=== pipelined_cla_adder_flat ===
==> config.mk <==
export PLATFORM = sky130hd
export DESIGN_NAME = pipelined_cla_adder_flat
export DESIGN_NICKNAME = d
export VERILOG_FILES = /design/src/rtl/adder_pkg.sv /design/src/rtl/pipelined_cla_adder_if.sv /design/src/rtl/cla_group.sv /design/src/rtl/pipelined_cla_adder.sv /design/src/flat_wrapper.sv
export SDC_FILE = /design/constraint.sdc
export NUM_CORES = 1
export LEC_CHECK = 0
export CAP_MARGIN = 20
export CORE_UTILIZATION = 50
export CTS_BUF_LIST = sky130_fd_sc_hd__clkbuf_4 sky130_fd_sc_hd__clkbuf_8
export DETAILED_ROUTE_END_ITERATION = 10
export MAX_ROUTING_LAYER = met4
export PLACE_DENSITY_LB_ADDON = 0.08
export SYNTH_ARGS = -nofsm -noshare
export SYNTH_HDL_FRONTEND = slang
export SYNTH_SLANG_ARGS = --single-unit
==> constraint.sdc <==
create_clock -name clk -period 2.6 [get_ports clk]
set_input_delay 0.52 -clock clk [delete_from_list [all_inputs] [get_ports clk]]
set_output_delay 0.52 -clock clk [all_outputs]
set_load 0.05 [all_outputs]
==> src/rtl/adder_pkg.sv <==
// Shared constants and geometry helpers for the pipelined CLA adder family.
package adder_pkg;

  localparam int unsigned DefWidth = 16;
  localparam int unsigned DefGroup = 4;

  // One CLA slice per stage, so this is also the latency in cycles.
  function automatic int unsigned num_stages(int unsigned width, int unsigned group);
    return width / group;
  endfunction

  function automatic bit geometry_ok(int unsigned width, int unsigned group);
    return (group != 0) && (width >= group) && ((width % group) == 0);
  endfunction

endpackage

==> src/rtl/pipelined_cla_adder_if.sv <==
// Operand/result valid-ready bundle for the pipelined CLA adder.
interface pipelined_cla_adder_if
  import adder_pkg::*;
#(
  parameter int unsigned WIDTH = DefWidth
);

  logic             in_valid;
  logic             in_ready;
  logic [WIDTH-1:0] a;
  logic [WIDTH-1:0] b;
  logic             cin;
  logic             sub;
  logic             out_valid;
  logic             out_ready;
  logic [WIDTH-1:0] s;
  logic             cout;
  logic             ovf;
  logic             zero;

  modport master (
    output in_valid, a, b, cin, sub, out_ready,
    input  in_ready, out_valid, s, cout, ovf, zero
  );

  modport slave (
    input  in_valid, a, b, cin, sub, out_ready,
    output in_ready, out_valid, s, cout, ovf, zero
  );

endinterface

==> src/rtl/cla_group.sv <==
// Combinational GROUP-bit carry-look-ahead slice; also exports the carry into its top bit.
module cla_group #(
  parameter int unsigned GROUP = 4
) (
  input  logic [GROUP-1:0] x,
  input  logic [GROUP-1:0] y,
  input  logic             ci,
  output logic [GROUP-1:0] sum,
  output logic             co,
  output logic             c_msb
);

  logic [GROUP-1:0] g;
  logic [GROUP-1:0] p;
  logic [GROUP:0]   c;
  logic             prod;

  assign g = x & y;
  assign p = x ^ y;

  // Flattened look-ahead: c[i+1] = g[i] | p[i]g[i-1] | ... | p[i..0]ci
  always_comb begin
    c    = '0;
    prod = 1'b0;
    c[0] = ci;
    for (int i = 0; i < int'(GROUP); i++) begin
      c[i+1] = g[i];
      prod   = p[i];
      for (int j = i - 1; j >= 0; j--) begin
        c[i+1] = c[i+1] | (prod & g[j]);
        prod   = prod & p[j];
      end
      c[i+1] = c[i+1] | (prod & ci);
    end
  end

  assign sum   = p ^ c[GROUP-1:0];
  assign co    = c[GROUP];
  assign c_msb = c[GROUP-1];

endmodule

==> src/rtl/pipelined_cla_adder.sv <==
// WIDTH-bit adder/subtractor, one GROUP-bit CLA slice per pipeline stage, valid/ready on both sides.
module pipelined_cla_adder
  import adder_pkg::*;
#(
  parameter int unsigned WIDTH = DefWidth,
  parameter int unsigned GROUP = DefGroup
) (
  input logic                  clk,
  input logic                  rst_n,
  pipelined_cla_adder_if.slave bus
);

  localparam int unsigned NumStages = num_stages(WIDTH, GROUP);
  localparam int unsigned Last      = NumStages - 1;

  if (!geometry_ok(WIDTH, GROUP)) begin : g_bad_geometry
    $error("pipelined_cla_adder: WIDTH must be a non-zero multiple of GROUP");
  end

  logic                 en;
  logic [WIDTH-1:0]     a_src   [NumStages];
  logic [WIDTH-1:0]     b_src   [NumStages];
  logic [WIDTH-1:0]     s_src   [NumStages];
  logic [NumStages-1:0] c_src;
  logic [NumStages-1:0] v_src;
  logic [GROUP-1:0]     grp_sum [NumStages];
  logic [NumStages-1:0] grp_co;
  logic [NumStages-1:0] grp_cmsb;

  logic [WIDTH-1:0]     a_q   [NumStages];
  logic [WIDTH-1:0]     a_d   [NumStages];
  logic [WIDTH-1:0]     b_q   [NumStages];
  logic [WIDTH-1:0]     b_d   [NumStages];
  logic [WIDTH-1:0]     sum_q [NumStages];
  logic [WIDTH-1:0]     sum_d [NumStages];
  logic [NumStages-1:0] c_q, c_d;
  logic [NumStages-1:0] v_q, v_d;
  logic                 ovf_q, ovf_d;
  logic                 zero_q, zero_d;

  // Stage 0 sees the prepared operands; stage k sees what stage k-1 registered.
  always_comb begin
    a_src[0] = bus.a;
    b_src[0] = bus.sub ? ~bus.b : bus.b;
    s_src[0] = '0;
    c_src    = '0;
    v_src    = '0;
    c_src[0] = bus.sub | bus.cin;
    v_src[0] = bus.in_valid;
    for (int k = 1; k < int'(NumStages); k++) begin
      a_src[k] = a_q[k-1];
      b_src[k] = b_q[k-1];
      s_src[k] = sum_q[k-1];
      c_src[k] = c_q[k-1];
      v_src[k] = v_q[k-1];
    end
  end

  for (genvar k = 0; k < int'(NumStages); k++) begin : g_stage
    cla_group #(
      .GROUP (GROUP)
    ) u_cla (
      .x     (a_src[k][k*GROUP +: GROUP]),
      .y     (b_src[k][k*GROUP +: GROUP]),
      .ci    (c_src[k]),
      .sum   (grp_sum[k]),
      .co    (grp_co[k]),
      .c_msb (grp_cmsb[k])
    );
  end

  assign en = !v_q[Last] || bus.out_ready;

  // Global stall: every stage either shifts or holds together.
  always_comb begin
    a_d    = a_q;
    b_d    = b_q;
    sum_d  = sum_q;
    c_d    = c_q;
    v_d    = v_q;
    ovf_d  = ovf_q;
    zero_d = zero_q;
    if (en) begin
      for (int k = 0; k < int'(NumStages); k++) begin
        a_d[k]                     = a_src[k];
        b_d[k]                     = b_src[k];
        sum_d[k]                   = s_src[k];
        sum_d[k][k*GROUP +: GROUP] = grp_sum[k];
        c_d[k]                     = grp_co[k];
        v_d[k]                     = v_src[k];
      end
      ovf_d  = grp_cmsb[Last] ^ grp_co[Last];
      zero_d = (sum_d[Last] == '0);
    end
  end

  always_ff @(posedge clk or negedge rst_n) begin
    if (!rst_n) begin
      for (int k = 0; k < int'(NumStages); k++) begin
        a_q[k]   <= '0;
        b_q[k]   <= '0;
        sum_q[k] <= '0;
      end
      c_q    <= '0;
      v_q    <= '0;
      ovf_q  <= 1'b0;
      zero_q <= 1'b1;
    end else begin
      a_q    <= a_d;
      b_q    <= b_d;
      sum_q  <= sum_d;
      c_q    <= c_d;
      v_q    <= v_d;
      ovf_q  <= ovf_d;
      zero_q <= zero_d;
    end
  end

  assign bus.in_ready  = en;
  assign bus.out_valid = v_q[Last];
  assign bus.s         = sum_q[Last];
  assign bus.cout      = c_q[Last];
  assign bus.ovf       = ovf_q;
  assign bus.zero      = zero_q;

endmodule

==> src/flat_wrapper.sv <==
// flat-port wrapper written by rule: the top's interface ports become plain ports
module pipelined_cla_adder_flat import adder_pkg::*;
#(
  parameter int unsigned WIDTH = DefWidth,
  parameter int unsigned GROUP = DefGroup
)
  (clk, rst_n, bus_in_valid, bus_a, bus_b, bus_cin, bus_sub, bus_out_ready, bus_in_ready, bus_out_valid, bus_s, bus_cout, bus_ovf, bus_zero);
  pipelined_cla_adder_if #(.WIDTH(WIDTH)) bus_i ();
  input logic clk;
  input logic rst_n;
  input wire logic [$bits(bus_i.in_valid)-1:0] bus_in_valid;
  input wire logic [$bits(bus_i.a)-1:0] bus_a;
  input wire logic [$bits(bus_i.b)-1:0] bus_b;
  input wire logic [$bits(bus_i.cin)-1:0] bus_cin;
  input wire logic [$bits(bus_i.sub)-1:0] bus_sub;
  input wire logic [$bits(bus_i.out_ready)-1:0] bus_out_ready;
  output wire logic [$bits(bus_i.in_ready)-1:0] bus_in_ready;
  output wire logic [$bits(bus_i.out_valid)-1:0] bus_out_valid;
  output wire logic [$bits(bus_i.s)-1:0] bus_s;
  output wire logic [$bits(bus_i.cout)-1:0] bus_cout;
  output wire logic [$bits(bus_i.ovf)-1:0] bus_ovf;
  output wire logic [$bits(bus_i.zero)-1:0] bus_zero;
  assign bus_i.in_valid = bus_in_valid;
  assign bus_i.a = bus_a;
  assign bus_i.b = bus_b;
  assign bus_i.cin = bus_cin;
  assign bus_i.sub = bus_sub;
  assign bus_i.out_ready = bus_out_ready;
  assign bus_in_ready = bus_i.in_ready;
  assign bus_out_valid = bus_i.out_valid;
  assign bus_s = bus_i.s;
  assign bus_cout = bus_i.cout;
  assign bus_ovf = bus_i.ovf;
  assign bus_zero = bus_i.zero;
  pipelined_cla_adder #(.WIDTH(WIDTH), .GROUP(GROUP)) u_core (.clk(clk), .rst_n(rst_n), .bus(bus_i));
endmodule
=== dm_cache_ctrl ===
--- config.mk ---
export PLATFORM = sky130hd
export DESIGN_NAME = dm_cache_ctrl
export DESIGN_NICKNAME = d
export VERILOG_FILES = /design/src/rtl/dm_cache_ctrl.sv
export SDC_FILE = /design/constraint.sdc
export NUM_CORES = 1
export LEC_CHECK = 0
export ABC_AREA = 1
export ABC_CLOCK_PERIOD_IN_PS = 5600
export CAP_MARGIN = 5
export CORE_MARGIN = 2
export CORE_UTILIZATION = 30
export CTS_CLUSTER_DIAMETER = 150
export DETAILED_ROUTE_END_ITERATION = 8
export GPL_TIMING_DRIVEN = 0
export PLACE_DENSITY_LB_ADDON = 0.15
export SLEW_MARGIN = 40
export SYNTH_ARGS = -nofsm -noshare
export SYNTH_HDL_FRONTEND = slang
export SYNTH_SLANG_ARGS = --single-unit
--- constraint.sdc ---
create_clock -name clk -period 5.6 [get_ports clk]
set_clock_uncertainty 0.1 [all_clocks]
set_input_delay 0.84 -clock clk [delete_from_list [all_inputs] [get_ports clk]]
set_output_delay 0.84 -clock clk [all_outputs]
set_load 0.01 [all_outputs]
--- src/rtl/dm_cache_ctrl.sv ---
// dm_cache_ctrl: controller for a direct-mapped cache with one word per line.
// It owns the tag, valid and data arrays and serves one lookup at a time.
// A miss triggers a single-word refill from backing memory.
//
// Ports:
//   clk, rst        - rising-edge clock, asynchronous active-high reset
//   req_valid/ready - lookup request handshake; req_addr is a byte address
//   flush           - one-cycle pulse that invalidates every line
//   resp_valid      - one-cycle response strobe; resp_hit/resp_data hold
//                     their values until the next response
//   mem_req_*       - refill read request to memory (word-aligned address)
//   mem_resp_*      - refill data from memory
//   busy            - FSM not idle, or a flush is waiting to execute
//   hit_count/miss_count - saturating response counters, only present when
//                     CACHE_STATS_EN is defined
//
// Handshake rule: a transfer happens on the rising edge where valid and
// ready are both high. Valid must not depend on ready. The payload stays
// stable while valid is high and ready is low. This applies to req_* and
// to mem_req_*.
//
// Optional feature macro: CACHE_STATS_EN.
// The FSM state is kept in r_state for observation.
module dm_cache_ctrl #(
  parameter int ADDR_W  = 32,
  parameter int DATA_W  = 32,
  parameter int INDEX_W = 4
) (
  input  logic              clk,
  input  logic              rst,
  input  logic              req_valid,
  output logic              req_ready,
  input  logic [ADDR_W-1:0] req_addr,
  input  logic              flush,
  output logic              resp_valid,
  output logic              resp_hit,
  output logic [DATA_W-1:0] resp_data,
  output logic              mem_req_valid,
  input  logic              mem_req_ready,
  output logic [ADDR_W-1:0] mem_req_addr,
  input  logic              mem_resp_valid,
  input  logic [DATA_W-1:0] mem_resp_data,
`ifdef CACHE_STATS_EN
  output logic [31:0]       hit_count,
  output logic [31:0]       miss_count,
`endif
  output logic              busy
);

  localparam int TAG_W = ADDR_W - INDEX_W - 2;
  localparam int LINES = 1 << INDEX_W;

  typedef enum logic [1:0] {
    S_IDLE,
    S_LOOKUP,
    S_MISS_REQ,
    S_MISS_WAIT
  } state_t;

  state_t              r_state;
  state_t              w_next;
  logic [ADDR_W-3:0]   r_waddr;       // latched word address
  logic [LINES-1:0]    r_valid;
  logic [TAG_W-1:0]    r_tag  [LINES];
  logic [DATA_W-1:0]   r_data [LINES];
  logic                r_flush_pend;
  logic                r_resp_valid;
  logic                r_resp_hit;
  logic [DATA_W-1:0]   r_resp_data;

  logic [INDEX_W-1:0]  w_idx;
  logic [TAG_W-1:0]    w_tag;
  logic                w_hit;
  logic                w_accept;
  logic                w_flush_now;
  logic                w_hit_resp;
  logic                w_refill;
  logic                w_unused_ok;

  // The byte-offset bits never matter for a word-per-line cache.
  assign w_unused_ok = &{1'b1, req_addr[1:0]};

  assign w_idx = r_waddr[INDEX_W-1:0];
  assign w_tag = r_waddr[ADDR_W-3:INDEX_W];
  assign w_hit = r_valid[w_idx] && (r_tag[w_idx] == w_tag);

  // A pending flush, or one arriving now, blocks new accepts in IDLE.
  // This guarantees that the flush executes before the next lookup.
  assign w_flush_now = (r_state == S_IDLE) && (flush || r_flush_pend);
  assign req_ready   = !rst && (r_state == S_IDLE) && !flush && !r_flush_pend;
  assign w_accept    = req_valid && req_ready;

  assign mem_req_valid = (r_state == S_MISS_REQ);
  assign mem_req_addr  = mem_req_valid ? {r_waddr, 2'b00} : '0;
  assign busy          = (r_state != S_IDLE) || r_flush_pend;

  assign resp_valid = r_resp_valid;
  assign resp_hit   = r_resp_hit;
  assign resp_data  = r_resp_data;

  always_ff @(posedge clk or posedge rst) begin
    if (rst) r_state <= S_IDLE;
    else     r_state <= w_next;
  end

  always_comb begin
    w_next     = r_state;
    w_hit_resp = 1'b0;
    w_refill   = 1'b0;
    case (r_state)
      S_IDLE:      if (w_accept) w_next = S_LOOKUP;
      S_LOOKUP: begin
        if (w_hit) begin
          w_hit_resp = 1'b1;
          w_next     = S_IDLE;
        end else begin
          w_next = S_MISS_REQ;
        end
      end
      S_MISS_REQ:  if (mem_req_ready) w_next = S_MISS_WAIT;
      S_MISS_WAIT: begin
        if (mem_resp_valid) begin
          w_refill = 1'b1;
          w_next   = S_IDLE;
        end
      end
      default:     w_next = S_IDLE;
    endcase
  end

  always_ff @(posedge clk or posedge rst) begin
    if (rst) begin
      r_waddr      <= '0;
      r_valid      <= '0;
      r_flush_pend <= 1'b0;
      r_resp_valid <= 1'b0;
      r_resp_hit   <= 1'b0;
      r_resp_data  <= '0;
    end else begin
      if (w_accept) r_waddr <= req_addr[ADDR_W-1:2];
      // Outside IDLE a flush is only remembered; it executes in IDLE.
      if (flush && (r_state != S_IDLE)) r_flush_pend <= 1'b1;
      else if (r_state == S_IDLE)       r_flush_pend <= 1'b0;
      if (w_flush_now)   r_valid        <= '0;
      else if (w_refill) r_valid[w_idx] <= 1'b1;
      r_resp_valid <= w_hit_resp || w_refill;
      if (w_hit_resp) begin
        r_resp_hit  <= 1'b1;
        r_resp_data <= r_data[w_idx];
      end else if (w_refill) begin
        r_resp_hit  <= 1'b0;
        r_resp_data <= mem_resp_data;
      end
    end
  end

  // Tag and data arrays carry no reset; valid bits alone qualify them.
  always_ff @(posedge clk) begin
    if (w_refill) begin
      r_tag[w_idx]  <= w_tag;
      r_data[w_idx] <= mem_resp_data;
    end
  end

`ifdef CACHE_STATS_EN
  logic [31:0] r_hit_count;
  logic [31:0] r_miss_count;

  always_ff @(posedge clk or posedge rst) begin
    if (rst) begin
      r_hit_count  <= '0;
      r_miss_count <= '0;
    end else begin
      if (w_hit_resp && (r_hit_count != 32'hFFFF_FFFF))
        r_hit_count <= r_hit_count + 32'd1;
      if (w_refill && (r_miss_count != 32'hFFFF_FFFF))
        r_miss_count <= r_miss_count + 32'd1;
    end
  end

  assign hit_count  = r_hit_count;
  assign miss_count = r_miss_count;
`endif

endmodule

=== systolic_array_controller_flat ===
[src/rtl/systolic_array_controller_if.sv]
// Bundle between the matrix source and the systolic array controller.
//   start/abort     : host request and cancel
//   a_mat/b_mat     : N*N operand matrices, row-major, DW bits per element
//   a_edge/b_edge   : per-lane operands for the array's left and top edges
//   pe_init         : accumulator clear broadcast to every PE
//   busy/done       : sequence status; done is a one-cycle pulse
// master = matrix source side, slave = controller side.
interface systolic_array_controller_if #(
  parameter int N  = 3,
  parameter int DW = 8
);
  logic              start;
  logic              abort;
  logic [N*N*DW-1:0] a_mat;
  logic [N*N*DW-1:0] b_mat;
  logic [N*DW-1:0]   a_edge;
  logic [N*DW-1:0]   b_edge;
  logic              pe_init;
  logic              busy;
  logic              done;

  modport master (
    output start, abort, a_mat, b_mat,
    input  a_edge, b_edge, pe_init, busy, done
  );

  modport slave (
    input  start, abort, a_mat, b_mat,
    output a_edge, b_edge, pe_init, busy, done
  );
endinterface

[src/rtl/systolic_array_controller.sv]
// Sequencer for an N x N output-stationary systolic array.
// Captures A and B on start, clears the PE accumulators, then feeds the
// left edge with A rows and the top edge with B columns using the diagonal
// skew that makes A[i][k] and B[k][j] meet in PE(i,j) at step i+j+k.
//   clk  : rising-edge clock
//   rst  : asynchronous active-low reset
//   bus  : slave side of systolic_array_controller_if (see interface file)
// All outputs are flops decoded from the next state/counter, so nothing
// combinational reaches the outputs from start/abort/matrices.
//
// state   | meaning
// --------+-----------------------------------------------------------
// S_IDLE  | waiting for start; edges 0
// S_CLEAR | one cycle of pe_init to zero the accumulators
// S_FEED  | 3N-2 steps of skewed operand injection, counter t = 0..3N-3
// S_DRAIN | one cycle so the last MAC in PE(N-1,N-1) registers
// S_DONE  | one-cycle done pulse; start here begins a new capture
module systolic_array_controller #(
  parameter int N  = 3,
  parameter int DW = 8
) (
  input logic                     clk,
  input logic                     rst,
  systolic_array_controller_if.slave bus
);

  localparam int STEPS = 3 * N - 2;
  localparam int CW    = $clog2(STEPS);
  localparam logic [CW-1:0] T_LAST = CW'(STEPS - 1);

  typedef enum logic [2:0] {
    S_IDLE,
    S_CLEAR,
    S_FEED,
    S_DRAIN,
    S_DONE
  } state_t;

  state_t            state_q, state_d;
  logic [CW-1:0]     cnt_q, cnt_d;
  logic [N*N*DW-1:0] a_reg_q, a_reg_d;
  logic [N*N*DW-1:0] b_reg_q, b_reg_d;
  logic [N*DW-1:0]   a_edge_q, a_edge_d;
  logic [N*DW-1:0]   b_edge_q, b_edge_d;
  logic              pe_init_q, pe_init_d;
  logic              busy_q, busy_d;
  logic              done_q, done_d;

  always_ff @(posedge clk or negedge rst) begin
    if (!rst) begin
      state_q   <= S_IDLE;
      cnt_q     <= '0;
      a_reg_q   <= '0;
      b_reg_q   <= '0;
      a_edge_q  <= '0;
      b_edge_q  <= '0;
      pe_init_q <= 1'b0;
      busy_q    <= 1'b0;
      done_q    <= 1'b0;
    end else begin
      state_q   <= state_d;
      cnt_q     <= cnt_d;
      a_reg_q   <= a_reg_d;
      b_reg_q   <= b_reg_d;
      a_edge_q  <= a_edge_d;
      b_edge_q  <= b_edge_d;
      pe_init_q <= pe_init_d;
      busy_q    <= busy_d;
      done_q    <= done_d;
    end
  end

  // Next state, step counter and operand capture.
  // abort is only looked at in the busy states, and there it beats the
  // counter-driven exits; in IDLE/DONE start alone decides.
  always_comb begin
    state_d = state_q;
    cnt_d   = '0;
    a_reg_d = a_reg_q;
    b_reg_d = b_reg_q;
    case (state_q)
      S_IDLE, S_DONE: begin
        if (bus.start) begin
          state_d = S_CLEAR;
          a_reg_d = bus.a_mat;
          b_reg_d = bus.b_mat;
        end else begin
          state_d = S_IDLE;
        end
      end
      S_CLEAR: begin
        state_d = bus.abort ? S_IDLE : S_FEED;
      end
      S_FEED: begin
        if (bus.abort) begin
          state_d = S_IDLE;
        end else if (cnt_q == T_LAST) begin
          state_d = S_DRAIN;
        end else begin
          cnt_d = cnt_q + CW'(1);
        end
      end
      S_DRAIN: begin
        state_d = bus.abort ? S_IDLE : S_DONE;
      end
      default: begin
        state_d = S_IDLE;
      end
    endcase
  end

  // Output decode from the next state so the flops present the values
  // belonging to the cycle being entered.
  // Lane x of the left edge carries A[x][k] at step x+k; lane x of the top
  // edge carries B[k][x] at the same step. Only one k matches per lane.
  always_comb begin
    a_edge_d  = '0;
    b_edge_d  = '0;
    pe_init_d = (state_d == S_CLEAR);
    busy_d    = (state_d == S_CLEAR) || (state_d == S_FEED) ||
                (state_d == S_DRAIN);
    done_d    = (state_d == S_DONE);
    if (state_d == S_FEED) begin
      for (int x = 0; x < N; x++) begin
        for (int k = 0; k < N; k++) begin
          if (cnt_d == CW'(x + k)) begin
            a_edge_d[x*DW +: DW] = a_reg_q[(x*N + k)*DW +: DW];
            b_edge_d[x*DW +: DW] = b_reg_q[(k*N + x)*DW +: DW];
          end
        end
      end
    end
  end

  assign bus.a_edge  = a_edge_q;
  assign bus.b_edge  = b_edge_q;
  assign bus.pe_init = pe_init_q;
  assign bus.busy    = busy_q;
  assign bus.done    = done_q;

endmodule

[src/flat_wrapper.sv]
// flat-port wrapper written by rule: the top's interface ports become plain ports
module systolic_array_controller_flat 
#(
  parameter int N  = 3,
  parameter int DW = 8
)
  (clk, rst, bus_start, bus_abort, bus_a_mat, bus_b_mat, bus_a_edge, bus_b_edge, bus_pe_init, bus_busy, bus_done);
  systolic_array_controller_if #(.N(N), .DW(DW)) bus_i ();
  input logic clk;
  input logic rst;
  input wire logic [$bits(bus_i.start)-1:0] bus_start;
  input wire logic [$bits(bus_i.abort)-1:0] bus_abort;
  input wire logic [$bits(bus_i.a_mat)-1:0] bus_a_mat;
  input wire logic [$bits(bus_i.b_mat)-1:0] bus_b_mat;
  output wire logic [$bits(bus_i.a_edge)-1:0] bus_a_edge;
  output wire logic [$bits(bus_i.b_edge)-1:0] bus_b_edge;
  output wire logic [$bits(bus_i.pe_init)-1:0] bus_pe_init;
  output wire logic [$bits(bus_i.busy)-1:0] bus_busy;
  output wire logic [$bits(bus_i.done)-1:0] bus_done;
  assign bus_i.start = bus_start;
  assign bus_i.abort = bus_abort;
  assign bus_i.a_mat = bus_a_mat;
  assign bus_i.b_mat = bus_b_mat;
  assign bus_a_edge = bus_i.a_edge;
  assign bus_b_edge = bus_i.b_edge;
  assign bus_pe_init = bus_i.pe_init;
  assign bus_busy = bus_i.busy;
  assign bus_done = bus_i.done;
  systolic_array_controller #(.N(N), .DW(DW)) u_core (.clk(clk), .rst(rst), .bus(bus_i));
endmodule
[config.mk]
export PLATFORM = sky130hd
export DESIGN_NAME = systolic_array_controller_flat
export DESIGN_NICKNAME = d
export VERILOG_FILES = /design/src/rtl/systolic_array_controller_if.sv /design/src/rtl/systolic_array_controller.sv /design/src/flat_wrapper.sv
export SDC_FILE = /design/constraint.sdc
export NUM_CORES = 1
export LEC_CHECK = 0
export CAP_MARGIN = 20
export CORE_MARGIN = 4
export CORE_UTILIZATION = 40
export DETAILED_ROUTE_END_ITERATION = 7
export PLACE_DENSITY = 0.67
export SLEW_MARGIN = 0
export SYNTH_ARGS = -nofsm -noshare
export SYNTH_HDL_FRONTEND = slang
export SYNTH_SLANG_ARGS = --single-unit
export TNS_END_PERCENT = 30
[constraint.sdc]
create_clock -name clk -period 2.05 [get_ports clk]
set_input_delay 0.41 -clock clk [delete_from_list [all_inputs] [get_ports clk]]
set_output_delay 0.41 -clock clk [all_outputs]
set_load 0.02 [all_outputs]
### Signal wires by layer, pipelined_cla_adder_flat

(3 px per um)
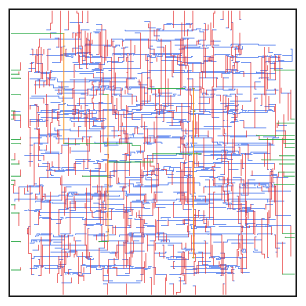
[green] metal 3 | wire length: 233 um
[red] metal 2 | wire length: 3,500 um
[orange] metal 4 | wire length: 142 um
[blue] metal 1 | wire length: 3,620 um
post-DR wirelength/cell: 12.0 um
drt total wl: 7.50 mm
via count: 3,038

==> reports/qor.yml, pipelined_cla_adder_flat <==
fmax_mhz: 455
powerSeq_mw: 2.58
fp_util_pct: 52.3
n_all_buffers: 65
reg2reg_slack_ns: 0.86
rsz0062_at_grt: "no"
insertion_delay_ns: 0.36
crit_buf_inv: 1
ys_cells: 463
layout-drive-gt1-share_pct: 6.91
synth-seq-cells: 98
final_cells: 626
yosysTopAreaCell: "dfrtp_1"
logic_gates: 326
grt_use_total_pct: 19.2
clock_power_mw: 1.00
io_buffers: 58
seq_share_pct: 46.8
via_per_inst: 4.85
synth.distinct_cells: 37
met2_usage_pct: 31.5
p_int_mw: 3.78
root_buffer: "clkbuf_8"
finalCriticalPeriod_ns: 2.20
power_density_nw_per_um2: 1210
outcome: "completed"
cts_tree: "yes"
ff_type: "dfrtp_1"
ios: 59
grt_antenna_before_repair: 0
top_layer: "met4"
cts_resized: 0
top_cell_area_share_pct: 55.9
dp_hpwl_mm: 5.04
p_clk_share_pct: 15.8
grt.busiest_layer: "met2"
place_inst: 610
finClkSkew_ns: 0.00853
synth.cell_area_um2: 4340
clock_sinks: 98
nFillCells: 714
clk_pin_slew_ns: 0.09
path_max_fanout: 2
path_depth: 1
ys_seq_share_pct: 56.5
tightest_slew_ns: 0.519
num_antenna_cells: 0
finalHoldViolCount: 0
synth_area_per_cell_um2: 9.38
layout.cells.most_common: "nand2_1"
final-comb-area_um2: 1730
die_w_um: 95.2
required_ns: 2.08
cts_buffer_depth: 2
crit_type: "reg2out"
-- pipelined_cla_adder_flat: kinds of logic (layout without fill, tap and decap cells) --
| family | count (synthesis) | count (layout) | share of synthesized area, % |
|---|---|---|---|
| AOI/OAI and AO/OA | 52 | 52 | 7.18 |
| xor gates and xnor gates | 26 | 26 | 5.24 |
| adders and majority gates | 20 | 20 | 6.46 |
| buffers and inverters | 39 | 97 | 3.89 |
| DFF | 98 | 98 | 56.5 |
| muxes | 1 | 1 | 0.259 |
| and+or+nand+nor | 227 | 227 | 20.5 |
### M3 wires, systolic_array_controller_flat

(2 px per um) Cells faint in the background.
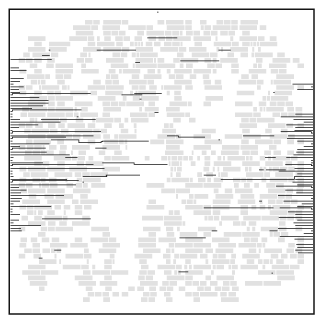
nets with wire on the layer: 127
longest straight run: 46.7 um
share of all routed wire: 8.1%
via count: 5,577
drt total wl: 21.2 mm
grt met3 use: 5.50%

==> reports/qor.yml, systolic_array_controller_flat <==
dp_hpwl_mm: 14.4
rows: 52
finClkSkew_ns: 0.0155
cts_buffer_depth: 3
synth.distinct_cells: 29
grt_use_total_pct: 18.2
post-synth-top-count-cell: "dfrtp_1"
final_cells: 1085
ys_sh_aoi_pct: 7.73
slowest_delay_ns: 0.61
pwr-share-seq_pct: 44.7
path_depth: 1
num_antenna_cells: 0
final_cell_mix: "dfrtp_1 (200), clkdlybuf4s50_1 (197), mux2_2 (155)"
finalMaxSlewViolations: 0
grt-ovfl-total: 0
power_density_nw_per_um2: 1100
hold_buffers: 1
yosysTopAreaCell: "dfrtp_1"
io_buffers: 198
leakage_nw: 4.68
outcome: "completed"
clk_pin_slew_ns: 0.06
finalCriticalPeriod_ns: 1.90
hold_class: "in2async"
rr_endpoint: "u_core.bus.b_edge[3]"
synth-seq-cells: 201
p_int_mw: 9.32
die_w_um: 152
grt_max_degree: 56
p_sw_mw: 3.27
ys_warn_count: 0
fin_crit_sh_pct: 92.4
path_cells: "clkdlybuf4s50_1"
cp.arrival_ns: 1.49
drv_cap: 0
nFillCells: 1619
drtIter0Drc: 189
via_per_inst: 5.14
simple_gate_share_pct: 4.15
grt_antenna_before_repair: 0
yosys.area_share.adder_pct: 0
die_area_um2: 23000
grt_pass1_wl_mm: 32.8
synth.cell_area_um2: 8250
hold-worst-slack_ns: 0.438
required_ns: 1.64
drtPass1Iterations: 4
largest_registers: "u_core.a_reg_q x72, u_core.b_reg_q x72"
root_buffer: "clkbuf_16"
top_cell_area_share_pct: 60.9
irDropWorstVdd_v: 0.000744
slew_headroom_pct: 60.7
tns_ns: 0
synth_area_per_cell_um2: 14.0
ios: 199
cts_htree_levels: 1
clock_sinks: 201
fp_util_pct: 40.8
crit_buf_inv: 1
yosys_area_um2: 8250
syn_to_final_growth_pct: 39.1
==> systolic_array_controller_flat: layout make-up <==
type | instances | area (um2) | share of cell area [%]
timing repair buffer | 227 | 2360 | 20.5
inverter | 3 | 16.3 | 0.142
multi-input combinational | 344 | 2970 | 25.8
tap | 270 | 338 | 2.94
clock inverter | 12 | 146 | 1.28
sequential | 201 | 5030 | 43.8
clock buffer | 28 | 624 | 5.44
==> systolic_array_controller_flat: metal layers <==
metal  wire length, um  GRT usage, %
met1              8850          22.8
met2             10200          30.8
met3              1710          5.50
met4               411          4.76
met5                 0             0
### Congestion heat map, dm_cache_ctrl

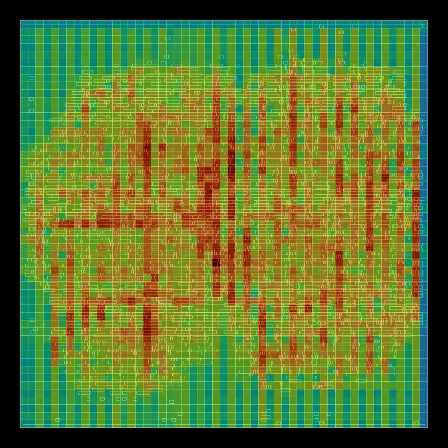
GRT Total Usage: 19.2%
post-DR wirelength/cell: 25.0 um
gr busiest metal: met2

==> reports/qor.yml, dm_cache_ctrl <==
outcome: "completed"
hold_class: "reg2reg"
ff_type: "edfxtp_1"
power-top-group: "registers"
drtAntennaViolNets: 0
drt-total-wl_mm: 131
powerSeq_mw: 9.92
p_clk_share_pct: 28.7
drtPass1Iterations: 5
crit_start: "r_waddr[0]"
holdPathStages: 2
logic_gates: 1838
dpl_cell_area_um2: 44900
reg2regPathDepth: 11
required_ns: 6.12
ys_warn_count: 0
netlist_logic_family_top: "simple AND/OR/NAND/NOR gates"
yosys-top-cells-area: "edfxtp_1 (71%), nand2_1 (10%), dfrtp_1 (5.3%), a22oi_1 (4.9%), a21oi_1 (1.8%)"
reg2reg_slack_ns: 1.00
p_int_mw: 15.8
p_comb_mw: 8.08
ys_cells: 3066
ff_count: 1011
finalHoldViolCount: 0
synth_area_per_cell_um2: 12.8
grt-ovfl-total: 0
numCtsBuffers: 108
clock_power_mw: 7.23
post-synth-top-count-cell: "nand2_1"
rows: 132
slew_headroom_pct: 27.9
num_antenna_cells: 2
path_cells: "buf_2 > nor2_1 > clkbuf_1 > clkbuf_2 > clkbuf_1 > a22oi_1 > a21oi_1 > nor4_1 > o21ai_0 > nand2_1 > nand2_1"
hold_path_end: "resp_hit"
finalPower_mw: 25.2
ios: 139
swShare_pct: 37.4
drc: 0
stdcell_area_um2: 48500
clock_sinks: 1011
endpoint: "resp_data[31]"
[dm_cache_ctrl: per-layer routing]
layer  track usage (%)  routed length [um]  vias to the layer above
met4              4.38                2710                        0
met1              27.1               59600                    12900
met5                 0                   0                        -
met2              30.9               61100                      760
met3              3.08                7480                      170
li1                  -                   -                    11700
[dm_cache_ctrl: critical path: cells and delay by family, from the launching register on]
kind	cells	cell delay, ns
buffers and inverters	4	1.87
flip-flops	1	0.47
AND/OR/NAND/NOR	4	0.72
AND-OR/OR-AND	3	1.35

## Gallery

Clock distribution.
(a)
(4 px per um)
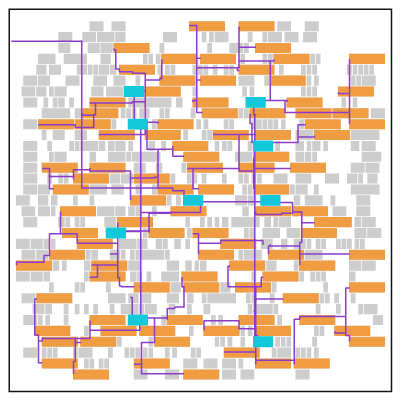
(b)
(2 px per um)
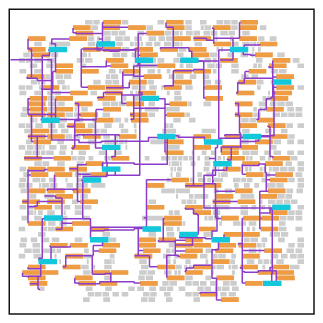
(c)
(1 px per um)
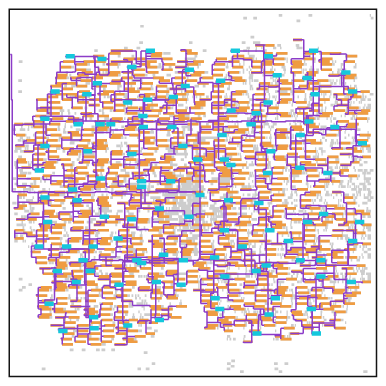
For dm_cache_ctrl, see (c).
For pipelined_cla_adder_flat, see (a).
For systolic_array_controller_flat, see (b).
Of these, largest die: (c)


=== lsu_ram_master ===
### M3 wires, lsu_ram_master

(2 px per um) Cells faint in the background.
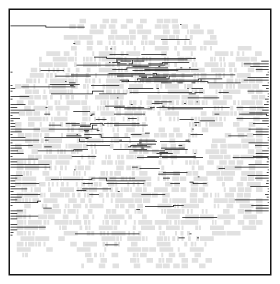

==> config.mk <==
export PLATFORM = sky130hd
export DESIGN_NAME = lsu_ram_master
export DESIGN_NICKNAME = d
export VERILOG_FILES = /design/src/rtl/lsu_pkg.sv /design/src/rtl/lsu_align.sv /design/src/rtl/lsu_ram_master.sv
export SDC_FILE = /design/constraint.sdc
export NUM_CORES = 1
export LEC_CHECK = 0
export CORE_AREA = 2 2 128 130
export DETAILED_ROUTE_END_ITERATION = 12
export DIE_AREA = 0 0 130 132
export GPL_TIMING_DRIVEN = 0
export PLACE_DENSITY = 0.67
export SETUP_SLACK_MARGIN = 0.5
export SLEW_MARGIN = 5
export SYNTH_ARGS = -nofsm -noshare
export SYNTH_HDL_FRONTEND = slang
export SYNTH_SLANG_ARGS = --single-unit
==> constraint.sdc <==
create_clock -name clk -period 4.6 [get_ports clk]
set_input_delay 0.92 -clock clk [delete_from_list [all_inputs] [get_ports clk]]
set_output_delay 0.92 -clock clk [all_outputs]
set_load 0.02 [all_outputs]
==> src/rtl/lsu_pkg.sv <==
// Shared funct3 size/sign codes and FSM state encoding for the load/store RAM master.
package lsu_pkg;

  localparam logic [2:0] F3_B  = 3'b000;
  localparam logic [2:0] F3_H  = 3'b001;
  localparam logic [2:0] F3_W  = 3'b010;
  localparam logic [2:0] F3_BU = 3'b100;
  localparam logic [2:0] F3_HU = 3'b101;

  typedef enum logic [1:0] {
    ST_IDLE = 2'd0,
    ST_RD   = 2'd1,
    ST_WR   = 2'd2,
    ST_RESP = 2'd3
  } state_e;

endpackage

==> src/rtl/lsu_align.sv <==
// Combinational lane steering for byte/half/word accesses: load extraction, store merge and
// error detection. Misalignment trapping is enabled by defining LSU_MISALIGN_CHECK_EN.
module lsu_align
  import lsu_pkg::*;
(
  input  logic [31:0] word_i,
  input  logic [31:0] wdata_i,
  input  logic [1:0]  offset_i,
  input  logic [2:0]  funct3_i,
  input  logic        we_i,
  output logic [31:0] load_data_o,
  output logic [31:0] merged_o,
  output logic        err_o
);

  logic        is_word;
  logic        is_half;
  logic        illegal;
  logic        misalign;
  logic [1:0]  eff_off;
  logic [31:0] shifted;
  logic        unused_wdata_hi;

  assign unused_wdata_hi = ^wdata_i[31:16];

  always_comb begin
    is_word = (funct3_i[1:0] == 2'b10);
    is_half = (funct3_i[1:0] == 2'b01);
    // Stores only know B/H/W; loads additionally reject the unused unsigned-word codes.
    illegal = we_i ? (funct3_i >= 3'b011)
                   : ((funct3_i == 3'b011) || (funct3_i[2:1] == 2'b11));
`ifdef LSU_MISALIGN_CHECK_EN
    misalign = (is_word && (offset_i != 2'b00)) || (is_half && offset_i[0]);
    eff_off  = offset_i;
`else
    misalign = 1'b0;
    eff_off  = is_word ? 2'b00 : (is_half ? {offset_i[1], 1'b0} : offset_i);
`endif
    err_o = illegal || misalign;
  end

  always_comb begin
    shifted = word_i >> {eff_off, 3'b000};
    case (funct3_i)
      F3_B:    load_data_o = {{24{shifted[7]}}, shifted[7:0]};
      F3_BU:   load_data_o = {24'h0, shifted[7:0]};
      F3_H:    load_data_o = {{16{shifted[15]}}, shifted[15:0]};
      F3_HU:   load_data_o = {16'h0, shifted[15:0]};
      default: load_data_o = word_i;
    endcase
  end

  always_comb begin
    // NOTE: every variable gets a full default before the case so no latch is inferred.
    merged_o = word_i;
    case (funct3_i)
      F3_B:    merged_o[{eff_off, 3'b000} +: 8]        = wdata_i[7:0];
      F3_H:    merged_o[{eff_off[1], 4'b0000} +: 16]   = wdata_i[15:0];
      default: merged_o = wdata_i;
    endcase
  end

endmodule

==> src/rtl/lsu_ram_master.sv <==
// RV32I load/store initiator for a level-written, combinational-read word RAM; sub-word stores
// use read-modify-write. Optional misalignment trapping via LSU_MISALIGN_CHECK_EN.
module lsu_ram_master
  import lsu_pkg::*;
#(
  parameter int ADDR_W = 13,
  parameter int DATA_W = 32
) (
  input  logic              clk,
  input  logic              rst,
  input  logic              i_req,
  input  logic              i_we,
  input  logic [31:0]       i_addr,
  input  logic [DATA_W-1:0] i_wdata,
  input  logic [2:0]        i_funct3,
  output logic              o_ready,
  output logic              o_rvalid,
  output logic [DATA_W-1:0] o_rdata,
  output logic              o_err,
  output logic [ADDR_W-1:0] o_mem_addr,
  output logic [DATA_W-1:0] o_mem_wdata,
  output logic              o_mem_wr,
  input  logic [DATA_W-1:0] i_mem_rdata
);

  state_e              state_q, state_d;
  logic [1:0]          off_q, off_d;
  logic [2:0]          funct3_q, funct3_d;
  logic                we_q, we_d;
  logic [DATA_W-1:0]   wdata_q, wdata_d;
  logic [ADDR_W-1:0]   mem_addr_q, mem_addr_d;
  logic [DATA_W-1:0]   mem_wdata_q, mem_wdata_d;
  logic                mem_wr_q, mem_wr_d;
  logic [DATA_W-1:0]   rdata_q, rdata_d;
  logic                err_q, err_d;
  logic                rvalid_q, rvalid_d;
  logic                ready_q, ready_d;

  logic                idle;
  logic [1:0]          al_off;
  logic [2:0]          al_funct3;
  logic                al_we;
  logic [DATA_W-1:0]   al_load;
  logic [DATA_W-1:0]   al_merged;
  logic                al_err;
  logic                unused_addr_hi;

  assign unused_addr_hi = ^i_addr[31:ADDR_W+2];

  // In IDLE the aligner classifies the incoming request; afterwards it works on latched fields.
  assign idle      = (state_q == ST_IDLE);
  assign al_off    = idle ? i_addr[1:0] : off_q;
  assign al_funct3 = idle ? i_funct3    : funct3_q;
  assign al_we     = idle ? i_we        : we_q;

  lsu_align u_align (
    .word_i      (i_mem_rdata),
    .wdata_i     (wdata_q),
    .offset_i    (al_off),
    .funct3_i    (al_funct3),
    .we_i        (al_we),
    .load_data_o (al_load),
    .merged_o    (al_merged),
    .err_o       (al_err)
  );

  always_comb begin
    state_d     = state_q;
    off_d       = off_q;
    funct3_d    = funct3_q;
    we_d        = we_q;
    wdata_d     = wdata_q;
    mem_addr_d  = mem_addr_q;
    mem_wdata_d = mem_wdata_q;
    rdata_d     = rdata_q;
    err_d       = err_q;
    mem_wr_d    = 1'b0;
    rvalid_d    = 1'b0;
    ready_d     = 1'b0;

    case (state_q)
      ST_IDLE: begin
        ready_d = 1'b1;
        if (i_req && ready_q) begin
          ready_d    = 1'b0;
          off_d      = i_addr[1:0];
          funct3_d   = i_funct3;
          we_d       = i_we;
          wdata_d    = i_wdata;
          mem_addr_d = i_addr[ADDR_W+1:2];
          if (al_err) begin
            err_d    = 1'b1;
            rdata_d  = '0;
            rvalid_d = 1'b1;
            state_d  = ST_RESP;
          end else if (i_we && (i_funct3 == F3_W)) begin
            mem_wdata_d = i_wdata;
            mem_wr_d    = 1'b1;
            state_d     = ST_WR;
          end else begin
            state_d = ST_RD;
          end
        end
      end
      ST_RD: begin
        if (we_q) begin
          mem_wdata_d = al_merged;
          mem_wr_d    = 1'b1;
          state_d     = ST_WR;
        end else begin
          rdata_d  = al_load;
          err_d    = 1'b0;
          rvalid_d = 1'b1;
          state_d  = ST_RESP;
        end
      end
      ST_WR: begin
        rdata_d  = '0;
        err_d    = 1'b0;
        rvalid_d = 1'b1;
        state_d  = ST_RESP;
      end
      ST_RESP: begin
        ready_d = 1'b1;
        state_d = ST_IDLE;
      end
      default: begin
        ready_d = 1'b1;
        state_d = ST_IDLE;
      end
    endcase
  end

  // NOTE: state updates use non-blocking assignments so every flop samples pre-edge values.
  always_ff @(posedge clk) begin
    if (rst) begin
      state_q     <= ST_IDLE;
      off_q       <= '0;
      funct3_q    <= '0;
      we_q        <= 1'b0;
      wdata_q     <= '0;
      mem_addr_q  <= '0;
      mem_wdata_q <= '0;
      mem_wr_q    <= 1'b0;
      rdata_q     <= '0;
      err_q       <= 1'b0;
      rvalid_q    <= 1'b0;
      ready_q     <= 1'b1;
    end else begin
      state_q     <= state_d;
      off_q       <= off_d;
      funct3_q    <= funct3_d;
      we_q        <= we_d;
      wdata_q     <= wdata_d;
      mem_addr_q  <= mem_addr_d;
      mem_wdata_q <= mem_wdata_d;
      mem_wr_q    <= mem_wr_d;
      rdata_q     <= rdata_d;
      err_q       <= err_d;
      rvalid_q    <= rvalid_d;
      ready_q     <= ready_d;
    end
  end

  assign o_ready     = ready_q;
  assign o_rvalid    = rvalid_q;
  assign o_rdata     = rdata_q;
  assign o_err       = err_q;
  assign o_mem_addr  = mem_addr_q;
  assign o_mem_wdata = mem_wdata_q;
  assign o_mem_wr    = mem_wr_q;

endmodule

=== pht_update_ctrl ===
[config.mk]
export PLATFORM = sky130hd
export DESIGN_NAME = pht_update_ctrl
export DESIGN_NICKNAME = d
export VERILOG_FILES = /design/src/rtl/pht_update_ctrl_pkg.sv /design/src/rtl/pht_upd_fifo.sv /design/src/rtl/pht_update_ctrl.sv
export SDC_FILE = /design/constraint.sdc
export NUM_CORES = 1
export LEC_CHECK = 0
export CAP_MARGIN = 5
export CORE_MARGIN = 1.5
export CORE_UTILIZATION = 48
export DETAILED_ROUTE_END_ITERATION = 8
export MAX_ROUTING_LAYER = met4
export PLACE_DENSITY_LB_ADDON = 0.08
export SLEW_MARGIN = 40
export SYNTH_ARGS = -nofsm -noshare
export SYNTH_HDL_FRONTEND = slang
export SYNTH_SLANG_ARGS = --single-unit
[constraint.sdc]
create_clock -name clk -period 1.79 [get_ports clk]
set_clock_uncertainty 0.05 [all_clocks]
set_input_delay 0.358 -clock clk [delete_from_list [all_inputs] [get_ports clk]]
set_output_delay 0.358 -clock clk [all_outputs]
set_load 0.005 [all_outputs]
[src/rtl/pht_update_ctrl_pkg.sv]
// Shared branch-predictor definitions: controller states, counter reset value
// and the 2-bit saturating counter update.
package pht_update_ctrl_pkg;

    typedef enum logic [1:0] {
        INIT = 2'b00,
        IDLE = 2'b01,
        WR   = 2'b10
    } pht_state_e;

    localparam logic [1:0] CTR_WEAK_NT = 2'b01;

    function automatic logic [1:0] ctr_sat_update(input logic [1:0] ctr, input logic taken);
        logic [1:0] res;
        if (taken) begin
            res = (ctr == 2'b11) ? 2'b11 : ctr + 2'b01;
        end else begin
            res = (ctr == 2'b00) ? 2'b00 : ctr - 2'b01;
        end
        return res;
    endfunction

endpackage

[src/rtl/pht_upd_fifo.sv]
// Update buffer: power-of-two ring with one extra pointer bit to tell full from empty.
module pht_upd_fifo #(
    parameter int W     = 4,
    parameter int DEPTH = 4
) (
    input  logic         clk,
    input  logic         rst_n_i,
    input  logic         push_i,
    input  logic [W-1:0] wdata_i,
    input  logic         pop_i,
    output logic [W-1:0] rdata_o,
    output logic         full_o,
    output logic         empty_o
);

    localparam int AW = $clog2(DEPTH);

    logic [W-1:0] mem_q [DEPTH];
    logic [AW:0]  wr_ptr_q;
    logic [AW:0]  rd_ptr_q;
    logic         do_push_s;
    logic         do_pop_s;

    assign empty_o   = (wr_ptr_q == rd_ptr_q);
    assign full_o    = (wr_ptr_q[AW] != rd_ptr_q[AW]) && (wr_ptr_q[AW-1:0] == rd_ptr_q[AW-1:0]);
    assign do_push_s = push_i && !full_o;
    assign do_pop_s  = pop_i && !empty_o;
    assign rdata_o   = mem_q[rd_ptr_q[AW-1:0]];

    // Pointer and storage update; reset drops any buffered entries.
    always_ff @(posedge clk or negedge rst_n_i) begin
        if (!rst_n_i) begin
            wr_ptr_q <= '0;
            rd_ptr_q <= '0;
            for (int i = 0; i < DEPTH; i++) begin
                mem_q[i] <= '0;
            end
        end else begin
            if (do_push_s) begin
                mem_q[wr_ptr_q[AW-1:0]] <= wdata_i;
                wr_ptr_q                <= wr_ptr_q + (AW+1)'(1);
            end
            if (do_pop_s) begin
                rd_ptr_q <= rd_ptr_q + (AW+1)'(1);
            end
        end
    end

endmodule

[src/rtl/pht_update_ctrl.sv]
// PHT sequencing controller: post-reset clear sweep, buffered counter updates
// as read-modify-write cycles, and a read port shared with fetch lookups.
module pht_update_ctrl
    import pht_update_ctrl_pkg::*;
#(
    parameter int IDX_W      = 3,
    parameter int CTR_W      = 2,
    parameter int FIFO_DEPTH = 4
) (
    input  logic             clk,
    input  logic             reset,
    input  logic             f_req,
    input  logic [IDX_W-1:0] f_idx,
    output logic             f_pred,
    output logic             f_valid,
    input  logic             upd_valid,
    input  logic [IDX_W-1:0] upd_idx,
    input  logic             upd_taken,
    output logic             upd_ready,
    output logic [IDX_W-1:0] pht_raddr,
    input  logic [CTR_W-1:0] pht_rdata,
    output logic             pht_we,
    output logic [IDX_W-1:0] pht_waddr,
    output logic [CTR_W-1:0] pht_wdata,
    output logic             init_done
);

    localparam int ENT_W = IDX_W + 1;
    localparam logic [IDX_W-1:0] LAST_IDX = {IDX_W{1'b1}};

    pht_state_e       state_q, state_d;
    logic [IDX_W-1:0] sweep_q, sweep_d;
    logic             we_q, we_d;
    logic [IDX_W-1:0] waddr_q, waddr_d;
    logic [CTR_W-1:0] wdata_q, wdata_d;
    logic             init_done_q, init_done_d;

    logic             fifo_full_s;
    logic             fifo_empty_s;
    logic             fifo_pop_s;
    logic             fifo_push_s;
    logic [ENT_W-1:0] fifo_head_s;
    logic [IDX_W-1:0] head_idx_s;
    logic             head_taken_s;

    assign head_idx_s   = fifo_head_s[ENT_W-1:1];
    assign head_taken_s = fifo_head_s[0];
    assign upd_ready    = !fifo_full_s && init_done_q;
    assign fifo_push_s  = upd_valid && upd_ready;

    assign pht_raddr = f_req ? f_idx : head_idx_s;
    assign f_valid   = f_req && init_done_q;
    assign f_pred    = f_valid && pht_rdata[CTR_W-1];
    assign pht_we    = we_q;
    assign pht_waddr = waddr_q;
    assign pht_wdata = wdata_q;
    assign init_done = init_done_q;

    pht_upd_fifo #(
        .W     (ENT_W),
        .DEPTH (FIFO_DEPTH)
    ) u_fifo (
        .clk     (clk),
        .rst_n_i (reset),
        .push_i  (fifo_push_s),
        .wdata_i ({upd_idx, upd_taken}),
        .pop_i   (fifo_pop_s),
        .rdata_o (fifo_head_s),
        .full_o  (fifo_full_s),
        .empty_o (fifo_empty_s)
    );

    // Next-state and write-port staging; the write lands the cycle after it is staged.
    always_comb begin
        state_d     = state_q;
        sweep_d     = sweep_q;
        we_d        = 1'b0;
        waddr_d     = waddr_q;
        wdata_d     = wdata_q;
        init_done_d = init_done_q;
        fifo_pop_s  = 1'b0;
        case (state_q)
            INIT: begin
                we_d    = 1'b1;
                waddr_d = sweep_q;
                wdata_d = CTR_WEAK_NT;
                sweep_d = sweep_q + IDX_W'(1);
                if (sweep_q == LAST_IDX) begin
                    state_d = IDLE;
                end else begin
                    state_d = INIT;
                end
            end
            IDLE: begin
                init_done_d = 1'b1;
                // Fetch owns the read port whenever it asks for it.
                if (!fifo_empty_s && !f_req) begin
                    fifo_pop_s = 1'b1;
                    we_d       = 1'b1;
                    waddr_d    = head_idx_s;
                    wdata_d    = ctr_sat_update(pht_rdata, head_taken_s);
                    state_d    = WR;
                end else begin
                    state_d = IDLE;
                end
            end
            WR: begin
                state_d = IDLE;
            end
            default: begin
                state_d = INIT;
                sweep_d = '0;
            end
        endcase
    end

    // Controller registers; reset abandons any staged write and restarts the sweep.
    always_ff @(posedge clk or negedge reset) begin
        if (!reset) begin
            state_q     <= INIT;
            sweep_q     <= '0;
            we_q        <= 1'b0;
            waddr_q     <= '0;
            wdata_q     <= '0;
            init_done_q <= 1'b0;
        end else begin
            state_q     <= state_d;
            sweep_q     <= sweep_d;
            we_q        <= we_d;
            waddr_q     <= waddr_d;
            wdata_q     <= wdata_d;
            init_done_q <= init_done_d;
        end
    end

endmodule

=== sram_fifo_ctrl ===
<file path="src/rtl/sram_fifo_ctrl.sv">
// -----------------------------------------------------------------------------
// sram_fifo_ctrl
//
// Single-clock 514 x 32 FIFO controller around one SRAM1R1W512x32 macro.
// Enqueued words are written into the macro (512 entries). Each read issued
// to the macro returns its word one cycle later, and that word is pushed into
// a 2-entry skid buffer. The skid head drives the dequeue interface. The skid
// absorbs the macro's registered read latency, so one enqueue and one dequeue
// can both complete in every cycle.
//
// Optional build macro:
//   SRAM_FIFO_BYPASS_EN - when the macro holds nothing, no read is in flight
//                         and the skid has room, an enqueued word goes
//                         straight into the skid tail. No SRAM write occurs,
//                         and the word can be dequeued one edge after it is
//                         enqueued.
//
// Ports:
//   clk        design clock (the parent also ties it to SRAM CE1/CE2)
//   reset      asynchronous, active-high
//   enq_val    producer has data          enq_rdy   controller accepts data
//   enq_bits   enqueue data (32)
//   deq_val    head entry valid           deq_rdy   consumer takes head
//   deq_bits   head entry data (32), 0 when empty
//   count      entries held: SRAM + in-flight read + skid (0..514)
//   sram_a1    read address               sram_csb1 read select (active-low)
//   sram_oeb1  read output enable, tied 0 sram_o1   read data from the macro
//   sram_a2    write address              sram_csb2 write select (active-low)
//   sram_web2  write enable (active-low)  sram_i2   write data (= enq_bits)
// -----------------------------------------------------------------------------
module sram_fifo_ctrl (
   input  logic        clk,
   input  logic        reset,
   input  logic        enq_val,
   output logic        enq_rdy,
   input  logic [31:0] enq_bits,
   output logic        deq_val,
   input  logic        deq_rdy,
   output logic [31:0] deq_bits,
   output logic [9:0]  count,
   output logic [8:0]  sram_a1,
   output logic        sram_csb1,
   output logic        sram_oeb1,
   input  logic [31:0] sram_o1,
   output logic [8:0]  sram_a2,
   output logic        sram_csb2,
   output logic        sram_web2,
   output logic [31:0] sram_i2
);

   localparam logic [9:0] RAM_DEPTH = 10'd512;

   // Registered state
   logic [8:0]  wr_ptr_reg;
   logic [8:0]  rd_ptr_reg;
   logic [9:0]  ram_cnt_reg;
   logic        inflight_reg;
   logic [1:0]  skid_cnt_reg;
   logic [31:0] skid_data_reg [2];   // slot 0 is always the head

   // Next-state and handshake terms
   logic [8:0]  wr_ptr_next;
   logic [8:0]  rd_ptr_next;
   logic [9:0]  ram_cnt_next;
   logic        inflight_next;
   logic [1:0]  skid_cnt_next;
   logic [31:0] skid_data_next [2];

   logic        enq_fire;
   logic        deq_fire;
   logic        rd_go;
   logic        ram_wr;
   logic        bypass_go;
   logic        skid_push;
   logic        push_idx;
   logic [31:0] push_data;
   logic [2:0]  occ_after;

   // ------------------------------------------------------------------
   // Handshakes
   // ------------------------------------------------------------------
   // Full is judged on the SRAM alone. A read issued in the same cycle
   // does not free a slot early, so there is no enqueue-to-read
   // pass-through at full.
   assign enq_rdy  = (ram_cnt_reg != RAM_DEPTH) & ~reset;
   assign enq_fire = enq_val & enq_rdy;

   assign deq_val  = (skid_cnt_reg != 2'd0);
   assign deq_fire = deq_val & deq_rdy;
   assign deq_bits = deq_val ? skid_data_reg[0] : 32'd0;

   // A read is issued only if its word is certain to find a skid slot one
   // edge later. The occupancy counts words already in the skid, plus a
   // word returning this cycle, minus a word leaving this cycle.
   // deq_fire implies skid_cnt_reg >= 1, so the subtraction cannot wrap.
   assign occ_after = {1'b0, skid_cnt_reg} + {2'b00, inflight_reg}
                    - {2'b00, deq_fire};
   assign rd_go     = (ram_cnt_reg != 10'd0) & (occ_after < 3'd2);

`ifdef SRAM_FIFO_BYPASS_EN
   logic [2:0] skid_after;

   // Bypass only when nothing older sits in the SRAM or is in flight.
   // Everything older is then already in the skid, so FIFO order holds.
   assign skid_after = {1'b0, skid_cnt_reg} - {2'b00, deq_fire};
   assign bypass_go  = enq_fire & (ram_cnt_reg == 10'd0) & ~inflight_reg
                     & (skid_after < 3'd2);
`else
   assign bypass_go  = 1'b0;
`endif

   assign ram_wr = enq_fire & ~bypass_go;

   // ------------------------------------------------------------------
   // SRAM ports
   // ------------------------------------------------------------------
   assign sram_a1   = rd_ptr_reg;
   assign sram_csb1 = ~rd_go;
   assign sram_oeb1 = 1'b0;
   assign sram_a2   = wr_ptr_reg;
   assign sram_csb2 = ~ram_wr;
   assign sram_web2 = ~ram_wr;
   assign sram_i2   = enq_bits;

   // ------------------------------------------------------------------
   // Skid buffer
   // ------------------------------------------------------------------
   // A returning SRAM word and a bypassed word are mutually exclusive:
   // bypass requires inflight_reg == 0.
   assign skid_push = inflight_reg | bypass_go;
   assign push_data = inflight_reg ? sram_o1 : enq_bits;

   // The tail slot after any pop is (skid_cnt - deq_fire). A push never
   // happens with two entries and no pop, so the low bit of that
   // difference is enough: cnt[0] ^ pop covers (0,0)->0, (1,0)->1,
   // (1,1)->0 and (2,1)->1.
   assign push_idx = skid_cnt_reg[0] ^ deq_fire;

   always_comb begin
      skid_data_next[0] = skid_data_reg[0];
      skid_data_next[1] = skid_data_reg[1];
      // A pop shifts slot 1 into the head. A push in the same cycle then
      // lands in the slot that the pop left free.
      if (deq_fire) begin
         skid_data_next[0] = skid_data_reg[1];
      end
      if (skid_push) begin
         skid_data_next[push_idx] = push_data;
      end
   end

   assign skid_cnt_next = skid_cnt_reg + {1'b0, skid_push} - {1'b0, deq_fire};

   // ------------------------------------------------------------------
   // Pointers and counters
   // ------------------------------------------------------------------
   // The 9-bit pointers wrap 511 -> 0 naturally.
   assign wr_ptr_next   = ram_wr ? (wr_ptr_reg + 9'd1) : wr_ptr_reg;
   assign rd_ptr_next   = rd_go  ? (rd_ptr_reg + 9'd1) : rd_ptr_reg;
   assign ram_cnt_next  = ram_cnt_reg + {9'd0, ram_wr} - {9'd0, rd_go};
   assign inflight_next = rd_go;

   assign count = ram_cnt_reg + {9'd0, inflight_reg} + {8'd0, skid_cnt_reg};

   always_ff @(posedge clk or posedge reset) begin
      if (reset) begin
         wr_ptr_reg       <= 9'd0;
         rd_ptr_reg       <= 9'd0;
         ram_cnt_reg      <= 10'd0;
         inflight_reg     <= 1'b0;
         skid_cnt_reg     <= 2'd0;
         skid_data_reg[0] <= 32'd0;
         skid_data_reg[1] <= 32'd0;
      end else begin
         wr_ptr_reg       <= wr_ptr_next;
         rd_ptr_reg       <= rd_ptr_next;
         ram_cnt_reg      <= ram_cnt_next;
         inflight_reg     <= inflight_next;
         skid_cnt_reg     <= skid_cnt_next;
         skid_data_reg[0] <= skid_data_next[0];
         skid_data_reg[1] <= skid_data_next[1];
      end
   end

endmodule

</file>
<file path="config.mk">
export PLATFORM = sky130hd
export DESIGN_NAME = sram_fifo_ctrl
export DESIGN_NICKNAME = d
export VERILOG_FILES = /design/src/rtl/sram_fifo_ctrl.sv
export SDC_FILE = /design/constraint.sdc
export NUM_CORES = 1
export LEC_CHECK = 0
export ABC_AREA = 1
export CORE_ASPECT_RATIO = 1.1
export CORE_MARGIN = 8
export CORE_UTILIZATION = 36
export CTS_BUF_LIST = sky130_fd_sc_hd__clkbuf_8
export CTS_CLUSTER_SIZE = 40
export DETAILED_ROUTE_END_ITERATION = 7
export PLACE_DENSITY = 0.66
export SYNTH_ARGS = -nofsm -noshare
export SYNTH_HDL_FRONTEND = slang
export SYNTH_SLANG_ARGS = --single-unit
</file>
<file path="constraint.sdc">
create_clock -name clk -period 4.58 [get_ports clk]
set_input_delay 0.916 -clock clk [delete_from_list [all_inputs] [get_ports clk]]
set_output_delay 0.916 -clock clk [all_outputs]
set_load 0.01 [all_outputs]
</file>
=== shift_add_mul_sequencer ===
## src/rtl/shift_add_mul_sequencer.sv

```systemverilog
// Serial-operand 4x4 shift-add multiplier sequencer with optional MAC accumulation.
// io_out shows either the result register or a packed status word.
module shift_add_mul_sequencer #(
  parameter bit ACCUMULATE = 1'b0
) (
  input  logic [7:0] io_in,
  output logic [7:0] io_out
);

  localparam int unsigned NIB_W = 4;
  localparam int unsigned RES_W = 8;
  localparam int unsigned CNT_W = 2;

  typedef enum logic [1:0] {
    IDLE   = 2'b00,
    GOT_A  = 2'b01,
    BUSY   = 2'b10,
    UNUSED = 2'b11
  } state_e;

  logic             clk;
  logic             rst;
  logic             stb;
  logic             view;
  logic [NIB_W-1:0] nibble;

  assign clk    = io_in[0];
  assign rst    = io_in[1];
  assign stb    = io_in[2];
  assign view   = io_in[3];
  assign nibble = io_in[7:4];

  state_e           state_q, state_d;
  logic [NIB_W-1:0] a_q, a_d;
  logic [NIB_W-1:0] b_q, b_d;
  logic [RES_W-1:0] acc_q, acc_d;
  logic [CNT_W-1:0] cnt_q, cnt_d;
  logic [RES_W-1:0] result_q, result_d;
  logic             overrun_q, overrun_d;
  logic             rvalid_q, rvalid_d;
  logic [CNT_W-1:0] ops_q, ops_d;

  logic [RES_W-1:0] addend;
  logic [RES_W-1:0] acc_sum;

  // One partial product per BUSY cycle, selected by the current multiplier bit.
  assign addend  = b_q[cnt_q] ? (RES_W'(a_q) << cnt_q) : RES_W'(0);
  assign acc_sum = acc_q + addend;

  always_comb begin
    state_d   = state_q;
    a_d       = a_q;
    b_d       = b_q;
    acc_d     = acc_q;
    cnt_d     = cnt_q;
    result_d  = result_q;
    overrun_d = overrun_q;
    rvalid_d  = rvalid_q;
    ops_d     = ops_q;

    case (state_q)
      GOT_A: begin
        if (stb) begin
          b_d     = nibble;
          acc_d   = RES_W'(0);
          cnt_d   = CNT_W'(0);
          state_d = BUSY;
        end
      end
      BUSY: begin
        acc_d = acc_sum;
        cnt_d = cnt_q + CNT_W'(1);
        // A strobe during BUSY, including the last edge, is dropped and flagged.
        if (stb) begin
          overrun_d = 1'b1;
        end
        if (cnt_q == CNT_W'(3)) begin
          result_d = ACCUMULATE ? (result_q + acc_sum) : acc_sum;
          rvalid_d = 1'b1;
          ops_d    = ops_q + CNT_W'(1);
          state_d  = IDLE;
        end
      end
      default: begin
        if (stb) begin
          a_d     = nibble;
          state_d = GOT_A;
        end
      end
    endcase
  end

  always_ff @(posedge clk or posedge rst) begin
    if (rst) begin
      state_q   <= IDLE;
      a_q       <= '0;
      b_q       <= '0;
      acc_q     <= '0;
      cnt_q     <= '0;
      result_q  <= '0;
      overrun_q <= 1'b0;
      rvalid_q  <= 1'b0;
      ops_q     <= '0;
    end else begin
      state_q   <= state_d;
      a_q       <= a_d;
      b_q       <= b_d;
      acc_q     <= acc_d;
      cnt_q     <= cnt_d;
      result_q  <= result_d;
      overrun_q <= overrun_d;
      rvalid_q  <= rvalid_d;
      ops_q     <= ops_d;
    end
  end

  assign io_out = view ? {state_q, overrun_q, rvalid_q, cnt_q, ops_q} : result_q;

endmodule
```

## config.mk

```make
export PLATFORM = sky130hd
export DESIGN_NAME = shift_add_mul_sequencer
export DESIGN_NICKNAME = d
export VERILOG_FILES = /design/src/rtl/shift_add_mul_sequencer.sv
export SDC_FILE = /design/constraint.sdc
export NUM_CORES = 1
export LEC_CHECK = 0
export CAP_MARGIN = 0
export CORE_UTILIZATION = 51
export CTS_CLUSTER_DIAMETER = 50
export DETAILED_ROUTE_END_ITERATION = 12
export PLACE_DENSITY = 0.75
export SLEW_MARGIN = 20
export SYNTH_ARGS = -nofsm -noshare
export SYNTH_HDL_FRONTEND = slang
export SYNTH_SLANG_ARGS = --single-unit
```

## constraint.sdc

```tcl
create_clock -name io_in -period 2.42 [get_ports io_in]
set_clock_uncertainty 0.1 [all_clocks]
set_input_delay 0.484 -clock io_in [delete_from_list [all_inputs] [get_ports io_in]]
set_output_delay 0.484 -clock io_in [all_outputs]
set_load 0.05 [all_outputs]
```

### Signal wires by layer, lsu_ram_master

(2 px per um)
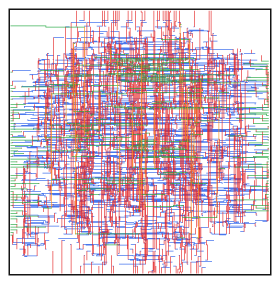
[orange] metal 4 | wire length: 943 um
[green] metal 3 | wire length: 2,330 um
[red] metal 2 | wire length: 10,700 um
[blue] metal 1 | wire length: 10,600 um
drt total wl: 24.5 mm
GRT Total Usage: 28.5%
post-DR wirelength/cell: 20.7 um

### Sequential cells grouped by signal name, lsu_ram_master

(2 px per um)
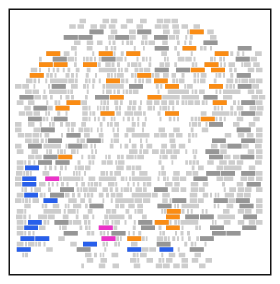
[blue] o_mem_addr | sequential cells: 13
[orange] wdata_q | sequential cells: 32
[magenta] funct3_q | sequential cells: 3
not colored: 73

About 'M3 wires' of lsu_ram_master:
main direction: horizontal
share of all routed wire: 9.5%
via count: 6,874
grt met3 use: 8.16%

==> reports/qor.yml, lsu_ram_master <==
min_from: "o_rdata[9]"
rr_endpoint: "o_mem_wdata[10]"
synth.cell_area_um2: 6170
drtIter0Drc: 770
post-synth-top-count-cell: "nand2_1"
top_layer: "met4"
synth_area_per_cell_um2: 8.01
ff_type: "dfxtp_1"
dp_hpwl_mm: 18.1
syn_to_final_growth_pct: 40.0
holdPathStages: 2
r2r-start: "state_q[0]"
insertion_delay_ns: 0.42
cp.arrival_ns: 4.05
outcome: "completed"
==> lsu_ram_master: registers in the layout, summed over array words and instances, names as in the netlist <==
name / flops
o_mem_wr: 1
o_mem_addr: 13
o_rdata: 32
off_q: 2
funct3_q: 3
wdata_q: 32
we_q: 1
o_ready: 1
o_rvalid: 1
o_mem_wdata: 32
state_q: 2
o_err: 1
==> lsu_ram_master: metrics by stage <==
step / instance area [um2] / worst slack, ns
CTS: 8640 / 0.910
detailed placement: 8080 / 0.485
global route: 8640 / 0.605
finish: 8640 / 0.847
global placement: 8080 / 0.478
floorplan: 6170 / 1.47
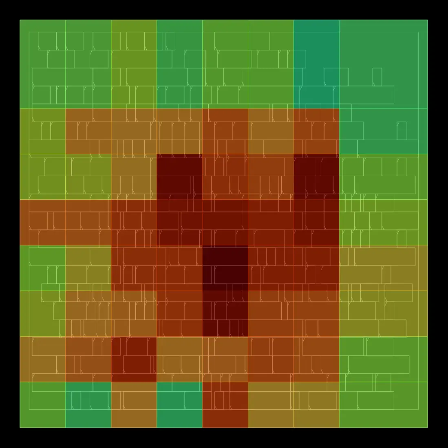
*Congestion heat map, shift_add_mul_sequencer*
grt met3 use: 34.5%
met2 Usage GRT: 49.9%
post-DR wirelength/cell: 19.4 um

==> reports/qor.yml, shift_add_mul_sequencer <==
outcome: "finished, violations left"
violations: "negative hold slack, negative setup slack"
place_ws_ns: -0.350
finalHoldViolCount: 9
dieHeight_um: 61.7
drtIter0Drc: 317
muxShareOfSynthArea_pct: 15.4
fmax_mhz: 371
io_buffers: 8
drv_cap: 0
hold-worst-slack_ns: -0.0662
setup-violations-final: 20
fin_ws_ns: -0.275
stdcell_area_um2: 2760
drc: 0
largest_registers: "acc_q x8, result_q x8"
dpl_cell_area_um2: 2080
clkCellAreaFrac_pct: 24.3
yosysTopAreaCell: "dfrtp_1"
grt_use_total_pct: 39.5
slew_headroom_pct: 77.2
nNetsFinal: 289
path_max_fanout: 6
layout-drive-gt1-share_pct: 41.6
wl_met2_mm: 2.98
slowest_delay_ns: 0.47
regArea_um2: 802
yosys.area_share.adder_pct: 7.99
cp.arrival_ns: 2.82
crit_path_frequent_cell: "buf_4"
synth.cell_area_um2: 1820
dr_total_vias: 1973
grt_max_degree: 13
fin_crit_sh_pct: 111
synth_area_per_cell_um2: 10.6
dp_hpwl_mm: 2.95
cts_tree: "yes"
-- shift_add_mul_sequencer: final timing paths --
check | startpoint | endpoint | slack (ns) | cells past startpoint
worst min-delay path | io_in[6] | b_q[2] | -0.07 | 3
worst min register to register | overrun_q | overrun_q | 0.39 | 1
worst max register to register | cnt_q[0] | result_q[4] | -0.28 | 10
min in group asynchronous | io_in[1] | acc_q[6] | 0.85 | 3
max in group asynchronous | io_in[1] | acc_q[2] | 1.23 | 3
worst max-delay path | cnt_q[0] | result_q[4] | -0.28 | 10
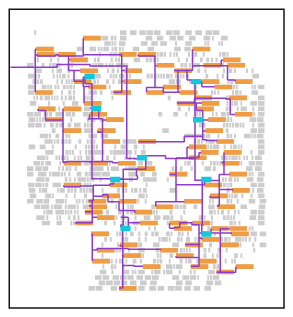
*Clock distribution, sram_fifo_ctrl*
(2 px per um)
[orange] flip-flops | count: 95
[purple] clock wires | length: 1,330 um
[cyan] clock drivers | count: 9
routed clock nets: 10

### Signal wires by layer, sram_fifo_ctrl

(2 px per um)
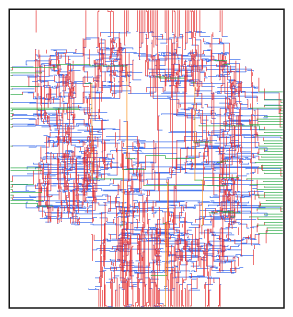
[orange] metal 4 | wire length: 280 um
[green] metal 3 | wire length: 1,010 um
[blue] metal 1 | wire length: 6,880 um
[red] metal 2 | wire length: 7,840 um

==> reports/qor.yml, sram_fifo_ctrl <==
outcome: "completed"
post-synth-top-count-cell: "nand2_1"
die_area_um2: 20300
top_cell_area_share_pct: 41.3
ys_warn_count: 0
dieHeight_um: 149
drt-total-wl_mm: 16.0
drc: 0
cts_htree_levels: 3
post_cts_buffers: 0
finalHoldViolCount: 0
reg2reg_slack_ns: 0.95
required_ns: 3.66
finClkSkew_ns: 0.00958
grt_pass1_wl_mm: 25.7
place_ws_ns: 0.120
cts_buffer_depth: 2
finalCriticalPeriod_ns: 4.33
path_max_fanout: 6
num_antenna_cells: 0
grt_use_total_pct: 15.9
ys_sh_aoi_pct: 10.2
fmax_mhz: 231
dp_hpwl_mm: 11.3
hold_class: "reg2reg"
fp_util_pct: 36.8
setup-violations-final: 0
nNetsFinal: 981
drtAntennaViolNets: 0
finalMaxSlewViolations: 0
tightest_slew_ns: 0.886
holdPathStages: 2
rows: 48
drtPass1Iterations: 4
drv_cap: 0
dpl_cell_area_um2: 7320
grt.busiest_layer: "met2"
cts_resized: 0
crit_start: "deq_rdy"
slew_headroom_pct: 40.7
final_cells: 1088
tns_ns: 0
hold_buffers: 0
dr_total_vias: 5104
top_layer: "met4"
final_cell_mix: "nand2_1 (191), clkdlybuf4s50_1 (164), nor2_1 (112)"
crit_type: "in2out"
start_kind: "input port"
wl_met2_mm: 7.84
synth-seq-cells: 95
yosys.area_share.adder_pct: 6.82
cp.arrival_ns: 3.42
via_per_inst: 4.69
synthArstFlopShare_pct: 100
cts_tree: "yes"
syn_to_final_growth_pct: 30.2
edf_count: 0
synth.cell_area_um2: 5760
layout.cells.most_common: "nand2_1"
synth_cells: 761
clk_pin_slew_ns: 0.08
root_buffer: "clkbuf_8"
stdcell_area_um2: 7500
## sram_fifo_ctrl: critical path, stage by stage
cell,delay [ns]
clkdlybuf4s50_1,0.46
inv_1,0.09
nor2_8,0.11
ha_1,0.25
inv_1,0.07
ha_1,0.16
inv_1,0.07
fa_1,0.48
inv_1,0.06
nor2_2,0.15
nand2_4,0.11
clkdlybuf4s50_1,0.50
## sram_fifo_ctrl: layout make-up
type,count,area [um2],share of cell area (%)
clock inverter,6,55.1,0.734
clock buffer,9,124,1.65
tap,200,250,3.34
inverter,87,332,4.42
sequential,95,2380,31.7
timing repair buffer,177,1740,23.2
multi-input combinational,514,2630,35.0
### M3 wires, pht_update_ctrl

(4 px per um) Cells faint in the background.
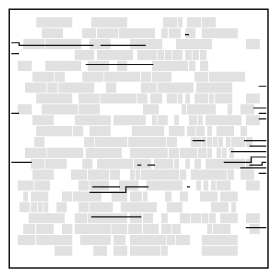
longest straight run: 18.4 um
main direction: horizontal
nets with wire on the layer: 21

==> reports/qor.yml, pht_update_ctrl <==
layout-drive-gt1-share_pct: 41.8
place_ws_ns: -0.282
fin_ws_ns: -0.184
seq_share_pct: 33.5
met2_usage_pct: 33.9
grt_antenna_before_repair: 0
num_antenna_cells: 0
top_register: "u_fifo.mem_q"
finalMaxSlewViolations: 0
die_w_um: 64.3
final_cells: 256
setup-violations-final: 20
violations: "negative setup slack"
insertion_delay_ns: 0.28
use_met1_pct: 29.0
post-synth-top-count-cell: "dfrtp_1"
via_per_inst: 5.05
route.met3.wl_um: 151
routabilityCongestion: 0.852
synth_area_per_cell_um2: 12.6
largest_register_ffs: 16
synth-seq-cells: 34
synth_cells: 143
grt_use_total_pct: 22.4
muxShareOfSynthArea_pct: 19.2
drt-total-wl_mm: 3.90
outcome: "finished, violations left"
stdcell_area_um2: 2550
finalCriticalPeriod_ns: 1.97
grt_max_degree: 35
end_kind: "output port"
nClkBuffers: 6
drtIter0Drc: 75
pht_update_ctrl: worst paths after layout:
check	depth (start not counted)	startpoint	slack, ns	to
worst min register to register	1	u_fifo.mem_q[4]	0.46	u_fifo.mem_q[4]
max in group asynchronous	2	reset	0.93	u_fifo.rd_ptr_q[0]
worst max register to register	6	u_fifo.rd_ptr_q[0]	-0.09	u_fifo.mem_q[13]
min in group clk	3	f_req	0.43	state_q[0]
worst max-delay path	5	u_fifo.rd_ptr_q[0]	-0.18	pht_raddr[1]
worst min-delay path	2	reset	0.43	state_q[0]


==> notes/layouts.md <==
Pictures saved along the way, in no particular order.

Congestion heat map.
panel A
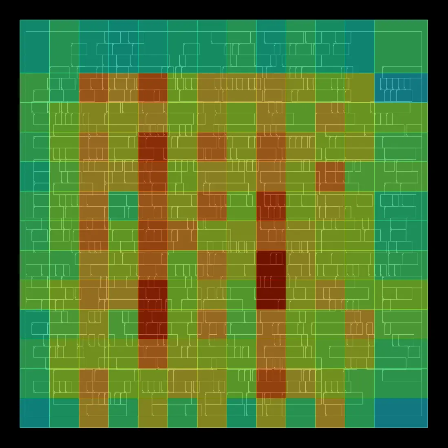
panel B
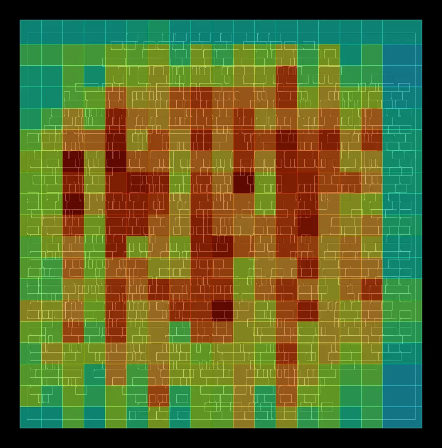
panel C
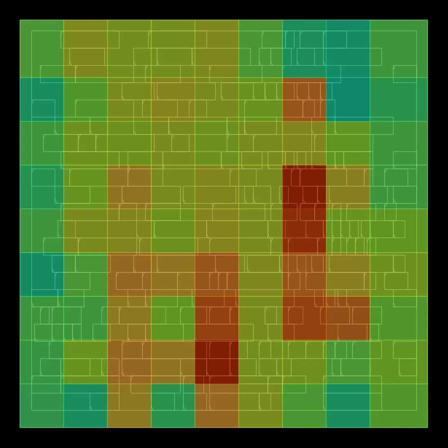
panel D
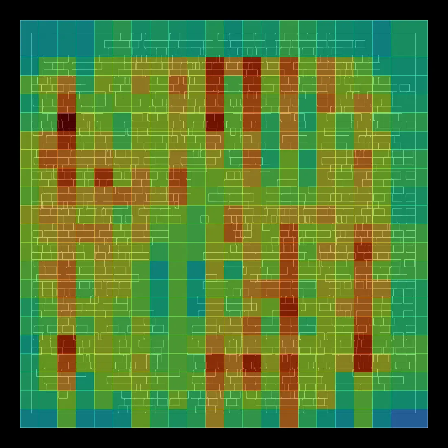
panel E
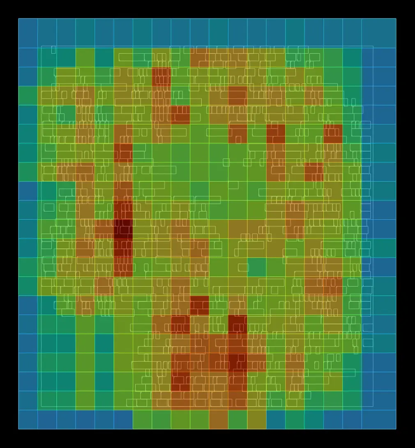
- least wire per cell: panel A
- highest track usage: panel B
pipelined_cla_adder_flat -> panel A
systolic_array_controller_flat -> panel D
lsu_ram_master -> panel B
sram_fifo_ctrl -> panel E
pht_update_ctrl -> panel C


==> notes/layouts.md <==
Pictures saved along the way, in no particular order.

Signal wires by layer.
Plate I
(4 px per um)
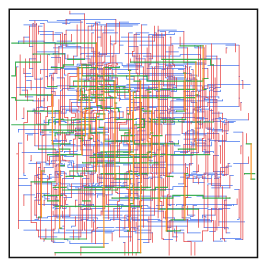
Plate II
(4 px per um)
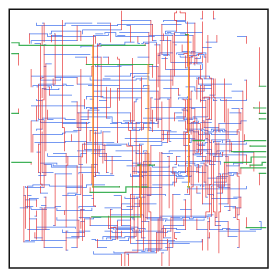
Plate III
(1 px per um)
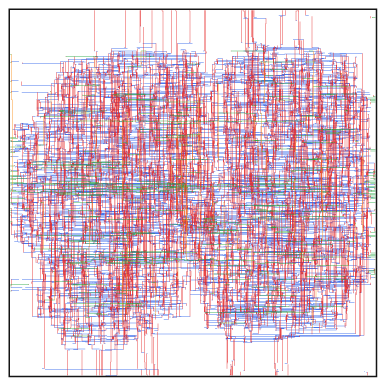
Plate IV
(2 px per um)
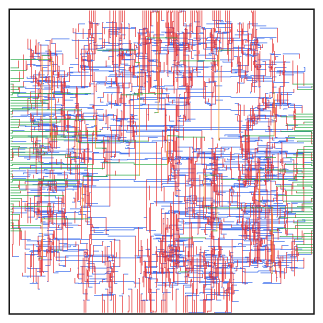
For systolic_array_controller_flat, see Plate IV.
For pht_update_ctrl, see Plate II.
For dm_cache_ctrl, see Plate III.
For shift_add_mul_sequencer, see Plate I.
- largest die: Plate III

Power figures rest on the tool's default switching activity, not on a simulated workload.
